==================== ram_arbiter
Fig. 1: ram_arbiter, routing congestion map
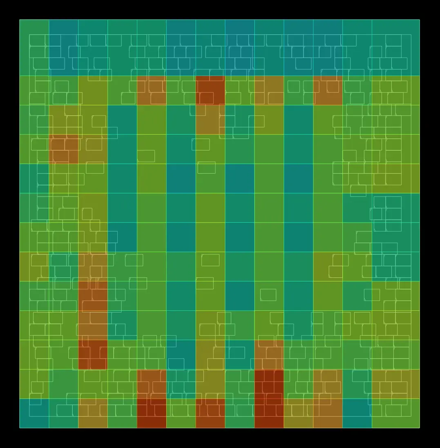

$ cat src/rtl/ram_arb_pkg.sv
// Shared types for the two-master RAM arbiter.
// Build with RAM_ARB_RR_EN defined for round-robin arbitration.
package ram_arb_pkg;

    localparam int NUM_MASTERS   = 2;
    localparam int ARB_MEM_DEPTH = 256;
    localparam int ARB_AW        = $clog2(ARB_MEM_DEPTH);

    typedef enum logic [1:0] {
        OWN_NONE = 2'd0,
        OWN_M0   = 2'd1,
        OWN_M1   = 2'd2
    } owner_e;

    typedef struct packed {
        logic [ARB_AW-1:0] addr;
        logic              we;
        logic [31:0]       wdata;
        logic [3:0]        wstrb;
    } mem_req_t;

endpackage

$ cat src/rtl/ram_arbiter_arb2.sv
// Two-way request to one-hot grant.
// RAM_ARB_RR_EN adds a round-robin preference pointer; else M1 wins.
module arb2
    import ram_arb_pkg::*;
(
`ifdef RAM_ARB_RR_EN
    input  logic                   clk_i,
    input  logic                   rst_ni,
`endif
    input  logic [NUM_MASTERS-1:0] req_i,
    output logic [NUM_MASTERS-1:0] gnt_o
);

`ifdef RAM_ARB_RR_EN
    // r_ptr = 0 prefers M0, 1 prefers M1
    logic r_ptr;

    always_comb begin
        gnt_o = '0;
        if (req_i[0] && (!req_i[1] || !r_ptr))
            gnt_o[0] = 1'b1;
        else if (req_i[1])
            gnt_o[1] = 1'b1;
    end

    always_ff @(posedge clk_i or negedge rst_ni) begin
        if (!rst_ni)
            r_ptr <= 1'b0;
        else if (gnt_o[0])
            r_ptr <= 1'b1;
        else if (gnt_o[1])
            r_ptr <= 1'b0;
    end
`else
    always_comb begin
        gnt_o    = '0;
        gnt_o[1] = req_i[1];
        gnt_o[0] = req_i[0] & ~req_i[1];
    end
`endif

endmodule

$ cat src/rtl/ram_arbiter.sv
// Shares one single-port RAM between fetch (M0) and load/store (M1).
// Optional RAM_ARB_RR_EN selects round-robin instead of M1 priority.
module ram_arbiter
    import ram_arb_pkg::*;
#(
    parameter  int MEM_DEPTH = ARB_MEM_DEPTH,
    localparam int AW        = $clog2(MEM_DEPTH)
) (
    input  logic          clk_i,
    input  logic          rst_ni,

    input  logic          m0_req_i,
    output logic          m0_gnt_o,
    input  logic [AW+1:2] m0_addr_i,
    input  logic          m0_we_i,
    input  logic [31:0]   m0_wdata_i,
    input  logic [3:0]    m0_wstrb_i,
    output logic          m0_rvalid_o,
    output logic [31:0]   m0_rdata_o,

    input  logic          m1_req_i,
    output logic          m1_gnt_o,
    input  logic [AW+1:2] m1_addr_i,
    input  logic          m1_we_i,
    input  logic [31:0]   m1_wdata_i,
    input  logic [3:0]    m1_wstrb_i,
    output logic          m1_rvalid_o,
    output logic [31:0]   m1_rdata_o,

    output logic          ram_en_o,
    output logic          ram_wen_o,
    output logic [AW+1:2] ram_addr_o,
    output logic [31:0]   ram_wdata_o,
    output logic [3:0]    ram_wstrb_o,
    input  logic [31:0]   ram_rdata_i
);

    logic [NUM_MASTERS-1:0] w_req;
    logic [NUM_MASTERS-1:0] w_gnt;
    mem_req_t               w_m0;
    mem_req_t               w_m1;
    mem_req_t               w_sel;
    owner_e                 r_owner;

    // Requests are masked in reset so no grant escapes while rst_ni is low
    assign w_req = {m1_req_i, m0_req_i} & {NUM_MASTERS{rst_ni}};

    arb2 u_arb2 (
`ifdef RAM_ARB_RR_EN
        .clk_i  (clk_i),
        .rst_ni (rst_ni),
`endif
        .req_i  (w_req),
        .gnt_o  (w_gnt)
    );

    assign m0_gnt_o = w_gnt[0];
    assign m1_gnt_o = w_gnt[1];

    assign w_m0 = '{addr:  ARB_AW'(m0_addr_i), we: m0_we_i,
                    wdata: m0_wdata_i, wstrb: m0_wstrb_i};
    assign w_m1 = '{addr:  ARB_AW'(m1_addr_i), we: m1_we_i,
                    wdata: m1_wdata_i, wstrb: m1_wstrb_i};

    always_comb begin
        w_sel = '0;
        unique case (1'b1)
            w_gnt[1]: w_sel = w_m1;
            w_gnt[0]: w_sel = w_m0;
            default:  w_sel = '0;
        endcase
    end

    assign ram_en_o    = |w_gnt;
    assign ram_wen_o   = w_sel.we;
    assign ram_addr_o  = AW'(w_sel.addr);
    assign ram_wdata_o = w_sel.wdata;
    assign ram_wstrb_o = w_sel.wstrb;

    always_ff @(posedge clk_i or negedge rst_ni) begin
        if (!rst_ni) begin
            r_owner <= OWN_NONE;
        end else begin
            unique case (1'b1)
                w_gnt[1]: r_owner <= OWN_M1;
                w_gnt[0]: r_owner <= OWN_M0;
                default:  r_owner <= OWN_NONE;
            endcase
        end
    end

    assign m0_rvalid_o = (r_owner == OWN_M0);
    assign m1_rvalid_o = (r_owner == OWN_M1);
    assign m0_rdata_o  = ram_rdata_i;
    assign m1_rdata_o  = ram_rdata_i;

endmodule

$ cat config.mk
export PLATFORM = sky130hd
export DESIGN_NAME = ram_arbiter
export DESIGN_NICKNAME = d
export VERILOG_FILES = /design/src/rtl/ram_arb_pkg.sv /design/src/rtl/ram_arbiter_arb2.sv /design/src/rtl/ram_arbiter.sv
export SDC_FILE = /design/constraint.sdc
export NUM_CORES = 1
export LEC_CHECK = 0
export CORE_AREA = 2 2 92 94
export CTS_BUF_LIST = sky130_fd_sc_hd__clkbuf_8
export DETAILED_ROUTE_END_ITERATION = 16
export DIE_AREA = 0 0 94 96
export GPL_TIMING_DRIVEN = 0
export HOLD_SLACK_MARGIN = 0.02
export SLEW_MARGIN = 20
export SYNTH_ARGS = -nofsm -noshare
export SYNTH_HDL_FRONTEND = slang
export SYNTH_HIERARCHICAL = 1
export SYNTH_SLANG_ARGS = --single-unit
$ cat constraint.sdc
create_clock -name clk_i -period 3.4 [get_ports clk_i]
set_input_delay 0.68 -clock clk_i [delete_from_list [all_inputs] [get_ports clk_i]]
set_output_delay 0.68 -clock clk_i [all_outputs]
set_load 0.005 [all_outputs]
==================== dmem_responder_flat
<file path="config.mk">
export PLATFORM = sky130hd
export DESIGN_NAME = dmem_responder_flat
export DESIGN_NICKNAME = d
export VERILOG_FILES = /design/src/rtl/dmem_responder_if.sv /design/src/rtl/dmem_responder.sv /design/src/flat_wrapper.sv
export SDC_FILE = /design/constraint.sdc
export NUM_CORES = 2
export LEC_CHECK = 0
export CAP_MARGIN = 30
export CELL_PAD_IN_SITES_DETAIL_PLACEMENT = 1
export CELL_PAD_IN_SITES_GLOBAL_PLACEMENT = 1
export CORE_ASPECT_RATIO = 1.75
export CORE_MARGIN = 4
export CORE_UTILIZATION = 49
export DETAILED_ROUTE_END_ITERATION = 7
export HOLD_SLACK_MARGIN = 0.02
export PLACE_DENSITY_LB_ADDON = 0.1
export SYNTH_ARGS = -nofsm -noshare
export SYNTH_HDL_FRONTEND = slang
export SYNTH_SLANG_ARGS = --single-unit
</file>
<file path="constraint.sdc">
create_clock -name clk -period 3.5 [get_ports clk]
set_input_delay 0.7 -clock clk [delete_from_list [all_inputs] [get_ports clk]]
set_output_delay 0.7 -clock clk [all_outputs]
set_load 0.005 [all_outputs]
</file>
<file path="src/rtl/dmem_responder_if.sv">
// Data-memory request/response bundle between the EX/MEM stage (master) and
// the memory responder (slave).
interface dmem_responder_if;
    logic        MemRead;
    logic        MemWrite;
    logic [31:0] dir;
    logic [31:0] dataIn;
    logic [31:0] dataOut;
    logic        ready;
    logic        stall;
    logic        misalign;

    modport master (
        output MemRead, MemWrite, dir, dataIn,
        input  dataOut, ready, stall, misalign
    );

    modport slave (
        input  MemRead, MemWrite, dir, dataIn,
        output dataOut, ready, stall, misalign
    );
endinterface

</file>
<file path="src/rtl/dmem_responder.sv">
// Word-addressed data memory with fixed wait states, a stall back to the pipeline
// and a one-cycle ready pulse. Define DMEM_ALIGN_CHECK_EN to flag and suppress misaligned accesses.
module dmem_responder #(
    parameter int unsigned DEPTH_WORDS = 64,
    parameter int unsigned ADDR_W      = 6,
    parameter int unsigned LATENCY     = 2
) (
    input logic             clk,
    input logic             rst,
    dmem_responder_if.slave dmem
);

    typedef enum logic [1:0] {
        IDLE = 2'd0,
        BUSY = 2'd1,
        DONE = 2'd2
    } state_t;

    state_t              state_q;
    logic [3:0]          cnt_q;
    logic                rd_q;
    logic                wr_q;
    logic                mis_q;
    logic [ADDR_W-1:0]   idx_q;
    logic [31:0]         wdata_q;
    logic [31:0]         dout_q;
    logic                ready_q;
    logic                misalign_q;
    logic [31:0]         mem_q [DEPTH_WORDS];

    logic req;
    logic mis_now;
    logic commit;
    logic mem_we;

    assign req    = dmem.MemRead | dmem.MemWrite;
    assign commit = (state_q == BUSY) && (cnt_q == '0);
    assign mem_we = commit && wr_q && !mis_q && !rst;

`ifdef DMEM_ALIGN_CHECK_EN
    assign mis_now       = (dmem.dir[1:0] != 2'b00);
    assign dmem.misalign = misalign_q;
    logic unused_bits;
    assign unused_bits = ^dmem.dir[31:ADDR_W+2];
`else
    assign mis_now       = 1'b0;
    assign dmem.misalign = 1'b0;
    logic unused_bits;
    assign unused_bits = ^{dmem.dir[31:ADDR_W+2], dmem.dir[1:0], misalign_q};
`endif

    assign dmem.stall   = !rst && (((state_q == IDLE) && req) || (state_q == BUSY));
    assign dmem.dataOut = dout_q;
    assign dmem.ready   = ready_q;

    always_ff @(posedge clk) begin
        if (rst) begin
            state_q    <= IDLE;
            cnt_q      <= '0;
            dout_q     <= '0;
            ready_q    <= 1'b0;
            misalign_q <= 1'b0;
        end else begin
            case (state_q)
                IDLE: begin
                    ready_q <= 1'b0;
                    if (req) begin
                        rd_q    <= dmem.MemRead;
                        wr_q    <= dmem.MemWrite;
                        mis_q   <= mis_now;
                        idx_q   <= dmem.dir[ADDR_W+1:2];
                        wdata_q <= dmem.dataIn;
                        cnt_q   <= 4'(LATENCY - 1);
                        state_q <= BUSY;
                    end
                end
                BUSY: begin
                    if (cnt_q != '0) begin
                        cnt_q <= cnt_q - 4'd1;
                    end else begin
                        // Read samples the old word even when a write to it commits this edge.
                        if (rd_q) dout_q <= mis_q ? '0 : mem_q[idx_q];
                        if (mis_q) misalign_q <= 1'b1;
                        ready_q <= 1'b1;
                        state_q <= DONE;
                    end
                end
                DONE: begin
                    ready_q <= 1'b0;
                    state_q <= IDLE;
                end
                default: begin
                    ready_q <= 1'b0;
                    state_q <= IDLE;
                end
            endcase
        end
    end

    always_ff @(posedge clk) begin
        if (mem_we) mem_q[idx_q] <= wdata_q;
    end

endmodule

</file>
<file path="src/flat_wrapper.sv">
// flat-port wrapper written by rule: the top's interface ports become plain ports
module dmem_responder_flat 
#(
    parameter int unsigned DEPTH_WORDS = 64,
    parameter int unsigned ADDR_W      = 6,
    parameter int unsigned LATENCY     = 2
)
  (clk, rst, dmem_MemRead, dmem_MemWrite, dmem_dir, dmem_dataIn, dmem_dataOut, dmem_ready, dmem_stall, dmem_misalign);
  dmem_responder_if dmem_i ();
  input logic clk;
  input logic rst;
  input wire logic [$bits(dmem_i.MemRead)-1:0] dmem_MemRead;
  input wire logic [$bits(dmem_i.MemWrite)-1:0] dmem_MemWrite;
  input wire logic [$bits(dmem_i.dir)-1:0] dmem_dir;
  input wire logic [$bits(dmem_i.dataIn)-1:0] dmem_dataIn;
  output wire logic [$bits(dmem_i.dataOut)-1:0] dmem_dataOut;
  output wire logic [$bits(dmem_i.ready)-1:0] dmem_ready;
  output wire logic [$bits(dmem_i.stall)-1:0] dmem_stall;
  output wire logic [$bits(dmem_i.misalign)-1:0] dmem_misalign;
  assign dmem_i.MemRead = dmem_MemRead;
  assign dmem_i.MemWrite = dmem_MemWrite;
  assign dmem_i.dir = dmem_dir;
  assign dmem_i.dataIn = dmem_dataIn;
  assign dmem_dataOut = dmem_i.dataOut;
  assign dmem_ready = dmem_i.ready;
  assign dmem_stall = dmem_i.stall;
  assign dmem_misalign = dmem_i.misalign;
  dmem_responder #(.DEPTH_WORDS(DEPTH_WORDS), .ADDR_W(ADDR_W), .LATENCY(LATENCY)) u_core (.clk(clk), .rst(rst), .dmem(dmem_i));
endmodule
</file>

==> gallery <==
M3 wires.
picture 1
Scale: 3 px per um.
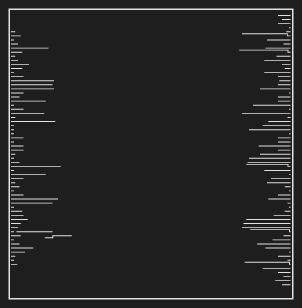
picture 2
Scale: 1 px per um.
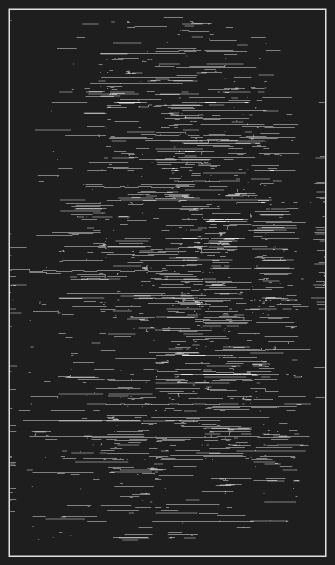
The one with the largest die is picture 2.
Picture 1 is ram_arbiter.
Picture 2 is dmem_responder_flat.

Fig. 2: ram_arbiter, drive-strength map
Scale: 4 px per um.
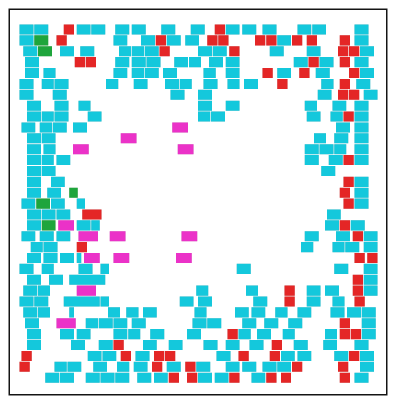
| colour | size | cells |
|---|---|---|
| green | drive 2 | 5 |
| magenta | drive 6 and up | 13 |
| red | drive 3 to 4 | 66 |
| cyan | drive 1 or less | 256 |
setup ws final: 0.1747 ns
area delta synth->final: 203.6%

About Fig. 1:
grt peak-use layer: met2
Total GRT Usage: 10.57%

==> results.json, ram_arbiter <==
{
  "met1_usage_pct": 10.04,
  "clkTransAtPathRegs_ns": 0.03,
  "cpPeakStageDelay_ns": 0.54,
  "path_max_fanout": 10,
  "yosys.area.top_type": "buf_4",
  "antenna_found_initial": 0,
  "n_clock_buffer": 3,
  "ant_nets": 0,
  "critPathBufInv": 5,
  "grt_start_max_net_pins": 11,
  "powerSeq_mw": 0.0257,
  "ys_top_cells_by_count": "buf_4, a22o_1, buf_6",
  "routedWlPerCell_um": 12.59,
  "pre_cts_slack_ns": 0.1538,
  "netlist-cell-type-count": 10,
  "status": "finished, final reports clean",
  "initial_core_util_pct": 13.69,
  "post-route-util_pct": 41.57,
  "synth-xor-area-share_pct": 0,
  "ys.flop_type": "dfrtp_1",
  "worst_pin_slew_ns": 0.1645,
  "seqAreaFraction_pct": 1.495,
  "pg_clk_mw": 0.0944,
  "cp-start-kind": "input port",
  "fin_cells": 445,
  "placed_area_um2": 3306,
  "final-comb-area_um2": 444.2,
  "cts_setup_buffers": 0,
  "syn_area_um2": 1102
}
Fig. 3: dmem_responder_flat, routing congestion map
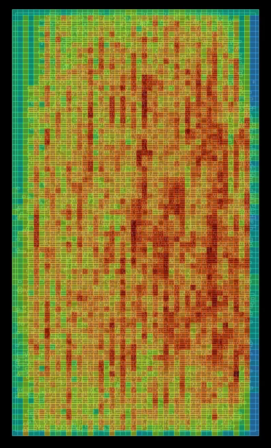
grt peak-use layer: met2
Total GRT Usage: 30.68%
Routed wire per std cell: 37.94 um

Fig. 4: dmem_responder_flat, signal wires on met2
Scale: 1 px per um.
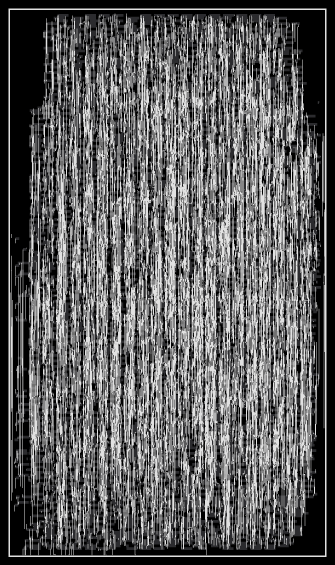
main direction: vertical
longest straight run: 215 um
nets with wire on the layer: 4233
wire length on this layer: 137 mm

==> results.json, dmem_responder_flat <==
{
  "status": "finished, final reports clean",
  "switching_share_pct": 22.83,
  "nWellTaps": 2189,
  "ys.flops": 2127,
  "cts-root-buf": "clkbuf_16",
  "ys_top_cells_by_count": "edfxtp_1, mux2i_1, a221oi_1",
  "end_kind": "flip-flop",
  "met2_length_mm": 136.8,
  "grt-ovfl-total": 0,
  "cts.htree.levels": 4,
  "layout-drive-gt1-share_pct": 21.40,
  "ant_nets": 0,
  "numCtsBuffers": 195,
  "ys_cells": 4228,
  "comb.multi_input.count": 1811,
  "placed_area_um2": 87720
}

==================== hex_word_pager_flat
### src/rtl/display_pkg.sv
// Shared display definitions for the HEX0-HEX5 digit feeders.
package display_pkg;

    localparam int NUM_DIGITS = 6;

    typedef logic [3:0] nibble_t;

    localparam logic [NUM_DIGITS-1:0] DP_OFF   = 6'b111111;
    // Page 1 lights digit 0's decimal point so the viewer knows which half is shown.
    localparam logic [NUM_DIGITS-1:0] DP_PAGE1 = 6'b111110;

    typedef struct packed {
        nibble_t [NUM_DIGITS-1:0] digits;
        logic    [NUM_DIGITS-1:0] blank;
        logic    [NUM_DIGITS-1:0] dp_n;
    } disp_t;

    // Leading-zero mask: walk from the top digit down while the nibble is zero.
    // Digit 0 is never blanked so a zero value still shows "0".
    function automatic logic [NUM_DIGITS-1:0] lz_blank_mask(
        input nibble_t [NUM_DIGITS-1:0] nibs,
        input logic                     en
    );
        logic [NUM_DIGITS-1:0] m;
        logic                  run;
        m   = '0;
        run = en;
        for (int k = NUM_DIGITS-1; k >= 1; k--) begin
            if (run && nibs[k] == 4'h0) m[k] = 1'b1;
            else                        run  = 1'b0;
        end
        return m;
    endfunction

endpackage

### src/rtl/hex_word_pager_if.sv
// Word capture handshake between a debug source and the pager.
interface hex_word_pager_if;
    logic [31:0] word_in;
    logic        word_valid;
    logic        word_ready;

    modport master (output word_in, word_valid, input word_ready);
    modport slave  (input word_in, word_valid, output word_ready);
endinterface

### src/rtl/key_debouncer.sv
// Synchronizer + debouncer for an active-low push-button; emits a one-cycle press pulse.
module key_debouncer #(
    parameter int DEB_CYCLES = 500_000
) (
    input  logic clk,
    input  logic rst_n,
    input  logic raw_n,
    output logic level,
    output logic press
);

    localparam int CW = $clog2(DEB_CYCLES + 1);

    logic          meta;
    logic          sync;
    logic [CW-1:0] cnt;
    logic          settled;

    // Last cycle of the required run of differing samples.
    assign settled = (cnt == CW'(DEB_CYCLES - 1));

    // Two-flop synchronizer; reset to released (high).
    always_ff @(posedge clk or negedge rst_n) begin
        if (!rst_n) begin
            meta <= 1'b1;
            sync <= 1'b1;
        end else begin
            meta <= raw_n;
            sync <= meta;
        end
    end

    // Debounce: follow sync only after it disagrees for DEB_CYCLES consecutive cycles.
    always_ff @(posedge clk or negedge rst_n) begin
        if (!rst_n) begin
            level <= 1'b1;
            cnt   <= '0;
            press <= 1'b0;
        end else begin
            press <= 1'b0;
            if (sync == level) begin
                cnt <= '0;
            end else if (settled) begin
                level <= sync;
                cnt   <= '0;
                // Only a falling level (currently high) counts as a press.
                press <= level;
            end else begin
                cnt <= cnt + CW'(1);
            end
        end
    end

endmodule

### src/rtl/hex_word_pager.sv
// Captures a 32-bit debug word and pages it onto six hex digits (low 24 / high 8 bits).
module hex_word_pager
    import display_pkg::*;
#(
    parameter int CLK_HZ      = 50_000_000,
    parameter int PAGE_MS     = 1000,
    parameter int DEBOUNCE_MS = 10,
    parameter int LZ_BLANK    = 1
) (
    input  logic                  clk,
    input  logic                  rst_n,
    hex_word_pager_if.slave       bus,
    input  logic                  freeze,
    input  logic                  page_btn,
    input  logic                  auto_en,
    output logic [23:0]           digits,
    output logic [NUM_DIGITS-1:0] blank,
    output logic [NUM_DIGITS-1:0] dp_n,
    output logic                  page
);

    localparam int PAGE_CYCLES = CLK_HZ / 1000 * PAGE_MS;
    localparam int DEB_CYCLES  = CLK_HZ / 1000 * DEBOUNCE_MS;
    localparam int TW          = $clog2(PAGE_CYCLES + 1);
    localparam bit LZ_ON       = (LZ_BLANK != 0);
    // Reset display matches held=0 on page 0.
    localparam logic [NUM_DIGITS-1:0] RST_BLANK = LZ_ON ? 6'b111110 : 6'b000000;

    logic [31:0]   held;
    logic [TW-1:0] tcnt;
    logic          press;
    logic          btn_level_unused;
    logic          expire;
    logic          flip;
    disp_t         disp_d;
    disp_t         disp_q;

    assign bus.word_ready = !freeze;

    // Hold the most recently accepted word.
    always_ff @(posedge clk or negedge rst_n) begin
        if (!rst_n)                           held <= '0;
        else if (bus.word_valid && !freeze)   held <= bus.word_in;
    end

    key_debouncer #(.DEB_CYCLES(DEB_CYCLES)) u_page_key (
        .clk   (clk),
        .rst_n (rst_n),
        .raw_n (page_btn),
        .level (btn_level_unused),
        .press (press)
    );

    assign expire = auto_en && (tcnt == TW'(PAGE_CYCLES - 1));
    // A press and an expiry in the same cycle still give a single flip.
    assign flip   = press || expire;

    // Auto-rotate timer and page register; a press restarts the interval.
    always_ff @(posedge clk or negedge rst_n) begin
        if (!rst_n) begin
            tcnt <= '0;
            page <= 1'b0;
        end else begin
            if (!auto_en || flip) tcnt <= '0;
            else                  tcnt <= tcnt + TW'(1);
            if (flip) page <= ~page;
        end
    end

    // Next display image from the current word and page.
    always_comb begin
        disp_d = '{digits: '0, blank: '0, dp_n: DP_OFF};
        if (!page) begin
            disp_d.digits = held[23:0];
            disp_d.blank  = lz_blank_mask(held[23:0], LZ_ON && (held[31:24] == 8'h00));
            disp_d.dp_n   = DP_OFF;
        end else begin
            disp_d.digits = {16'h0000, held[31:24]};
            // Digits 5..2 are always dark on page 1; digit 1 follows the zero rule.
            disp_d.blank  = 6'b111100 | lz_blank_mask({16'h0000, held[31:24]}, LZ_ON);
            disp_d.dp_n   = DP_PAGE1;
        end
    end

    // Registered display outputs.
    always_ff @(posedge clk or negedge rst_n) begin
        if (!rst_n) disp_q <= '{digits: '0, blank: RST_BLANK, dp_n: DP_OFF};
        else        disp_q <= disp_d;
    end

    assign digits = disp_q.digits;
    assign blank  = disp_q.blank;
    assign dp_n   = disp_q.dp_n;

endmodule

### src/flat_wrapper.sv
// flat-port wrapper written by rule: the top's interface ports become plain ports
module hex_word_pager_flat import display_pkg::*;
#(
    parameter int CLK_HZ      = 50_000_000,
    parameter int PAGE_MS     = 1000,
    parameter int DEBOUNCE_MS = 10,
    parameter int LZ_BLANK    = 1
)
  (clk, rst_n, freeze, page_btn, auto_en, digits, blank, dp_n, page, bus_word_in, bus_word_valid, bus_word_ready);
  hex_word_pager_if bus_i ();
  input  logic clk;
  input  logic rst_n;
  input  logic freeze;
  input  logic page_btn;
  input  logic auto_en;
  output logic [23:0] digits;
  output logic [NUM_DIGITS-1:0] blank;
  output logic [NUM_DIGITS-1:0] dp_n;
  output logic page;
  input wire logic [$bits(bus_i.word_in)-1:0] bus_word_in;
  input wire logic [$bits(bus_i.word_valid)-1:0] bus_word_valid;
  output wire logic [$bits(bus_i.word_ready)-1:0] bus_word_ready;
  assign bus_i.word_in = bus_word_in;
  assign bus_i.word_valid = bus_word_valid;
  assign bus_word_ready = bus_i.word_ready;
  hex_word_pager #(.CLK_HZ(CLK_HZ), .PAGE_MS(PAGE_MS), .DEBOUNCE_MS(DEBOUNCE_MS), .LZ_BLANK(LZ_BLANK)) u_core (.clk(clk), .rst_n(rst_n), .bus(bus_i), .freeze(freeze), .page_btn(page_btn), .auto_en(auto_en), .digits(digits), .blank(blank), .dp_n(dp_n), .page(page));
endmodule
### config.mk
export PLATFORM = sky130hd
export DESIGN_NAME = hex_word_pager_flat
export DESIGN_NICKNAME = d
export VERILOG_FILES = /design/src/rtl/display_pkg.sv /design/src/rtl/hex_word_pager_if.sv /design/src/rtl/key_debouncer.sv /design/src/rtl/hex_word_pager.sv /design/src/flat_wrapper.sv
export SDC_FILE = /design/constraint.sdc
export NUM_CORES = 1
export LEC_CHECK = 0
export CORE_MARGIN = 4
export CORE_UTILIZATION = 48
export DETAILED_ROUTE_END_ITERATION = 12
export GPL_ROUTABILITY_DRIVEN = 0
export HOLD_SLACK_MARGIN = 0.08
export PLACE_DENSITY = 0.73
export SYNTH_ARGS = -nofsm -noshare
export SYNTH_HDL_FRONTEND = slang
export SYNTH_HIERARCHICAL = 1
export SYNTH_SLANG_ARGS = --single-unit
### constraint.sdc
create_clock -name clk -period 2.2 [get_ports clk]
set_clock_uncertainty 0.15 [all_clocks]
set_input_delay 0.22 -clock clk [delete_from_list [all_inputs] [get_ports clk]]
set_output_delay 0.22 -clock clk [all_outputs]
set_load 0.01 [all_outputs]
==================== fmc_adc_test_pattern_gen
<file path="src/rtl/fmc_adc_tpg_pkg.sv">
`timescale 1ns/1ps
`default_nettype none
// ============================================================================
// Module   : fmc_adc_tpg_pkg
// Purpose  : Shared types and helpers for the ADC test-pattern generator.
// Revision : 1.0 - initial release
// ============================================================================
package fmc_adc_tpg_pkg;

    localparam int c_TPG_MAX_DW = 16;

    typedef enum logic [1:0] {
        TPG_CONST = 2'd0,
        TPG_RAMP  = 2'd1,
        TPG_TRI   = 2'd2,
        TPG_RSVD  = 2'd3
    } t_tpg_mode;

    typedef enum logic [1:0] {
        IDLE  = 2'd0,
        CHECK = 2'd1,
        RUN   = 2'd2,
        ERR   = 2'd3
    } t_tpg_fsm;

    // Fields sized for the widest sample; narrower instances use the low bits.
    typedef struct packed {
        t_tpg_mode                 mode;
        logic [c_TPG_MAX_DW-1:0]   step;
        logic [c_TPG_MAX_DW-1:0]   lo;
        logic [c_TPG_MAX_DW-1:0]   hi;
    } t_tpg_cfg;

    function automatic int unsigned f_ch_lsb(input int unsigned ch, input int unsigned dw);
        return ch * dw;
    endfunction

endpackage
`default_nettype wire

</file>
<file path="src/rtl/fmc_adc_tpg_chan.sv">
`timescale 1ns/1ps
`default_nettype none
// ============================================================================
// Module   : fmc_adc_tpg_chan
// Purpose  : One channel: value, direction, init clamp and wrap/reversal pulse.
// Revision : 1.0 - initial release
// ============================================================================
module fmc_adc_tpg_chan
    import fmc_adc_tpg_pkg::*;
#(
    parameter int g_DATA_WIDTH = 16
) (
    input  logic                    sys_clk_i,
    input  logic                    sys_rst_i,
    input  logic                    load_i,
    input  logic                    advance_i,
    input  logic [1:0]              mode_i,
    input  logic [g_DATA_WIDTH-1:0] step_i,
    input  logic [g_DATA_WIDTH-1:0] lo_i,
    input  logic [g_DATA_WIDTH-1:0] hi_i,
    input  logic [g_DATA_WIDTH-1:0] init_i,
    output logic [g_DATA_WIDTH-1:0] value_o,
    output logic                    wrap_o
);

    // Two guard bits: value + full-scale unsigned step cannot overflow.
    localparam int c_EW = g_DATA_WIDTH + 2;

    logic signed [g_DATA_WIDTH-1:0] r_value;
    logic signed [g_DATA_WIDTH-1:0] w_value_nxt;
    logic                           r_dir_dn;
    logic                           w_dir_dn_nxt;
    logic                           r_wrap;
    logic                           w_wrap_nxt;

    logic signed [c_EW-1:0] w_v;
    logic signed [c_EW-1:0] w_lo;
    logic signed [c_EW-1:0] w_hi;
    logic signed [c_EW-1:0] w_init;
    logic signed [c_EW-1:0] w_step;
    logic signed [c_EW-1:0] w_sum;
    logic signed [c_EW-1:0] w_dif;

    assign w_v    = c_EW'(r_value);
    assign w_lo   = c_EW'($signed(lo_i));
    assign w_hi   = c_EW'($signed(hi_i));
    assign w_init = c_EW'($signed(init_i));
    assign w_step = $signed(c_EW'(step_i));
    assign w_sum  = w_v + w_step;
    assign w_dif  = w_v - w_step;

    always_comb begin
        w_value_nxt  = r_value;
        w_dir_dn_nxt = r_dir_dn;
        w_wrap_nxt   = 1'b0;
        if (load_i) begin
            w_dir_dn_nxt = 1'b0;
            if (w_init > w_hi)
                w_value_nxt = hi_i;
            else if (w_init < w_lo)
                w_value_nxt = lo_i;
            else
                w_value_nxt = init_i;
        end else if (advance_i) begin
            case (t_tpg_mode'(mode_i))
                TPG_RAMP: begin
                    if (w_sum > w_hi) begin
                        w_value_nxt = lo_i;
                        w_wrap_nxt  = 1'b1;
                    end else begin
                        w_value_nxt = w_sum[g_DATA_WIDTH-1:0];
                    end
                end
                TPG_TRI: begin
                    if (!r_dir_dn) begin
                        if (w_sum > w_hi) begin
                            w_value_nxt  = hi_i;
                            w_dir_dn_nxt = 1'b1;
                            w_wrap_nxt   = 1'b1;
                        end else begin
                            w_value_nxt = w_sum[g_DATA_WIDTH-1:0];
                        end
                    end else begin
                        if (w_dif < w_lo) begin
                            w_value_nxt  = lo_i;
                            w_dir_dn_nxt = 1'b0;
                            w_wrap_nxt   = 1'b1;
                        end else begin
                            w_value_nxt = w_dif[g_DATA_WIDTH-1:0];
                        end
                    end
                end
                default: ;
            endcase
        end
    end

    always_ff @(posedge sys_clk_i or posedge sys_rst_i) begin
        if (sys_rst_i) begin
            r_value  <= '0;
            r_dir_dn <= 1'b0;
            r_wrap   <= 1'b0;
        end else begin
            r_value  <= w_value_nxt;
            r_dir_dn <= w_dir_dn_nxt;
            r_wrap   <= w_wrap_nxt;
        end
    end

    assign value_o = r_value;
    assign wrap_o  = r_wrap;

endmodule
`default_nettype wire

</file>
<file path="src/rtl/fmc_adc_test_pattern_gen.sv">
`timescale 1ns/1ps
`default_nettype none
// ============================================================================
// Module   : fmc_adc_test_pattern_gen
// Purpose  : Multi-channel constant/ramp/triangle ADC test-pattern source.
// Revision : 1.0 - initial release
// ============================================================================
module fmc_adc_test_pattern_gen
    import fmc_adc_tpg_pkg::*;
#(
    parameter int g_NB_CHANNELS = 4,
    parameter int g_DATA_WIDTH  = 16
) (
    input  logic                                  sys_clk_i,
    input  logic                                  sys_rst_i,
    input  logic                                  enable_i,
    input  logic                                  sample_ce_i,
    input  logic [1:0]                            mode_i,
    input  logic [g_DATA_WIDTH-1:0]               step_i,
    input  logic [g_DATA_WIDTH-1:0]               limit_lo_i,
    input  logic [g_DATA_WIDTH-1:0]               limit_hi_i,
    input  logic [g_NB_CHANNELS*g_DATA_WIDTH-1:0] ch_init_i,
    output logic [g_NB_CHANNELS*g_DATA_WIDTH-1:0] data_o,
    output logic                                  valid_o,
    output logic [g_NB_CHANNELS-1:0]              wrap_o,
    output logic                                  running_o,
    output logic                                  cfg_err_o
);

    localparam int c_DW    = g_DATA_WIDTH;
    localparam int c_BUS_W = g_NB_CHANNELS * g_DATA_WIDTH;

    t_tpg_fsm           r_state;
    t_tpg_fsm           w_state_nxt;
    t_tpg_cfg           r_cfg;
    logic [c_BUS_W-1:0] r_init;
    logic               r_en_d;
    logic               r_valid;
    logic               r_cfg_err;
    logic               w_rise;
    logic               w_cfg_bad;
    logic               w_latch;
    logic               w_load;
    logic               w_adv;

    assign w_rise    = enable_i & ~r_en_d;
    assign w_cfg_bad = $signed(r_cfg.lo[c_DW-1:0]) > $signed(r_cfg.hi[c_DW-1:0]);

    always_comb begin
        w_state_nxt = r_state;
        w_latch     = 1'b0;
        w_load      = 1'b0;
        w_adv       = 1'b0;
        case (r_state)
            IDLE: begin
                if (w_rise) begin
                    w_latch     = 1'b1;
                    w_state_nxt = CHECK;
                end
            end
            CHECK: begin
                if (w_cfg_bad) begin
                    w_state_nxt = ERR;
                end else begin
                    w_load      = 1'b1;
                    w_state_nxt = RUN;
                end
            end
            RUN: begin
                // A strobe coinciding with the enable drop still yields its sample.
                w_adv = sample_ce_i;
                if (!enable_i)
                    w_state_nxt = IDLE;
            end
            ERR: begin
                if (!enable_i)
                    w_state_nxt = IDLE;
            end
            default: w_state_nxt = IDLE;
        endcase
    end

    always_ff @(posedge sys_clk_i or posedge sys_rst_i) begin
        if (sys_rst_i) begin
            r_state   <= IDLE;
            r_en_d    <= 1'b0;
            r_valid   <= 1'b0;
            r_cfg_err <= 1'b0;
            r_cfg     <= '0;
            r_init    <= '0;
        end else begin
            r_state <= w_state_nxt;
            r_en_d  <= enable_i;
            r_valid <= w_adv;
            if (w_latch) begin
                r_cfg.mode <= t_tpg_mode'(mode_i);
                r_cfg.step <= c_TPG_MAX_DW'(step_i);
                r_cfg.lo   <= c_TPG_MAX_DW'(limit_lo_i);
                r_cfg.hi   <= c_TPG_MAX_DW'(limit_hi_i);
                r_init     <= ch_init_i;
            end
            if (r_state == CHECK)
                r_cfg_err <= w_cfg_bad;
        end
    end

    generate
        for (genvar i = 0; i < g_NB_CHANNELS; i++) begin : g_chan
            fmc_adc_tpg_chan #(
                .g_DATA_WIDTH (g_DATA_WIDTH)
            ) u_chan (
                .sys_clk_i (sys_clk_i),
                .sys_rst_i (sys_rst_i),
                .load_i    (w_load),
                .advance_i (w_adv),
                .mode_i    (r_cfg.mode),
                .step_i    (r_cfg.step[c_DW-1:0]),
                .lo_i      (r_cfg.lo[c_DW-1:0]),
                .hi_i      (r_cfg.hi[c_DW-1:0]),
                .init_i    (r_init[f_ch_lsb(i, c_DW) +: c_DW]),
                .value_o   (data_o[f_ch_lsb(i, c_DW) +: c_DW]),
                .wrap_o    (wrap_o[i])
            );
        end
    endgenerate

    assign valid_o   = r_valid;
    assign running_o = (r_state == RUN);
    assign cfg_err_o = r_cfg_err;

endmodule
`default_nettype wire
</file>
<file path="config.mk">
export PLATFORM = sky130hd
export DESIGN_NAME = fmc_adc_test_pattern_gen
export DESIGN_NICKNAME = d
export VERILOG_FILES = /design/src/rtl/fmc_adc_tpg_pkg.sv /design/src/rtl/fmc_adc_tpg_chan.sv /design/src/rtl/fmc_adc_test_pattern_gen.sv
export SDC_FILE = /design/constraint.sdc
export NUM_CORES = 1
export LEC_CHECK = 0
export CORE_UTILIZATION = 30
export DETAILED_ROUTE_END_ITERATION = 7
export PLACE_DENSITY = 0.52
export SETUP_SLACK_MARGIN = 0.4
export SYNTH_ARGS = -nofsm -noshare
export SYNTH_HDL_FRONTEND = slang
export SYNTH_HIERARCHICAL = 1
export SYNTH_SLANG_ARGS = --single-unit
export TNS_END_PERCENT = 20
</file>
<file path="constraint.sdc">
create_clock -name sys_clk_i -period 6.9 [get_ports sys_clk_i]
set_clock_uncertainty 0.2 [all_clocks]
set_input_delay 1.725 -clock sys_clk_i [delete_from_list [all_inputs] [get_ports sys_clk_i]]
set_output_delay 1.725 -clock sys_clk_i [all_outputs]
set_load 0.005 [all_outputs]
</file>
==================== wb_select_stage
## src/rtl/wb_select_stage.sv

```systemverilog
// Registered writeback stage: picks the register-file write value from NSRC sources,
// formats load data, and stalls in WAIT_LOAD when load data arrives after acceptance.
module wb_select_stage #(
  parameter  int XLEN     = 32,
  parameter  int NSRC     = 4,
  parameter  int LOAD_IDX = 2,
  localparam int SELW     = $clog2(NSRC),
  localparam int LOW      = $clog2(XLEN/8)
) (
  input  logic                 clk,
  input  logic                 rst_n,
  input  logic                 in_valid,
  output logic                 in_ready,
  input  logic [SELW-1:0]      wb_sel,
  input  logic [NSRC*XLEN-1:0] src_data,
  input  logic [4:0]           rd_addr,
  input  logic                 reg_write,
  input  logic [1:0]           load_size,
  input  logic                 load_unsigned,
  input  logic [LOW-1:0]       addr_lo,
  input  logic                 mem_rvalid,
  input  logic [XLEN-1:0]      mem_rdata,
  input  logic                 flush,
  output logic                 wb_valid,
  output logic                 wb_we,
  output logic [4:0]           wb_addr,
  output logic [XLEN-1:0]      wb_data
);

  typedef enum logic {IDLE, WAIT_LOAD} state_t;

  state_t          state_q, state_d;
  logic [4:0]      rd_q, rd_d;
  logic            rw_q, rw_d;
  logic [1:0]      size_q, size_d;
  logic            uns_q, uns_d;
  logic [LOW-1:0]  alo_q, alo_d;
  logic            wb_valid_q, wb_valid_d;
  logic            wb_we_q, wb_we_d;
  logic [4:0]      wb_addr_q, wb_addr_d;
  logic [XLEN-1:0] wb_data_q, wb_data_d;

  logic [XLEN-1:0] sel_data;
  logic            sel_legal;
  logic            is_load;
  logic            ret;
  logic            ret_rw;
  logic [4:0]      ret_addr;
  logic [XLEN-1:0] ret_data;

  // Lane offset is the address with the sub-lane bits cleared; full-width loads never shift.
  function automatic logic [XLEN-1:0] fmt_load(input logic [XLEN-1:0] rdata,
                                               input logic [1:0]      size,
                                               input logic            uns,
                                               input logic [LOW-1:0]  alo);
    logic [LOW-1:0]  off;
    logic [XLEN-1:0] sh;
    logic [XLEN-1:0] res;
    case (size)
      2'b00:   off = alo;
      2'b01:   off = alo & ~LOW'(1);
      2'b10:   off = alo & ~LOW'(3);
      default: off = '0;
    endcase
    sh = rdata >> {off, 3'b000};
    case (size)
      2'b00:   res = uns ? XLEN'(sh[7:0])  : XLEN'($signed(sh[7:0]));
      2'b01:   res = uns ? XLEN'(sh[15:0]) : XLEN'($signed(sh[15:0]));
      2'b10:   res = uns ? XLEN'(sh[31:0]) : XLEN'($signed(sh[31:0]));
      default: res = sh;
    endcase
    return res;
  endfunction

  always_comb begin
    sel_data  = '0;
    sel_legal = 1'b0;
    for (int k = 0; k < NSRC; k++) begin
      if (wb_sel == SELW'(k)) begin
        sel_data  = src_data[k*XLEN +: XLEN];
        sel_legal = 1'b1;
      end
    end
  end

  assign is_load = (wb_sel == SELW'(LOAD_IDX));

  always_comb begin
    state_d    = state_q;
    rd_d       = rd_q;
    rw_d       = rw_q;
    size_d     = size_q;
    uns_d      = uns_q;
    alo_d      = alo_q;
    wb_valid_d = 1'b0;
    wb_we_d    = 1'b0;
    wb_addr_d  = wb_addr_q;
    wb_data_d  = wb_data_q;
    ret        = 1'b0;
    ret_rw     = reg_write;
    ret_addr   = rd_addr;
    ret_data   = sel_data;
    case (state_q)
      IDLE: begin
        if (in_valid && !flush) begin
          if (is_load) begin
            if (mem_rvalid) begin
              ret      = 1'b1;
              ret_data = fmt_load(mem_rdata, load_size, load_unsigned, addr_lo);
            end else begin
              rd_d    = rd_addr;
              rw_d    = reg_write;
              size_d  = load_size;
              uns_d   = load_unsigned;
              alo_d   = addr_lo;
              state_d = WAIT_LOAD;
            end
          end else begin
            ret    = 1'b1;
            ret_rw = reg_write && sel_legal;
          end
        end
      end
      WAIT_LOAD: begin
        if (flush) begin
          state_d = IDLE;
        end else if (mem_rvalid) begin
          ret      = 1'b1;
          ret_rw   = rw_q;
          ret_addr = rd_q;
          ret_data = fmt_load(mem_rdata, size_q, uns_q, alo_q);
          state_d  = IDLE;
        end
      end
      default: state_d = IDLE;
    endcase
    if (ret) begin
      wb_valid_d = 1'b1;
      wb_we_d    = ret_rw && (ret_addr != 5'd0);
      wb_addr_d  = ret_addr;
      wb_data_d  = ret_data;
    end
  end

  always_ff @(posedge clk or negedge rst_n) begin
    if (!rst_n) begin
      state_q    <= IDLE;
      rd_q       <= '0;
      rw_q       <= 1'b0;
      size_q     <= '0;
      uns_q      <= 1'b0;
      alo_q      <= '0;
      wb_valid_q <= 1'b0;
      wb_we_q    <= 1'b0;
      wb_addr_q  <= '0;
      wb_data_q  <= '0;
    end else begin
      state_q    <= state_d;
      rd_q       <= rd_d;
      rw_q       <= rw_d;
      size_q     <= size_d;
      uns_q      <= uns_d;
      alo_q      <= alo_d;
      wb_valid_q <= wb_valid_d;
      wb_we_q    <= wb_we_d;
      wb_addr_q  <= wb_addr_d;
      wb_data_q  <= wb_data_d;
    end
  end

  assign in_ready = (state_q == IDLE);
  assign wb_valid = wb_valid_q;
  assign wb_we    = wb_we_q;
  assign wb_addr  = wb_addr_q;
  assign wb_data  = wb_data_q;

endmodule

```

## config.mk

```make
export PLATFORM = sky130hd
export DESIGN_NAME = wb_select_stage
export DESIGN_NICKNAME = d
export VERILOG_FILES = /design/src/rtl/wb_select_stage.sv
export SDC_FILE = /design/constraint.sdc
export NUM_CORES = 1
export LEC_CHECK = 0
export CAP_MARGIN = 20
export CELL_PAD_IN_SITES_DETAIL_PLACEMENT = 0
export CELL_PAD_IN_SITES_GLOBAL_PLACEMENT = 1
export CORE_MARGIN = 4
export CORE_UTILIZATION = 30
export DETAILED_ROUTE_END_ITERATION = 16
export GPL_TIMING_DRIVEN = 0
export PLACE_DENSITY = 0.81
export SETUP_SLACK_MARGIN = 0.15
export SLEW_MARGIN = 25
export SYNTH_ARGS = -nofsm -noshare
export SYNTH_HDL_FRONTEND = slang
export SYNTH_SLANG_ARGS = --single-unit
```

## constraint.sdc

```tcl
create_clock -name clk -period 2.9 [get_ports clk]
set_input_delay 0.58 -clock clk [delete_from_list [all_inputs] [get_ports clk]]
set_output_delay 0.58 -clock clk [all_outputs]
set_load 0.03 [all_outputs]
```

Fig. 5: wb_select_stage, M3 wires
Scale: 2 px per um.
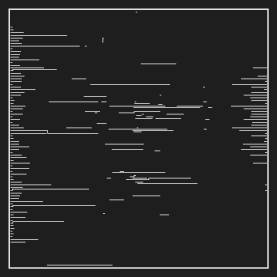
longest straight run: 41.2 um
main direction: horizontal
share of all routed wire: 7.6%
nets with wire on the layer: 152
final WL: 17.99 mm
met3 Track Usage GR: 4.940%
routed via count: 4659

==> results.json, wb_select_stage <==
{
  "status": "finished, final reports clean",
  "bufAreaShareNonClock_pct": 33.96,
  "diodes": 0,
  "ff2ff_setup_slack_ns": 0.56,
  "cts_tree": "built",
  "ys_seq_share_pct": 29.24,
  "worst-path-stages": 9,
  "fmax_ghz": 0.3805,
  "crit_type": "in2reg",
  "cpMostUsedCell": "nor2b_1",
  "synth_warnings": 0,
  "min_period_ns": 2.628,
  "synth.most_common_cell": "dfrtp_1",
  "rsz0062_at_grt": "true",
  "r2r_start": "size_q[0]",
  "seqAreaFraction_pct": 18.43,
  "place_congestion": 0.8499,
  "n_clock_buffer": 6,
  "ant_nets": 0,
  "cts_setup_buffers": 0,
  "ys.flop_type": "dfrtp_1",
  "use_met2_pct": 37.30,
  "cts.htree.levels": 2,
  "sh_comb_area_pct": 40.70,
  "worst_pin_slew_ns": 0.8148
}
Fig. 6: hex_word_pager_flat, M3 wires
Scale: 2 px per um.
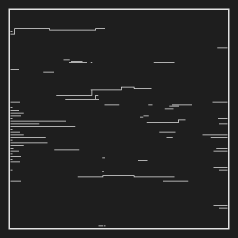
longest straight run: 32.0 um
share of all routed wire: 5.6%
nets with wire on the layer: 57
main direction: horizontal
wire length on this layer: 546 um

==> results.json, hex_word_pager_flat <==
{
  "buffers_excl_clock": 91,
  "critPathBufInv": 0,
  "top_logic_kind": "simple AND/OR/NAND/NOR gates",
  "critical-path-slowest-cell": "or4_4",
  "mux_area_share_pct": 9.433,
  "worst-path-stages": 4,
  "status": "finished, final reports clean",
  "seqAreaFraction_pct": 46.48,
  "clkTransAtPathRegs_ns": 0.10,
  "ys_top_cells_by_area": "dfrtp_1, mux2_2, dfstp_2",
  "syn_inst": 410,
  "fa_ha_area_share_pct": 0.5112,
  "sh_comb_area_pct": 31.89,
  "placed_area_um2": 5772,
  "r2r_cells": 4,
  "path_max_fanout": 14,
  "cp-start-kind": "flip-flop",
  "crit_type": "reg2reg",
  "diodes": 0,
  "cts_buffer_depth": 2,
  "grt_pass1_vias": 3388,
  "min_to": "u_core/u_page_key/sync",
  "n_clock_buffer": 12,
  "ys_top_cells_by_count": "dfrtp_1, mux2_2, nand2_1, nor2_1, xnor2_1",
  "synth_warnings": 6,
  "ys_cells": 410
}
Fig. 7: fmc_adc_test_pattern_gen, logic cells by family
Scale: 1.5 px per um.
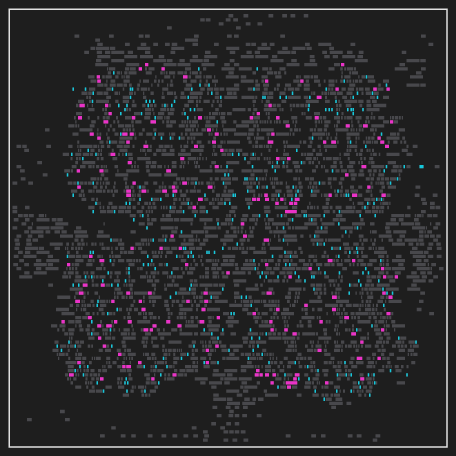
| colour | family | cells | most used |
|---|---|---|---|
| cyan | inverters | 333 | inv_1 |
| magenta | AND-OR and OR-AND gates | 178 | a21o_1 |
non-filler cells, final: 4250
fraction of area in multi-input gates: 64.16%
Commonest Layout Cell: ha_1

Fig. 8: fmc_adc_test_pattern_gen, drive-strength map
Scale: 1.5 px per um.
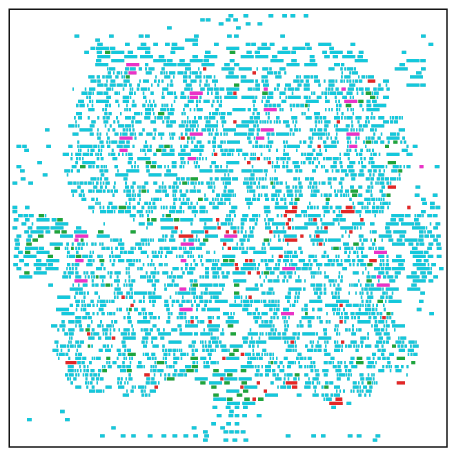
| colour | size | cells |
|---|---|---|
| red | drive 3 to 4 | 75 |
| cyan | drive 1 or less | 2964 |
| magenta | drive 6 and up | 31 |
| green | drive 2 | 110 |

==> results.json, fmc_adc_test_pattern_gen <==
{
  "status": "finished, final reports clean",
  "placed_area_um2": 28110,
  "ys_cells": 3021,
  "min_period_ns": 6.144,
  "crit_type": "reg2reg",
  "tns_ns": 0,
  "buffers_excl_clock": 245,
  "cts_tree": "built",
  "ys_top_cells_by_count": "ha_1, inv_1, a21oi_1",
  "critical-path-slowest-cell": "dfrtp_1",
  "route.vias.total": 24164,
  "grt_pass1_vias": 23089,
  "syn_to_final_growth_pct": 14.83,
  "ys_sh_simple_pct": 13.52,
  "n_clock_buffer": 18,
  "grt_start_max_net_pins": 67,
  "synthesis.nets": 3567,
  "use_met3_pct": 4.099,
  "insertion_delay_ns": 0.52,
  "ys.flops": 191,
  "die_w_um": 290.8,
  "diodes": 0
}

==================== hazard_control_unit_flat
==> src/rtl/udlx_pkg.sv <==
// Shared uDLX definitions: hazard controller state encoding and default sizes.
// Imported by the hazard_control_unit slice (interface, watchdog, top).
package udlx_pkg;

  // Hazard controller FSM encoding.
  typedef enum logic [1:0] {
    RUN      = 2'd0,
    MEM_WAIT = 2'd1,
    FAULT    = 2'd2
  } hcu_state_e;

  localparam int unsigned REG_ADDR_WIDTH_DEFAULT = 5;
  localparam int unsigned TIMEOUT_DEFAULT        = 256;
  localparam int unsigned CNT_WIDTH_DEFAULT      = 32;

endpackage : udlx_pkg

==> src/rtl/hazard_control_unit_if.sv <==
// Pipeline <-> hazard controller bus.
//   master : pipeline side; drives ID/EX hazard info, mem_stall and fault_clr,
//            and receives stage enables, flushes, fault and statistics.
//   slave  : hazard_control_unit side (the reverse directions).
interface hazard_control_unit_if
  import udlx_pkg::*;
#(
  parameter int unsigned REG_ADDR_WIDTH = REG_ADDR_WIDTH_DEFAULT,
  parameter int unsigned CNT_WIDTH      = CNT_WIDTH_DEFAULT
);

  logic [REG_ADDR_WIDTH-1:0] id_rs_addr;
  logic [REG_ADDR_WIDTH-1:0] id_rt_addr;
  logic                      id_rs_used;
  logic                      id_rt_used;
  logic [REG_ADDR_WIDTH-1:0] ex_rd_addr;
  logic                      ex_reg_wr_ena;
  logic                      ex_mem_rd;
  logic                      ex_branch_taken;
  logic                      mem_stall;
  logic                      fault_clr;

  logic                      pc_wr_ena;
  logic                      if_id_wr_ena;
  logic                      id_ex_wr_ena;
  logic                      ex_mem_wr_ena;
  logic                      if_id_flush;
  logic                      id_ex_flush;
  logic                      fault;
  logic [CNT_WIDTH-1:0]      stall_cycles;
  logic [CNT_WIDTH-1:0]      mem_wait_cycles;
  logic [CNT_WIDTH-1:0]      flush_count;

  modport master (
    output id_rs_addr, id_rt_addr, id_rs_used, id_rt_used,
           ex_rd_addr, ex_reg_wr_ena, ex_mem_rd, ex_branch_taken,
           mem_stall, fault_clr,
    input  pc_wr_ena, if_id_wr_ena, id_ex_wr_ena, ex_mem_wr_ena,
           if_id_flush, id_ex_flush, fault,
           stall_cycles, mem_wait_cycles, flush_count
  );

  modport slave (
    input  id_rs_addr, id_rt_addr, id_rs_used, id_rt_used,
           ex_rd_addr, ex_reg_wr_ena, ex_mem_rd, ex_branch_taken,
           mem_stall, fault_clr,
    output pc_wr_ena, if_id_wr_ena, id_ex_wr_ena, ex_mem_wr_ena,
           if_id_flush, id_ex_flush, fault,
           stall_cycles, mem_wait_cycles, flush_count
  );

endinterface : hazard_control_unit_if

==> src/rtl/hazard_control_unit_stall_watchdog.sv <==
// stall_watchdog: counts consecutive mem_stall cycles and pulses o_trip_c
// in the cycle whose closing edge would be the TIMEOUT-th stalled edge.
//   clk, rst_n   : clock, synchronous active-low reset
//   i_ena        : counting allowed (low while the controller sits in FAULT)
//   i_mem_stall  : data memory not ready this cycle
//   o_trip_c     : combinational trip pulse, consumed by the state register
module stall_watchdog
  import udlx_pkg::*;
#(
  parameter int unsigned TIMEOUT = TIMEOUT_DEFAULT
) (
  input  logic clk,
  input  logic rst_n,
  input  logic i_ena,
  input  logic i_mem_stall,
  output logic o_trip_c
);

  localparam int unsigned WCW = $clog2(TIMEOUT);

  logic [WCW-1:0] r_wait_cnt;

  assign o_trip_c = i_ena & i_mem_stall & (r_wait_cnt == WCW'(TIMEOUT - 1));

  // Count stalled edges; any non-stalled edge, FAULT or a trip restarts from 0.
  always_ff @(posedge clk) begin
    if (!rst_n) begin
      r_wait_cnt <= '0;
    end else if (!i_ena || !i_mem_stall || o_trip_c) begin
      r_wait_cnt <= '0;
    end else begin
      r_wait_cnt <= r_wait_cnt + WCW'(1);
    end
  end

endmodule : stall_watchdog

==> src/rtl/hazard_control_unit.sv <==
// hazard_control_unit: uDLX pipeline hazard controller.
// Detects unforwardable load-use hazards (one bubble), flushes IF/ID and
// ID/EX on taken branches, freezes every stage while data memory stalls and
// traps to FAULT when a memory wait reaches TIMEOUT cycles.
//   clk, rst_n : clock, synchronous active-low reset
//   hz (slave) : hazard inputs, stage enables/flushes (combinational, Mealy),
//                fault (registered), statistics counters
// Build option: define HAZARD_STATS_EN to implement the saturating counters;
// otherwise the counter outputs are tied to zero.
module hazard_control_unit
  import udlx_pkg::*;
#(
  parameter int unsigned REG_ADDR_WIDTH = REG_ADDR_WIDTH_DEFAULT,
  parameter int unsigned TIMEOUT        = TIMEOUT_DEFAULT,
  parameter int unsigned CNT_WIDTH      = CNT_WIDTH_DEFAULT
) (
  input  logic                 clk,
  input  logic                 rst_n,
  hazard_control_unit_if.slave hz
);

  localparam logic [REG_ADDR_WIDTH-1:0] ZERO_REG = '0;

  hcu_state_e r_state;
  hcu_state_e w_state_nxt;
  logic       r_fault;
  logic       w_trip;
  logic       w_lu;
  logic       w_lu_take;
  logic       w_br_take;
  logic       w_freeze;
  logic       w_pc_wr_ena;
  logic       w_if_id_wr_ena;
  logic       w_id_ex_wr_ena;
  logic       w_ex_mem_wr_ena;
  logic       w_if_id_flush;
  logic       w_id_ex_flush;

  // Load-use: EX load to a real register that the ID instruction reads.
  assign w_lu = hz.ex_mem_rd & hz.ex_reg_wr_ena & (hz.ex_rd_addr != ZERO_REG) &
                ((hz.id_rs_used & (hz.id_rs_addr == hz.ex_rd_addr)) |
                 (hz.id_rt_used & (hz.id_rt_addr == hz.ex_rd_addr)));

  stall_watchdog #(
    .TIMEOUT (TIMEOUT)
  ) u_stall_watchdog (
    .clk         (clk),
    .rst_n       (rst_n),
    .i_ena       (r_state != FAULT),
    .i_mem_stall (hz.mem_stall),
    .o_trip_c    (w_trip)
  );

  // State register; fault mirrors residence in FAULT.
  always_ff @(posedge clk) begin
    if (!rst_n) begin
      r_state <= RUN;
      r_fault <= 1'b0;
    end else begin
      r_state <= w_state_nxt;
      r_fault <= (w_state_nxt == FAULT);
    end
  end

  // Next state and Mealy stage controls.
  always_comb begin
    w_state_nxt     = r_state;
    w_pc_wr_ena     = 1'b1;
    w_if_id_wr_ena  = 1'b1;
    w_id_ex_wr_ena  = 1'b1;
    w_ex_mem_wr_ena = 1'b1;
    w_if_id_flush   = 1'b0;
    w_id_ex_flush   = 1'b0;
    w_lu_take       = 1'b0;
    w_br_take       = 1'b0;
    w_freeze        = 1'b0;

    unique case (r_state)
      // MEM_WAIT releasing behaves exactly like RUN in the same cycle.
      RUN, MEM_WAIT: begin
        if (hz.mem_stall) begin
          w_pc_wr_ena     = 1'b0;
          w_if_id_wr_ena  = 1'b0;
          w_id_ex_wr_ena  = 1'b0;
          w_ex_mem_wr_ena = 1'b0;
          w_freeze        = 1'b1;
          w_state_nxt     = w_trip ? FAULT : MEM_WAIT;
        end else begin
          w_state_nxt = RUN;
          if (hz.ex_branch_taken) begin
            // ID holds a wrong-path instruction, so any load-use is moot.
            w_if_id_flush = 1'b1;
            w_id_ex_flush = 1'b1;
            w_br_take     = 1'b1;
          end else if (w_lu) begin
            w_pc_wr_ena    = 1'b0;
            w_if_id_wr_ena = 1'b0;
            w_id_ex_flush  = 1'b1;
            w_lu_take      = 1'b1;
          end
        end
      end
      FAULT: begin
        w_pc_wr_ena     = 1'b0;
        w_if_id_wr_ena  = 1'b0;
        w_id_ex_wr_ena  = 1'b0;
        w_ex_mem_wr_ena = 1'b0;
        if (hz.fault_clr) begin
          w_state_nxt = RUN;
        end
      end
      default: begin
        w_pc_wr_ena     = 1'b0;
        w_if_id_wr_ena  = 1'b0;
        w_id_ex_wr_ena  = 1'b0;
        w_ex_mem_wr_ena = 1'b0;
        w_state_nxt     = RUN;
      end
    endcase
  end

  assign hz.pc_wr_ena     = w_pc_wr_ena;
  assign hz.if_id_wr_ena  = w_if_id_wr_ena;
  assign hz.id_ex_wr_ena  = w_id_ex_wr_ena;
  assign hz.ex_mem_wr_ena = w_ex_mem_wr_ena;
  assign hz.if_id_flush   = w_if_id_flush;
  assign hz.id_ex_flush   = w_id_ex_flush;
  assign hz.fault         = r_fault;

`ifdef HAZARD_STATS_EN
  logic [CNT_WIDTH-1:0] r_stall_cycles;
  logic [CNT_WIDTH-1:0] r_mem_wait_cycles;
  logic [CNT_WIDTH-1:0] r_flush_count;

  // Saturating event counters.
  always_ff @(posedge clk) begin
    if (!rst_n) begin
      r_stall_cycles    <= '0;
      r_mem_wait_cycles <= '0;
      r_flush_count     <= '0;
    end else begin
      if (w_lu_take && (r_stall_cycles != '1)) begin
        r_stall_cycles <= r_stall_cycles + CNT_WIDTH'(1);
      end
      if (w_freeze && (r_mem_wait_cycles != '1)) begin
        r_mem_wait_cycles <= r_mem_wait_cycles + CNT_WIDTH'(1);
      end
      if (w_br_take && (r_flush_count != '1)) begin
        r_flush_count <= r_flush_count + CNT_WIDTH'(1);
      end
    end
  end

  assign hz.stall_cycles    = r_stall_cycles;
  assign hz.mem_wait_cycles = r_mem_wait_cycles;
  assign hz.flush_count     = r_flush_count;
`else
  logic w_unused_stats;
  assign w_unused_stats     = w_lu_take ^ w_br_take ^ w_freeze;
  assign hz.stall_cycles    = CNT_WIDTH'(0);
  assign hz.mem_wait_cycles = CNT_WIDTH'(0);
  assign hz.flush_count     = CNT_WIDTH'(0);
`endif

endmodule : hazard_control_unit

==> src/flat_wrapper.sv <==
// flat-port wrapper written by rule: the top's interface ports become plain ports
module hazard_control_unit_flat import udlx_pkg::*;
#(
  parameter int unsigned REG_ADDR_WIDTH = REG_ADDR_WIDTH_DEFAULT,
  parameter int unsigned TIMEOUT        = TIMEOUT_DEFAULT,
  parameter int unsigned CNT_WIDTH      = CNT_WIDTH_DEFAULT
)
  (clk, rst_n, hz_id_rs_addr, hz_id_rt_addr, hz_id_rs_used, hz_id_rt_used, hz_ex_rd_addr, hz_ex_reg_wr_ena, hz_ex_mem_rd, hz_ex_branch_taken, hz_mem_stall, hz_fault_clr, hz_pc_wr_ena, hz_if_id_wr_ena, hz_id_ex_wr_ena, hz_ex_mem_wr_ena, hz_if_id_flush, hz_id_ex_flush, hz_fault, hz_stall_cycles, hz_mem_wait_cycles, hz_flush_count);
  hazard_control_unit_if #(.REG_ADDR_WIDTH(REG_ADDR_WIDTH), .CNT_WIDTH(CNT_WIDTH)) hz_i ();
  input  logic clk;
  input  logic rst_n;
  input wire logic [$bits(hz_i.id_rs_addr)-1:0] hz_id_rs_addr;
  input wire logic [$bits(hz_i.id_rt_addr)-1:0] hz_id_rt_addr;
  input wire logic [$bits(hz_i.id_rs_used)-1:0] hz_id_rs_used;
  input wire logic [$bits(hz_i.id_rt_used)-1:0] hz_id_rt_used;
  input wire logic [$bits(hz_i.ex_rd_addr)-1:0] hz_ex_rd_addr;
  input wire logic [$bits(hz_i.ex_reg_wr_ena)-1:0] hz_ex_reg_wr_ena;
  input wire logic [$bits(hz_i.ex_mem_rd)-1:0] hz_ex_mem_rd;
  input wire logic [$bits(hz_i.ex_branch_taken)-1:0] hz_ex_branch_taken;
  input wire logic [$bits(hz_i.mem_stall)-1:0] hz_mem_stall;
  input wire logic [$bits(hz_i.fault_clr)-1:0] hz_fault_clr;
  output wire logic [$bits(hz_i.pc_wr_ena)-1:0] hz_pc_wr_ena;
  output wire logic [$bits(hz_i.if_id_wr_ena)-1:0] hz_if_id_wr_ena;
  output wire logic [$bits(hz_i.id_ex_wr_ena)-1:0] hz_id_ex_wr_ena;
  output wire logic [$bits(hz_i.ex_mem_wr_ena)-1:0] hz_ex_mem_wr_ena;
  output wire logic [$bits(hz_i.if_id_flush)-1:0] hz_if_id_flush;
  output wire logic [$bits(hz_i.id_ex_flush)-1:0] hz_id_ex_flush;
  output wire logic [$bits(hz_i.fault)-1:0] hz_fault;
  output wire logic [$bits(hz_i.stall_cycles)-1:0] hz_stall_cycles;
  output wire logic [$bits(hz_i.mem_wait_cycles)-1:0] hz_mem_wait_cycles;
  output wire logic [$bits(hz_i.flush_count)-1:0] hz_flush_count;
  assign hz_i.id_rs_addr = hz_id_rs_addr;
  assign hz_i.id_rt_addr = hz_id_rt_addr;
  assign hz_i.id_rs_used = hz_id_rs_used;
  assign hz_i.id_rt_used = hz_id_rt_used;
  assign hz_i.ex_rd_addr = hz_ex_rd_addr;
  assign hz_i.ex_reg_wr_ena = hz_ex_reg_wr_ena;
  assign hz_i.ex_mem_rd = hz_ex_mem_rd;
  assign hz_i.ex_branch_taken = hz_ex_branch_taken;
  assign hz_i.mem_stall = hz_mem_stall;
  assign hz_i.fault_clr = hz_fault_clr;
  assign hz_pc_wr_ena = hz_i.pc_wr_ena;
  assign hz_if_id_wr_ena = hz_i.if_id_wr_ena;
  assign hz_id_ex_wr_ena = hz_i.id_ex_wr_ena;
  assign hz_ex_mem_wr_ena = hz_i.ex_mem_wr_ena;
  assign hz_if_id_flush = hz_i.if_id_flush;
  assign hz_id_ex_flush = hz_i.id_ex_flush;
  assign hz_fault = hz_i.fault;
  assign hz_stall_cycles = hz_i.stall_cycles;
  assign hz_mem_wait_cycles = hz_i.mem_wait_cycles;
  assign hz_flush_count = hz_i.flush_count;
  hazard_control_unit #(.REG_ADDR_WIDTH(REG_ADDR_WIDTH), .TIMEOUT(TIMEOUT), .CNT_WIDTH(CNT_WIDTH)) u_core (.clk(clk), .rst_n(rst_n), .hz(hz_i));
endmodule
==> config.mk <==
export PLATFORM = sky130hd
export DESIGN_NAME = hazard_control_unit_flat
export DESIGN_NICKNAME = d
export VERILOG_FILES = /design/src/rtl/udlx_pkg.sv /design/src/rtl/hazard_control_unit_if.sv /design/src/rtl/hazard_control_unit_stall_watchdog.sv /design/src/rtl/hazard_control_unit.sv /design/src/flat_wrapper.sv
export SDC_FILE = /design/constraint.sdc
export NUM_CORES = 1
export LEC_CHECK = 0
export CAP_MARGIN = 20
export CORE_MARGIN = 4
export CORE_UTILIZATION = 31
export CTS_CLUSTER_SIZE = 14
export DETAILED_ROUTE_END_ITERATION = 8
export GPL_ROUTABILITY_DRIVEN = 0
export PLACE_DENSITY = 0.92
export SLEW_MARGIN = 20
export SYNTH_ARGS = -nofsm -noshare
export SYNTH_HDL_FRONTEND = slang
export SYNTH_SLANG_ARGS = --single-unit
==> constraint.sdc <==
create_clock -name clk -period 2.5 [get_ports clk]
set_input_delay 0.75 -clock clk [delete_from_list [all_inputs] [get_ports clk]]
set_output_delay 0.75 -clock clk [all_outputs]
set_load 0.1 [all_outputs]
==================== proj_kmer_unpacker
==> config.mk <==
export PLATFORM = sky130hd
export DESIGN_NAME = proj_kmer_unpacker
export DESIGN_NICKNAME = d
export VERILOG_FILES = /design/src/rtl/proj_kmer_unpacker.sv
export SDC_FILE = /design/constraint.sdc
export NUM_CORES = 1
export LEC_CHECK = 0
export CAP_MARGIN = 30
export CORE_MARGIN = 2
export CORE_UTILIZATION = 53
export CTS_BUF_LIST = sky130_fd_sc_hd__clkbuf_4
export DETAILED_ROUTE_END_ITERATION = 8
export GPL_TIMING_DRIVEN = 0
export PLACE_DENSITY = 0.85
export SLEW_MARGIN = 5
export SYNTH_ARGS = -nofsm -noshare
export SYNTH_HDL_FRONTEND = slang
export SYNTH_SLANG_ARGS = --single-unit
==> constraint.sdc <==
create_clock -name clk -period 2.8 [get_ports clk]
set_clock_uncertainty 0.05 [all_clocks]
set_input_delay 0.56 -clock clk [delete_from_list [all_inputs] [get_ports clk]]
set_output_delay 0.56 -clock clk [all_outputs]
set_load 0.02 [all_outputs]
==> src/rtl/proj_kmer_unpacker.sv <==
// Unpacks KMER_LEN-symbol packed words into a one-symbol-per-cycle valid/ready stream, then pulses start_over after a sequence's final symbol.
// Latency: first symbol valid one cycle after word acceptance; back-to-back words stream with no bubble.
// Backpressure: out_ready=0 holds out_data/out_valid. Optional consumed-symbol counter under PROJ_UNPACK_SYMCNT_EN.
module proj_kmer_unpacker #(
    parameter int DATA_BITS = 2,
    parameter int KMER_LEN  = 16,
    parameter int WORD_BITS = KMER_LEN * DATA_BITS
) (
    input  logic                          clk,
    input  logic                          rst,
    input  logic [WORD_BITS-1:0]          in_word,
    input  logic                          in_valid,
    input  logic                          in_last,
    input  logic [$clog2(KMER_LEN):0]     in_count,
    output logic                          in_ready,
    output logic [DATA_BITS-1:0]          out_data,
    output logic                          out_valid,
    input  logic                          out_ready,
`ifdef PROJ_UNPACK_SYMCNT_EN
    output logic [31:0]                   sym_count,
`endif
    output logic                          start_over
);

    localparam int CW = $clog2(KMER_LEN) + 1;
    localparam logic [CW-1:0] KLEN = CW'(KMER_LEN);
    localparam logic [CW-1:0] ONE  = CW'(1);

    typedef enum logic [1:0] {
        IDLE  = 2'd0,
        SHIFT = 2'd1,
        FLUSH = 2'd2
    } state_t;

    state_t               state_q, state_d;
    logic [WORD_BITS-1:0] shreg_q, shreg_d;
    logic [CW-1:0]        rem_q, rem_d;
    logic                 last_q, last_d;
    logic [CW-1:0]        load_cnt;
    logic                 last_sym;
    logic                 accept;
    logic                 consume;

    // Out-of-range counts on a final word fall back to a full word.
    always_comb begin
        load_cnt = KLEN;
        if (in_last && (in_count != '0) && (in_count <= KLEN)) begin
            load_cnt = in_count;
        end
    end

    assign last_sym  = (rem_q <= ONE);
    assign out_valid = (state_q == SHIFT);
    assign out_data  = shreg_q[DATA_BITS-1:0];
    assign start_over = (state_q == FLUSH);
    assign consume   = out_valid && out_ready;
    // Mid-sequence refill window: final symbol of a non-final word leaving now.
    assign in_ready  = !rst && ((state_q == IDLE) ||
                       ((state_q == SHIFT) && !last_q && last_sym && out_ready));
    assign accept    = in_valid && in_ready;

    always_comb begin
        state_d = state_q;
        shreg_d = shreg_q;
        rem_d   = rem_q;
        last_d  = last_q;
        case (state_q)
            IDLE: begin
                if (accept) begin
                    shreg_d = in_word;
                    rem_d   = load_cnt;
                    last_d  = in_last;
                    state_d = SHIFT;
                end
            end
            SHIFT: begin
                if (out_ready) begin
                    shreg_d = shreg_q >> DATA_BITS;
                    rem_d   = rem_q - ONE;
                    if (last_sym) begin
                        rem_d = '0;
                        if (last_q) begin
                            state_d = FLUSH;
                        end else if (accept) begin
                            shreg_d = in_word;
                            rem_d   = load_cnt;
                            last_d  = in_last;
                        end else begin
                            state_d = IDLE;
                        end
                    end
                end
            end
            FLUSH: begin
                last_d  = 1'b0;
                state_d = IDLE;
            end
            default: state_d = IDLE;
        endcase
    end

    always_ff @(posedge clk) begin
        if (rst) begin
            state_q <= IDLE;
            shreg_q <= '0;
            rem_q   <= '0;
            last_q  <= 1'b0;
        end else begin
            state_q <= state_d;
            shreg_q <= shreg_d;
            rem_q   <= rem_d;
            last_q  <= last_d;
        end
    end

`ifdef PROJ_UNPACK_SYMCNT_EN
    logic [31:0] cnt_q, cnt_d;

    always_comb begin
        cnt_d = cnt_q;
        if (state_q == FLUSH) begin
            cnt_d = '0;
        end else if (consume) begin
            cnt_d = cnt_q + 32'd1;
        end
    end

    always_ff @(posedge clk) begin
        if (rst) begin
            cnt_q <= '0;
        end else begin
            cnt_q <= cnt_d;
        end
    end

    assign sym_count = cnt_q;
`else
    logic unused_consume;
    assign unused_consume = consume;
`endif

endmodule
==================== rv32_fetch_flat
--- config.mk ---
export PLATFORM = sky130hd
export DESIGN_NAME = rv32_fetch_flat
export DESIGN_NICKNAME = d
export VERILOG_FILES = /design/src/rtl/rv32_fetch_if.sv /design/src/rtl/rv32_fetch.sv /design/src/flat_wrapper.sv
export SDC_FILE = /design/constraint.sdc
export NUM_CORES = 1
export LEC_CHECK = 0
export ABC_AREA = 1
export ABC_CLOCK_PERIOD_IN_PS = 2300
export CORE_MARGIN = 2
export CORE_UTILIZATION = 40
export CTS_BUF_LIST = sky130_fd_sc_hd__clkbuf_4 sky130_fd_sc_hd__clkbuf_8
export DETAILED_ROUTE_END_ITERATION = 10
export SLEW_MARGIN = 20
export SYNTH_ARGS = -nofsm -noshare
export SYNTH_HDL_FRONTEND = slang
export SYNTH_SLANG_ARGS = --single-unit
--- constraint.sdc ---
create_clock -name clk -period 2.3 [get_ports clk]
set_input_delay 0.345 -clock clk [delete_from_list [all_inputs] [get_ports clk]]
set_output_delay 0.345 -clock clk [all_outputs]
set_load 0.01 [all_outputs]
--- src/rtl/rv32_fetch_if.sv ---
// Instruction-memory read port: word address and request out, ready and data back.
interface rv32_fetch_if;
   logic [31:0] instr_address_out;
   logic        instr_read_out;
   logic        instr_ready_in;
   logic [31:0] instr_read_value_in;

   modport master (
      output instr_address_out,
      output instr_read_out,
      input  instr_ready_in,
      input  instr_read_value_in
   );

   modport slave (
      input  instr_address_out,
      input  instr_read_out,
      output instr_ready_in,
      output instr_read_value_in
   );
endinterface

--- src/rtl/rv32_fetch.sv ---
// RV32 fetch stage: hold-until-ready memory reads, static branch prediction,
// one-entry stall buffer, and redirect handling that drains an in-flight read.
module rv32_fetch #(
   parameter logic [31:0] RESET_PC = 32'h0000_0000
) (
   input  logic               clk,
   input  logic               reset_n,
   input  logic               stall_in,
   input  logic               flush_in,
   input  logic               redirect_in,
   input  logic [31:0]        redirect_pc_in,
   rv32_fetch_if.master       imem,
   output logic               valid_out,
   output logic               branch_predicted_taken_out,
   output logic [31:0]        pc_out,
   output logic [31:0]        instr_out
);
   localparam logic [31:0] NOP = 32'h0000_0013;

   typedef enum logic [1:0] {S_FETCH, S_HOLD, S_DISCARD} state_t;

   state_t      r_state,     w_state;
   logic [31:0] r_addr,      w_addr;
   logic [31:0] r_pend,      w_pend;
   logic [31:0] r_buf_pc,    w_buf_pc;
   logic [31:0] r_buf_instr, w_buf_instr;
   logic        r_buf_tk,    w_buf_tk;
   logic        r_valid,     w_valid;
   logic        r_tk,        w_tk;
   logic [31:0] r_pc,        w_pc;
   logic [31:0] r_instr,     w_instr;

   logic        w_read;
   logic        w_done;
   logic [31:0] w_data;
   logic [6:0]  w_opcode;
   logic [31:0] w_jimm;
   logic [31:0] w_bimm;
   logic        w_pred_tk;
   logic [31:0] w_next;
   logic [31:0] w_redir_pc;

   assign w_read     = reset_n && (r_state != S_HOLD);
   assign w_done     = w_read && imem.instr_ready_in;
   assign w_data     = imem.instr_read_value_in;
   assign w_opcode   = w_data[6:0];
   assign w_jimm     = {{12{w_data[31]}}, w_data[19:12], w_data[20], w_data[30:21], 1'b0};
   assign w_bimm     = {{20{w_data[31]}}, w_data[7], w_data[30:25], w_data[11:8], 1'b0};
   assign w_redir_pc = redirect_pc_in & 32'hFFFF_FFFC;

   assign imem.instr_address_out = r_addr;
   assign imem.instr_read_out    = w_read;

   assign valid_out                  = r_valid;
   assign branch_predicted_taken_out = r_tk;
   assign pc_out                     = r_pc;
   assign instr_out                  = r_instr;

   always_comb begin
      w_pred_tk = 1'b0;
      w_next    = r_addr + 32'd4;
      if (w_opcode == 7'b1101111) begin
         w_pred_tk = 1'b1;
         w_next    = r_addr + w_jimm;
      end else if (w_opcode == 7'b1100011 && w_data[31]) begin
         w_pred_tk = 1'b1;
         w_next    = r_addr + w_bimm;
      end
   end

   always_comb begin
      w_state     = r_state;
      w_addr      = r_addr;
      w_pend      = r_pend;
      w_buf_pc    = r_buf_pc;
      w_buf_instr = r_buf_instr;
      w_buf_tk    = r_buf_tk;
      w_valid     = r_valid;
      w_tk        = r_tk;
      w_pc        = r_pc;
      w_instr     = r_instr;

      if (redirect_in) begin
         w_valid = 1'b0;
         // A read stuck waiting must finish at its old address before we move on.
         if (r_state == S_HOLD || w_done) begin
            w_addr  = w_redir_pc;
            w_state = S_FETCH;
         end else begin
            w_pend  = w_redir_pc;
            w_state = S_DISCARD;
         end
      end else begin
         unique case (r_state)
            S_FETCH: begin
               if (w_done) begin
                  w_addr = w_next & 32'hFFFF_FFFC;
                  if (!stall_in) begin
                     w_pc    = r_addr;
                     w_instr = w_data;
                     w_tk    = w_pred_tk;
                     w_valid = 1'b1;
                  end else if (!flush_in) begin
                     w_buf_pc    = r_addr;
                     w_buf_instr = w_data;
                     w_buf_tk    = w_pred_tk;
                     w_state     = S_HOLD;
                  end
               end else if (!stall_in) begin
                  w_valid = 1'b0;
               end
            end
            S_HOLD: begin
               if (flush_in) begin
                  w_state = S_FETCH;
               end else if (!stall_in) begin
                  w_pc    = r_buf_pc;
                  w_instr = r_buf_instr;
                  w_tk    = r_buf_tk;
                  w_valid = 1'b1;
                  w_state = S_FETCH;
               end
            end
            S_DISCARD: begin
               if (w_done) begin
                  w_addr  = r_pend;
                  w_state = S_FETCH;
               end
               if (!stall_in) w_valid = 1'b0;
            end
            default: w_state = S_FETCH;
         endcase
         if (flush_in && !stall_in) begin
            w_valid = 1'b0;
            w_tk    = 1'b0;
         end
      end
   end

   always_ff @(posedge clk or negedge reset_n) begin
      if (!reset_n) begin
         r_state     <= S_FETCH;
         r_addr      <= RESET_PC;
         r_pend      <= '0;
         r_buf_pc    <= '0;
         r_buf_instr <= NOP;
         r_buf_tk    <= 1'b0;
         r_valid     <= 1'b0;
         r_tk        <= 1'b0;
         r_pc        <= '0;
         r_instr     <= NOP;
      end else begin
         r_state     <= w_state;
         r_addr      <= w_addr;
         r_pend      <= w_pend;
         r_buf_pc    <= w_buf_pc;
         r_buf_instr <= w_buf_instr;
         r_buf_tk    <= w_buf_tk;
         r_valid     <= w_valid;
         r_tk        <= w_tk;
         r_pc        <= w_pc;
         r_instr     <= w_instr;
      end
   end
endmodule

--- src/flat_wrapper.sv ---
// flat-port wrapper written by rule: the top's interface ports become plain ports
module rv32_fetch_flat 
#(
   parameter logic [31:0] RESET_PC = 32'h0000_0000
)
  (clk, reset_n, stall_in, flush_in, redirect_in, redirect_pc_in, valid_out, branch_predicted_taken_out, pc_out, instr_out, imem_instr_address_out, imem_instr_read_out, imem_instr_ready_in, imem_instr_read_value_in);
  rv32_fetch_if imem_i ();
  input  logic clk;
  input  logic reset_n;
  input  logic stall_in;
  input  logic flush_in;
  input  logic redirect_in;
  input  logic [31:0] redirect_pc_in;
  output logic valid_out;
  output logic branch_predicted_taken_out;
  output logic [31:0] pc_out;
  output logic [31:0] instr_out;
  output wire logic [$bits(imem_i.instr_address_out)-1:0] imem_instr_address_out;
  output wire logic [$bits(imem_i.instr_read_out)-1:0] imem_instr_read_out;
  input wire logic [$bits(imem_i.instr_ready_in)-1:0] imem_instr_ready_in;
  input wire logic [$bits(imem_i.instr_read_value_in)-1:0] imem_instr_read_value_in;
  assign imem_instr_address_out = imem_i.instr_address_out;
  assign imem_instr_read_out = imem_i.instr_read_out;
  assign imem_i.instr_ready_in = imem_instr_ready_in;
  assign imem_i.instr_read_value_in = imem_instr_read_value_in;
  rv32_fetch #(.RESET_PC(RESET_PC)) u_core (.clk(clk), .reset_n(reset_n), .stall_in(stall_in), .flush_in(flush_in), .redirect_in(redirect_in), .redirect_pc_in(redirect_pc_in), .imem(imem_i), .valid_out(valid_out), .branch_predicted_taken_out(branch_predicted_taken_out), .pc_out(pc_out), .instr_out(instr_out));
endmodule
==================== traffic_light_fsm
$ cat config.mk
export PLATFORM = sky130hd
export DESIGN_NAME = traffic_light_fsm
export DESIGN_NICKNAME = d
export VERILOG_FILES = /design/src/rtl/traffic_light_fsm.sv
export SDC_FILE = /design/constraint.sdc
export NUM_CORES = 1
export LEC_CHECK = 0
export CAP_MARGIN = 20
export CORE_MARGIN = 3
export CORE_UTILIZATION = 50
export CTS_CLUSTER_DIAMETER = 80
export DETAILED_ROUTE_END_ITERATION = 8
export DONT_BUFFER_PORTS = 1
export GPL_ROUTABILITY_DRIVEN = 0
export SLEW_MARGIN = 20
export SYNTH_ARGS = -nofsm -noshare
export SYNTH_HDL_FRONTEND = slang
export SYNTH_SLANG_ARGS = --single-unit
$ cat constraint.sdc
create_clock -name clk -period 3.1 [get_ports clk]
set_clock_uncertainty 0.05 [all_clocks]
set_input_delay 0.62 -clock clk [delete_from_list [all_inputs] [get_ports clk]]
set_output_delay 0.62 -clock clk [all_outputs]
set_load 0.005 [all_outputs]
$ cat src/rtl/traffic_light_fsm.sv
// rtl/traffic_light_fsm.sv - two-way intersection light sequencer paced by a 1 Hz seconds input
// Optional pedestrian walk phase is built when TRAFFIC_PED_EN is defined.
module traffic_light_fsm #(
    parameter int GREEN_S  = 10,
    parameter int YELLOW_S = 3,
    parameter int ALLRED_S = 1,
    parameter int CNT_W    = 8
`ifdef TRAFFIC_PED_EN
    ,
    parameter int WALK_S   = 5
`endif
) (
    input  logic             clk,
    input  logic             rst,
    input  logic             sec_clk,
`ifdef TRAFFIC_PED_EN
    input  logic             ped_req,
    output logic             walk,
`endif
    output logic [2:0]       ns_light,
    output logic [2:0]       ew_light,
    output logic [CNT_W-1:0] sec_left
);

    localparam logic [2:0] LAMP_R = 3'b100;
    localparam logic [2:0] LAMP_Y = 3'b010;
    localparam logic [2:0] LAMP_G = 3'b001;

    localparam logic [CNT_W-1:0] GREEN_LD  = CNT_W'(GREEN_S - 1);
    localparam logic [CNT_W-1:0] YELLOW_LD = CNT_W'(YELLOW_S - 1);
    localparam logic [CNT_W-1:0] ALLRED_LD = CNT_W'(ALLRED_S - 1);
`ifdef TRAFFIC_PED_EN
    localparam logic [CNT_W-1:0] WALK_LD   = CNT_W'(WALK_S - 1);
`endif

    typedef enum logic [2:0] {
        ALLRED_A  = 3'd0,
        NS_GREEN  = 3'd1,
        NS_YELLOW = 3'd2,
        ALLRED_B  = 3'd3,
        EW_GREEN  = 3'd4,
        EW_YELLOW = 3'd5
`ifdef TRAFFIC_PED_EN
        ,
        WALK      = 3'd6
`endif
    } state_t;

    state_t           state_q;
    state_t           state_d;
    logic [CNT_W-1:0] cnt_q;
    logic [CNT_W-1:0] cnt_d;
    logic             sec_q;
    logic             tick;
    logic             expire;
`ifdef TRAFFIC_PED_EN
    logic             pending_q;
    logic             pending_d;
`endif

    function automatic logic [CNT_W-1:0] load_of(input state_t s);
        logic [CNT_W-1:0] ld;
        case (s)
            NS_GREEN, EW_GREEN:   ld = GREEN_LD;
            NS_YELLOW, EW_YELLOW: ld = YELLOW_LD;
`ifdef TRAFFIC_PED_EN
            WALK:                 ld = WALK_LD;
`endif
            default:              ld = ALLRED_LD;
        endcase
        return ld;
    endfunction

    // Rising edge of the seconds square wave only; a falling edge is ignored.
    assign tick   = sec_clk & ~sec_q;
    assign expire = tick && (cnt_q == '0);

    always_ff @(posedge clk) begin
        if (!rst) begin
            state_q   <= ALLRED_A;
            cnt_q     <= ALLRED_LD;
            sec_q     <= 1'b0;
`ifdef TRAFFIC_PED_EN
            pending_q <= 1'b0;
`endif
        end else begin
            state_q   <= state_d;
            cnt_q     <= cnt_d;
            sec_q     <= sec_clk;
`ifdef TRAFFIC_PED_EN
            pending_q <= pending_d;
`endif
        end
    end

    always_comb begin
        state_d = state_q;
        cnt_d   = cnt_q;
        case (state_q)
            ALLRED_A:  if (expire) state_d = NS_GREEN;
            NS_GREEN:  if (expire) state_d = NS_YELLOW;
            NS_YELLOW: if (expire) state_d = ALLRED_B;
            ALLRED_B:  if (expire) state_d = EW_GREEN;
            EW_GREEN:  if (expire) state_d = EW_YELLOW;
`ifdef TRAFFIC_PED_EN
            EW_YELLOW: if (expire) state_d = pending_q ? WALK : ALLRED_A;
            WALK:      if (expire) state_d = ALLRED_A;
`else
            EW_YELLOW: if (expire) state_d = ALLRED_A;
`endif
            default:   state_d = ALLRED_A;
        endcase

        // Every state change (including recovery from a corrupt encoding) reloads the phase length.
        if (state_d != state_q) begin
            cnt_d = load_of(state_d);
        end else if (tick) begin
            cnt_d = cnt_q - CNT_W'(1);
        end
    end

`ifdef TRAFFIC_PED_EN
    // Entering WALK serves the request, so the clear wins over a same-cycle press.
    always_comb begin
        pending_d = pending_q | (ped_req && (state_q != WALK));
        if ((state_d == WALK) && (state_q != WALK)) begin
            pending_d = 1'b0;
        end
    end

    assign walk = (state_q == WALK);
`endif

    always_comb begin
        ns_light = LAMP_R;
        ew_light = LAMP_R;
        case (state_q)
            NS_GREEN:  ns_light = LAMP_G;
            NS_YELLOW: ns_light = LAMP_Y;
            EW_GREEN:  ew_light = LAMP_G;
            EW_YELLOW: ew_light = LAMP_Y;
            default: begin
                ns_light = LAMP_R;
                ew_light = LAMP_R;
            end
        endcase
    end

    assign sec_left = cnt_q;

endmodule

Fig. 9: hazard_control_unit_flat, M3 wires
Scale: 4 px per um.
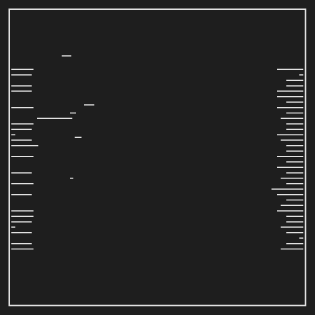
nets with wire on the layer: 58
longest straight run: 8.50 um

==> results.json, hazard_control_unit_flat <==
{
  "status": "complete, but fails checks",
  "violations": "negative setup slack",
  "rsz0062_at_grt": "true",
  "ys_sh_simple_pct": 11.88,
  "worstPathRequired_ns": 1.75,
  "internal_power_mw": 0.3658,
  "cts-root-buf": "clkbuf_8",
  "yosys.area.top_type": "buf_4",
  "netlist-cell-type-count": 33,
  "ant_nets": 0,
  "wl_met1_um": 721,
  "comb.multi_input.count": 150,
  "synthDominantCellAreaShare_pct": 55.00,
  "sh_comb_area_pct": 51.92,
  "maxCapViolCount": 0,
  "post-route-util_pct": 38.33,
  "grt_start_max_net_pins": 8,
  "ys.flops": 11,
  "setup_viol": 3,
  "setup_ws_ns": -0.2531,
  "power-top-group": "combinational cells",
  "met2_length_mm": 1.413,
  "hold_violations": 0,
  "cts_setup_buffers": 2,
  "timing.hold.ws_ns": 0.4645
}
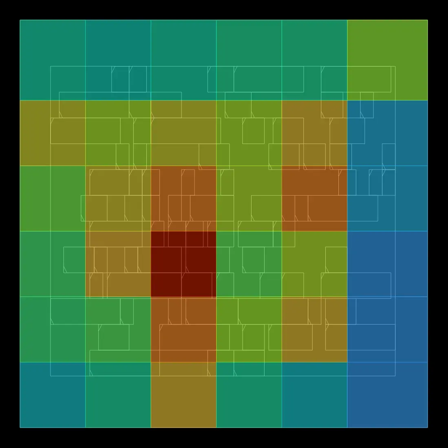
Fig. 10. Routing congestion map (traffic_light_fsm).
met3 Track Usage GR: 6.356%
final core utilization: 60.23%
routing usage on met2: 20.96%
Routed wire per std cell: 14.48 um

Fig. 11: traffic_light_fsm, M3 wires
Scale: 6 px per um.
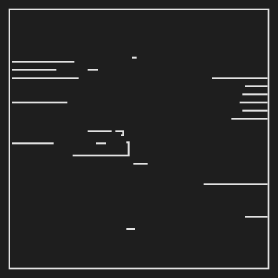
nets with wire on the layer: 18
main direction: horizontal
final WL: 1.332 mm
routed via count: 532

==> results.json, traffic_light_fsm <==
{
  "ctsResizeCount": 0,
  "powerSeq_mw": 0.218,
  "status": "finished, final reports clean",
  "aoi_share_pct": 9.524,
  "sh_comb_area_pct": 58.67,
  "largest_cell_class": "logic gates",
  "bufAreaShareNonClock_pct": 0,
  "critPathTopFamily": "flip-flops",
  "ys.flop_type": "dfxtp_1",
  "p_sw_mw": 0.1560,
  "final-comb-area_um2": 419.2,
  "syn_area_um2": 683.2,
  "switching_share_pct": 35.19,
  "top_logic_kind": "simple AND/OR/NAND/NOR gates",
  "cts_buffer_depth": 2,
  "layout-drive-gt1-share_pct": 14.10,
  "synth-edff-count": 0
}
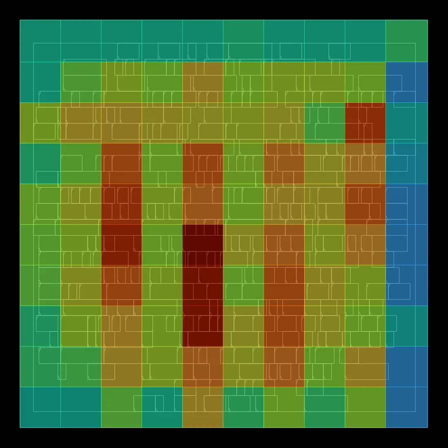
Fig. 12. Routing congestion map (proj_kmer_unpacker).
met3 Track Usage GR: 4.797%
Routed wire per std cell: 13.46 um
Total GRT Usage: 21.36%

==> results.json, proj_kmer_unpacker <==
{
  "p_sw_mw": 0.8639,
  "final-comb-area_um2": 1310,
  "drcViolationCount": 0,
  "insertion_delay_ns": 0.35,
  "ys_sh_simple_pct": 18.37,
  "status": "finished, final reports clean",
  "fillCellCount": 319,
  "regMostFlops": "shreg_q",
  "synth-edff-count": 0,
  "portBuffers": 45,
  "crit_end": "in_ready",
  "highest_layer": "met4",
  "powerSeq_mw": 0.800,
  "cts_hold_buf": 0,
  "maxSlewHeadroom_pct": 50.61,
  "cts-root-buf": "clkbuf_4",
  "reg_top3": "shreg_q x32, rem_q x5, state_q x2",
  "avgSynthCellArea_um2": 8.413,
  "layout-drive-gt1-share_pct": 15.58,
  "critPathBufInv": 4,
  "die_w_um": 69.23,
  "min_period_ns": 2.640,
  "ant_nets": 0,
  "crit_type": "reg2out",
  "final_common_cell": "clkdlybuf4s50_1"
}
Fig. 13: rv32_fetch_flat, drive-strength map
Scale: 3 px per um.
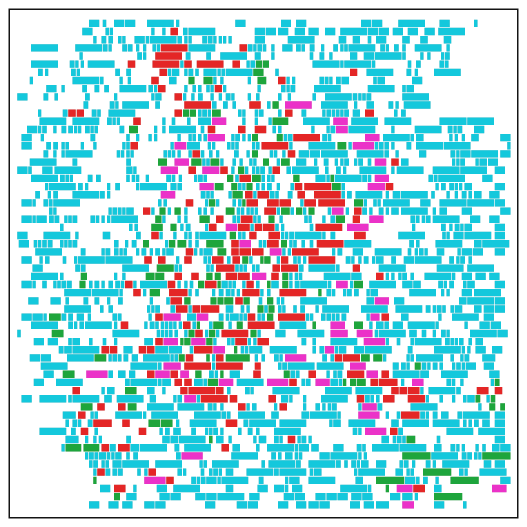
| colour | size | cells |
|---|---|---|
| magenta | drive 6 and up | 56 |
| cyan | drive 1 or less | 1391 |
| red | drive 3 to 4 | 174 |
| green | drive 2 | 132 |

Fig. 14: rv32_fetch_flat, M3 wires
Scale: 1.5 px per um.
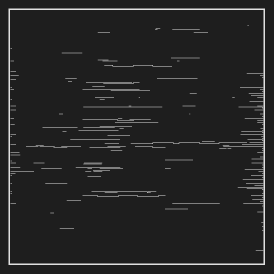
share of all routed wire: 4.7%
nets with wire on the layer: 143
main direction: horizontal
longest straight run: 52.4 um

==> results.json, rv32_fetch_flat <==
{
  "cts_hold_buf": 1,
  "power-top-group": "combinational cells",
  "synth_warnings": 0,
  "leakagePower_nw": 7.499,
  "top_logic_kind": "simple AND/OR/NAND/NOR gates",
  "initial_core_util_pct": 40.53,
  "p_per_area_nw_per_um2": 1149,
  "synthDominantCellAreaShare_pct": 42.04,
  "ant_nets": 0,
  "flops": 189,
  "status": "finished, final reports clean",
  "hold_violations": 0,
  "path_cells": "buf_4 > nor3_4 > nand3_4 > buf_6 > o21ai_2 > o21ai_2 > inv_2 > ha_4 > buf_6 > nand3_4 > nand3_4 > nand2_2 > nand2_2 > buf_6 > xnor2_1 > nand2_1 > o211ai_1 > a21oi_1",
  "min_from": "imem_instr_read_value_in[0]",
  "ys_async_sr_fraction_pct": 100.0,
  "met2_length_mm": 14.33,
  "ir_drop_uv": 490.1,
  "setup_ws_ns": 0.07402,
  "regArea_um2": 4737,
  "highest_layer": "met4",
  "setup_viol": 0,
  "grt_start_max_net_pins": 102,
  "drcViolationCount": 0,
  "top_usage_layer": "met1",
  "tns_ns": 0,
  "synth-edff-count": 0,
  "antenna_found_initial": 0
}


==> notes/layouts.md <==
Pictures saved along the way, in no particular order.

Logic cells by family.
shot_01.png
Scale: 3 px per um.
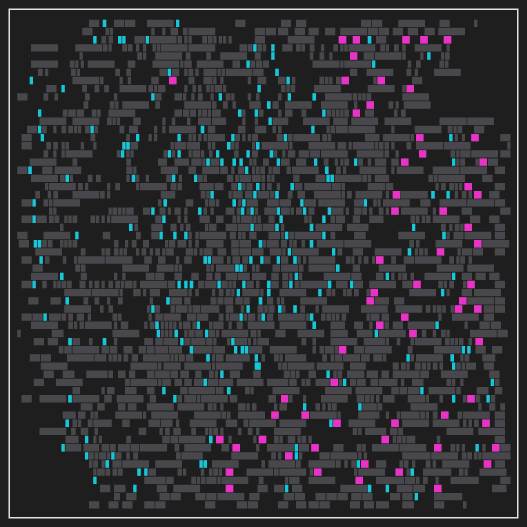
shot_02.png
Scale: 12 px per um.
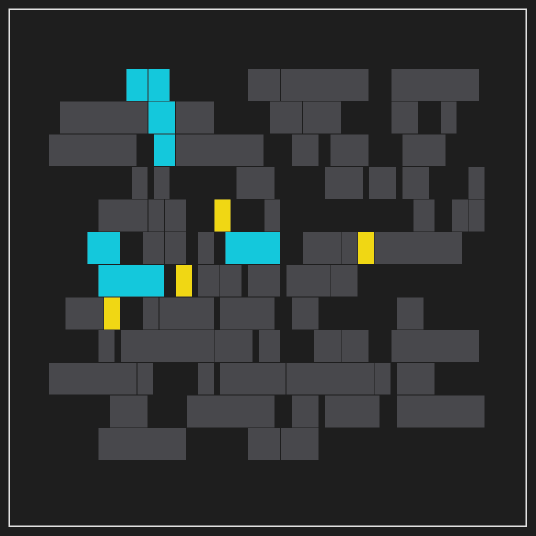
shot_03.png
Scale: 4 px per um.
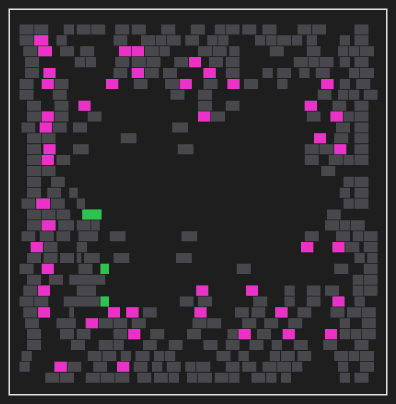
shot_04.png
Scale: 4 px per um.
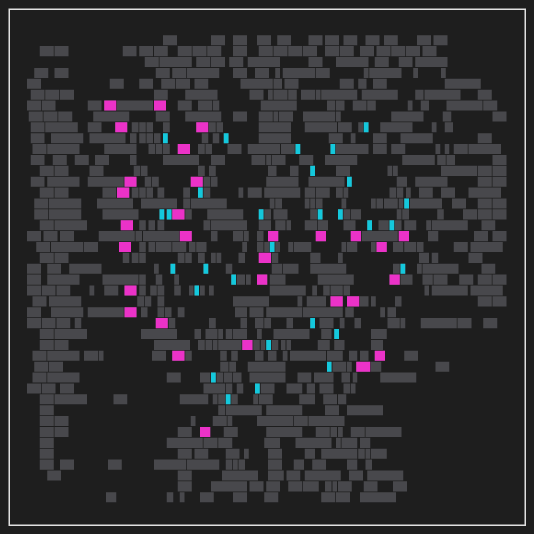
shot_05.png
Scale: 6 px per um.
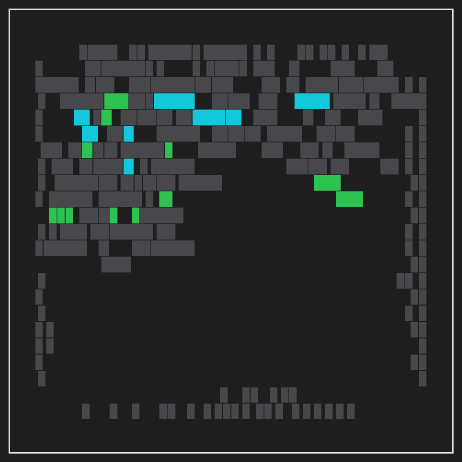
shot_06.png
Scale: 4 px per um.
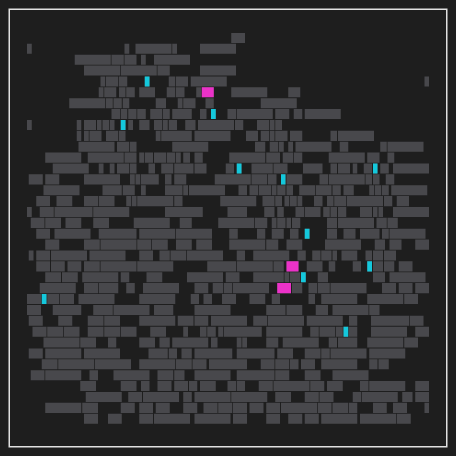
For hex_word_pager_flat, see shot_06.png.
For rv32_fetch_flat, see shot_01.png.
For ram_arbiter, see shot_03.png.
For hazard_control_unit_flat, see shot_05.png.
For wb_select_stage, see shot_04.png.
For traffic_light_fsm, see shot_02.png.
- most cells: shot_01.png
- smallest die: shot_02.png

Key to shot_01.png:
| colour | family | cells | most used |
|---|---|---|---|
| magenta | AND-OR and OR-AND gates | 63 | o21a_1 |
| cyan | inverters | 210 | inv_1 |


==> screenshots <==
Drive-strength map.
panel A
Scale: 6 px per um.
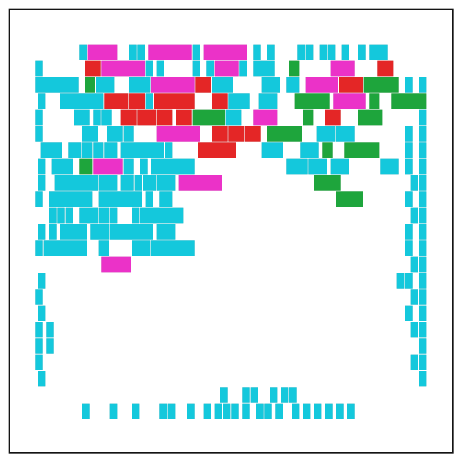
panel B
Scale: 6 px per um.
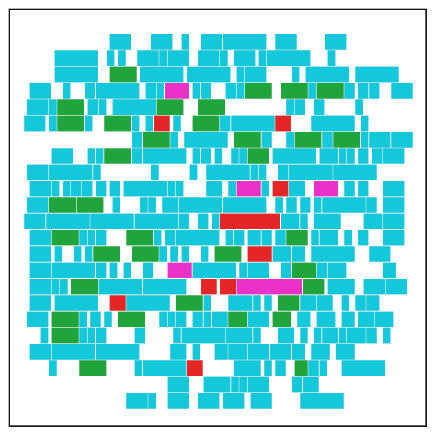
panel C
Scale: 4 px per um.
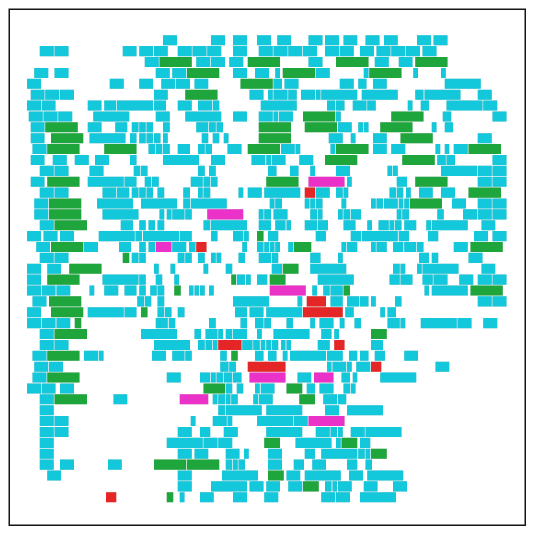
panel D
Scale: 12 px per um.
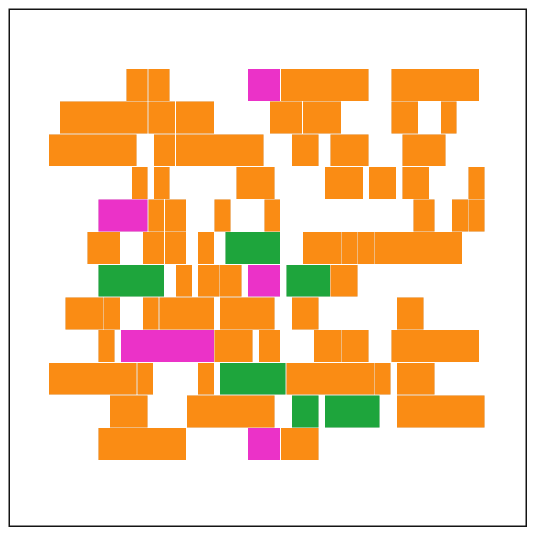
panel E
Scale: 4 px per um.
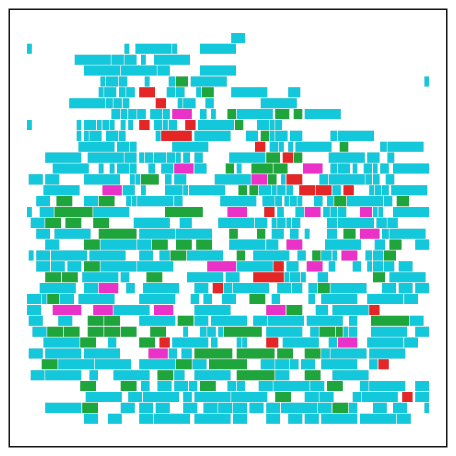
traffic_light_fsm -> panel D
wb_select_stage -> panel C
hex_word_pager_flat -> panel E
hazard_control_unit_flat -> panel A
proj_kmer_unpacker -> panel B
The one with the fewest cells is panel D.
The one with the smallest die is panel D.

Key to panel E:
| colour | size | cells |
|---|---|---|
| magenta | drive 6 and up | 20 |
| red | drive 3 to 4 | 20 |
| green | drive 2 | 80 |
| cyan | drive 1 or less | 379 |

No activity file was given, so power comes from the tool's default toggle rates.
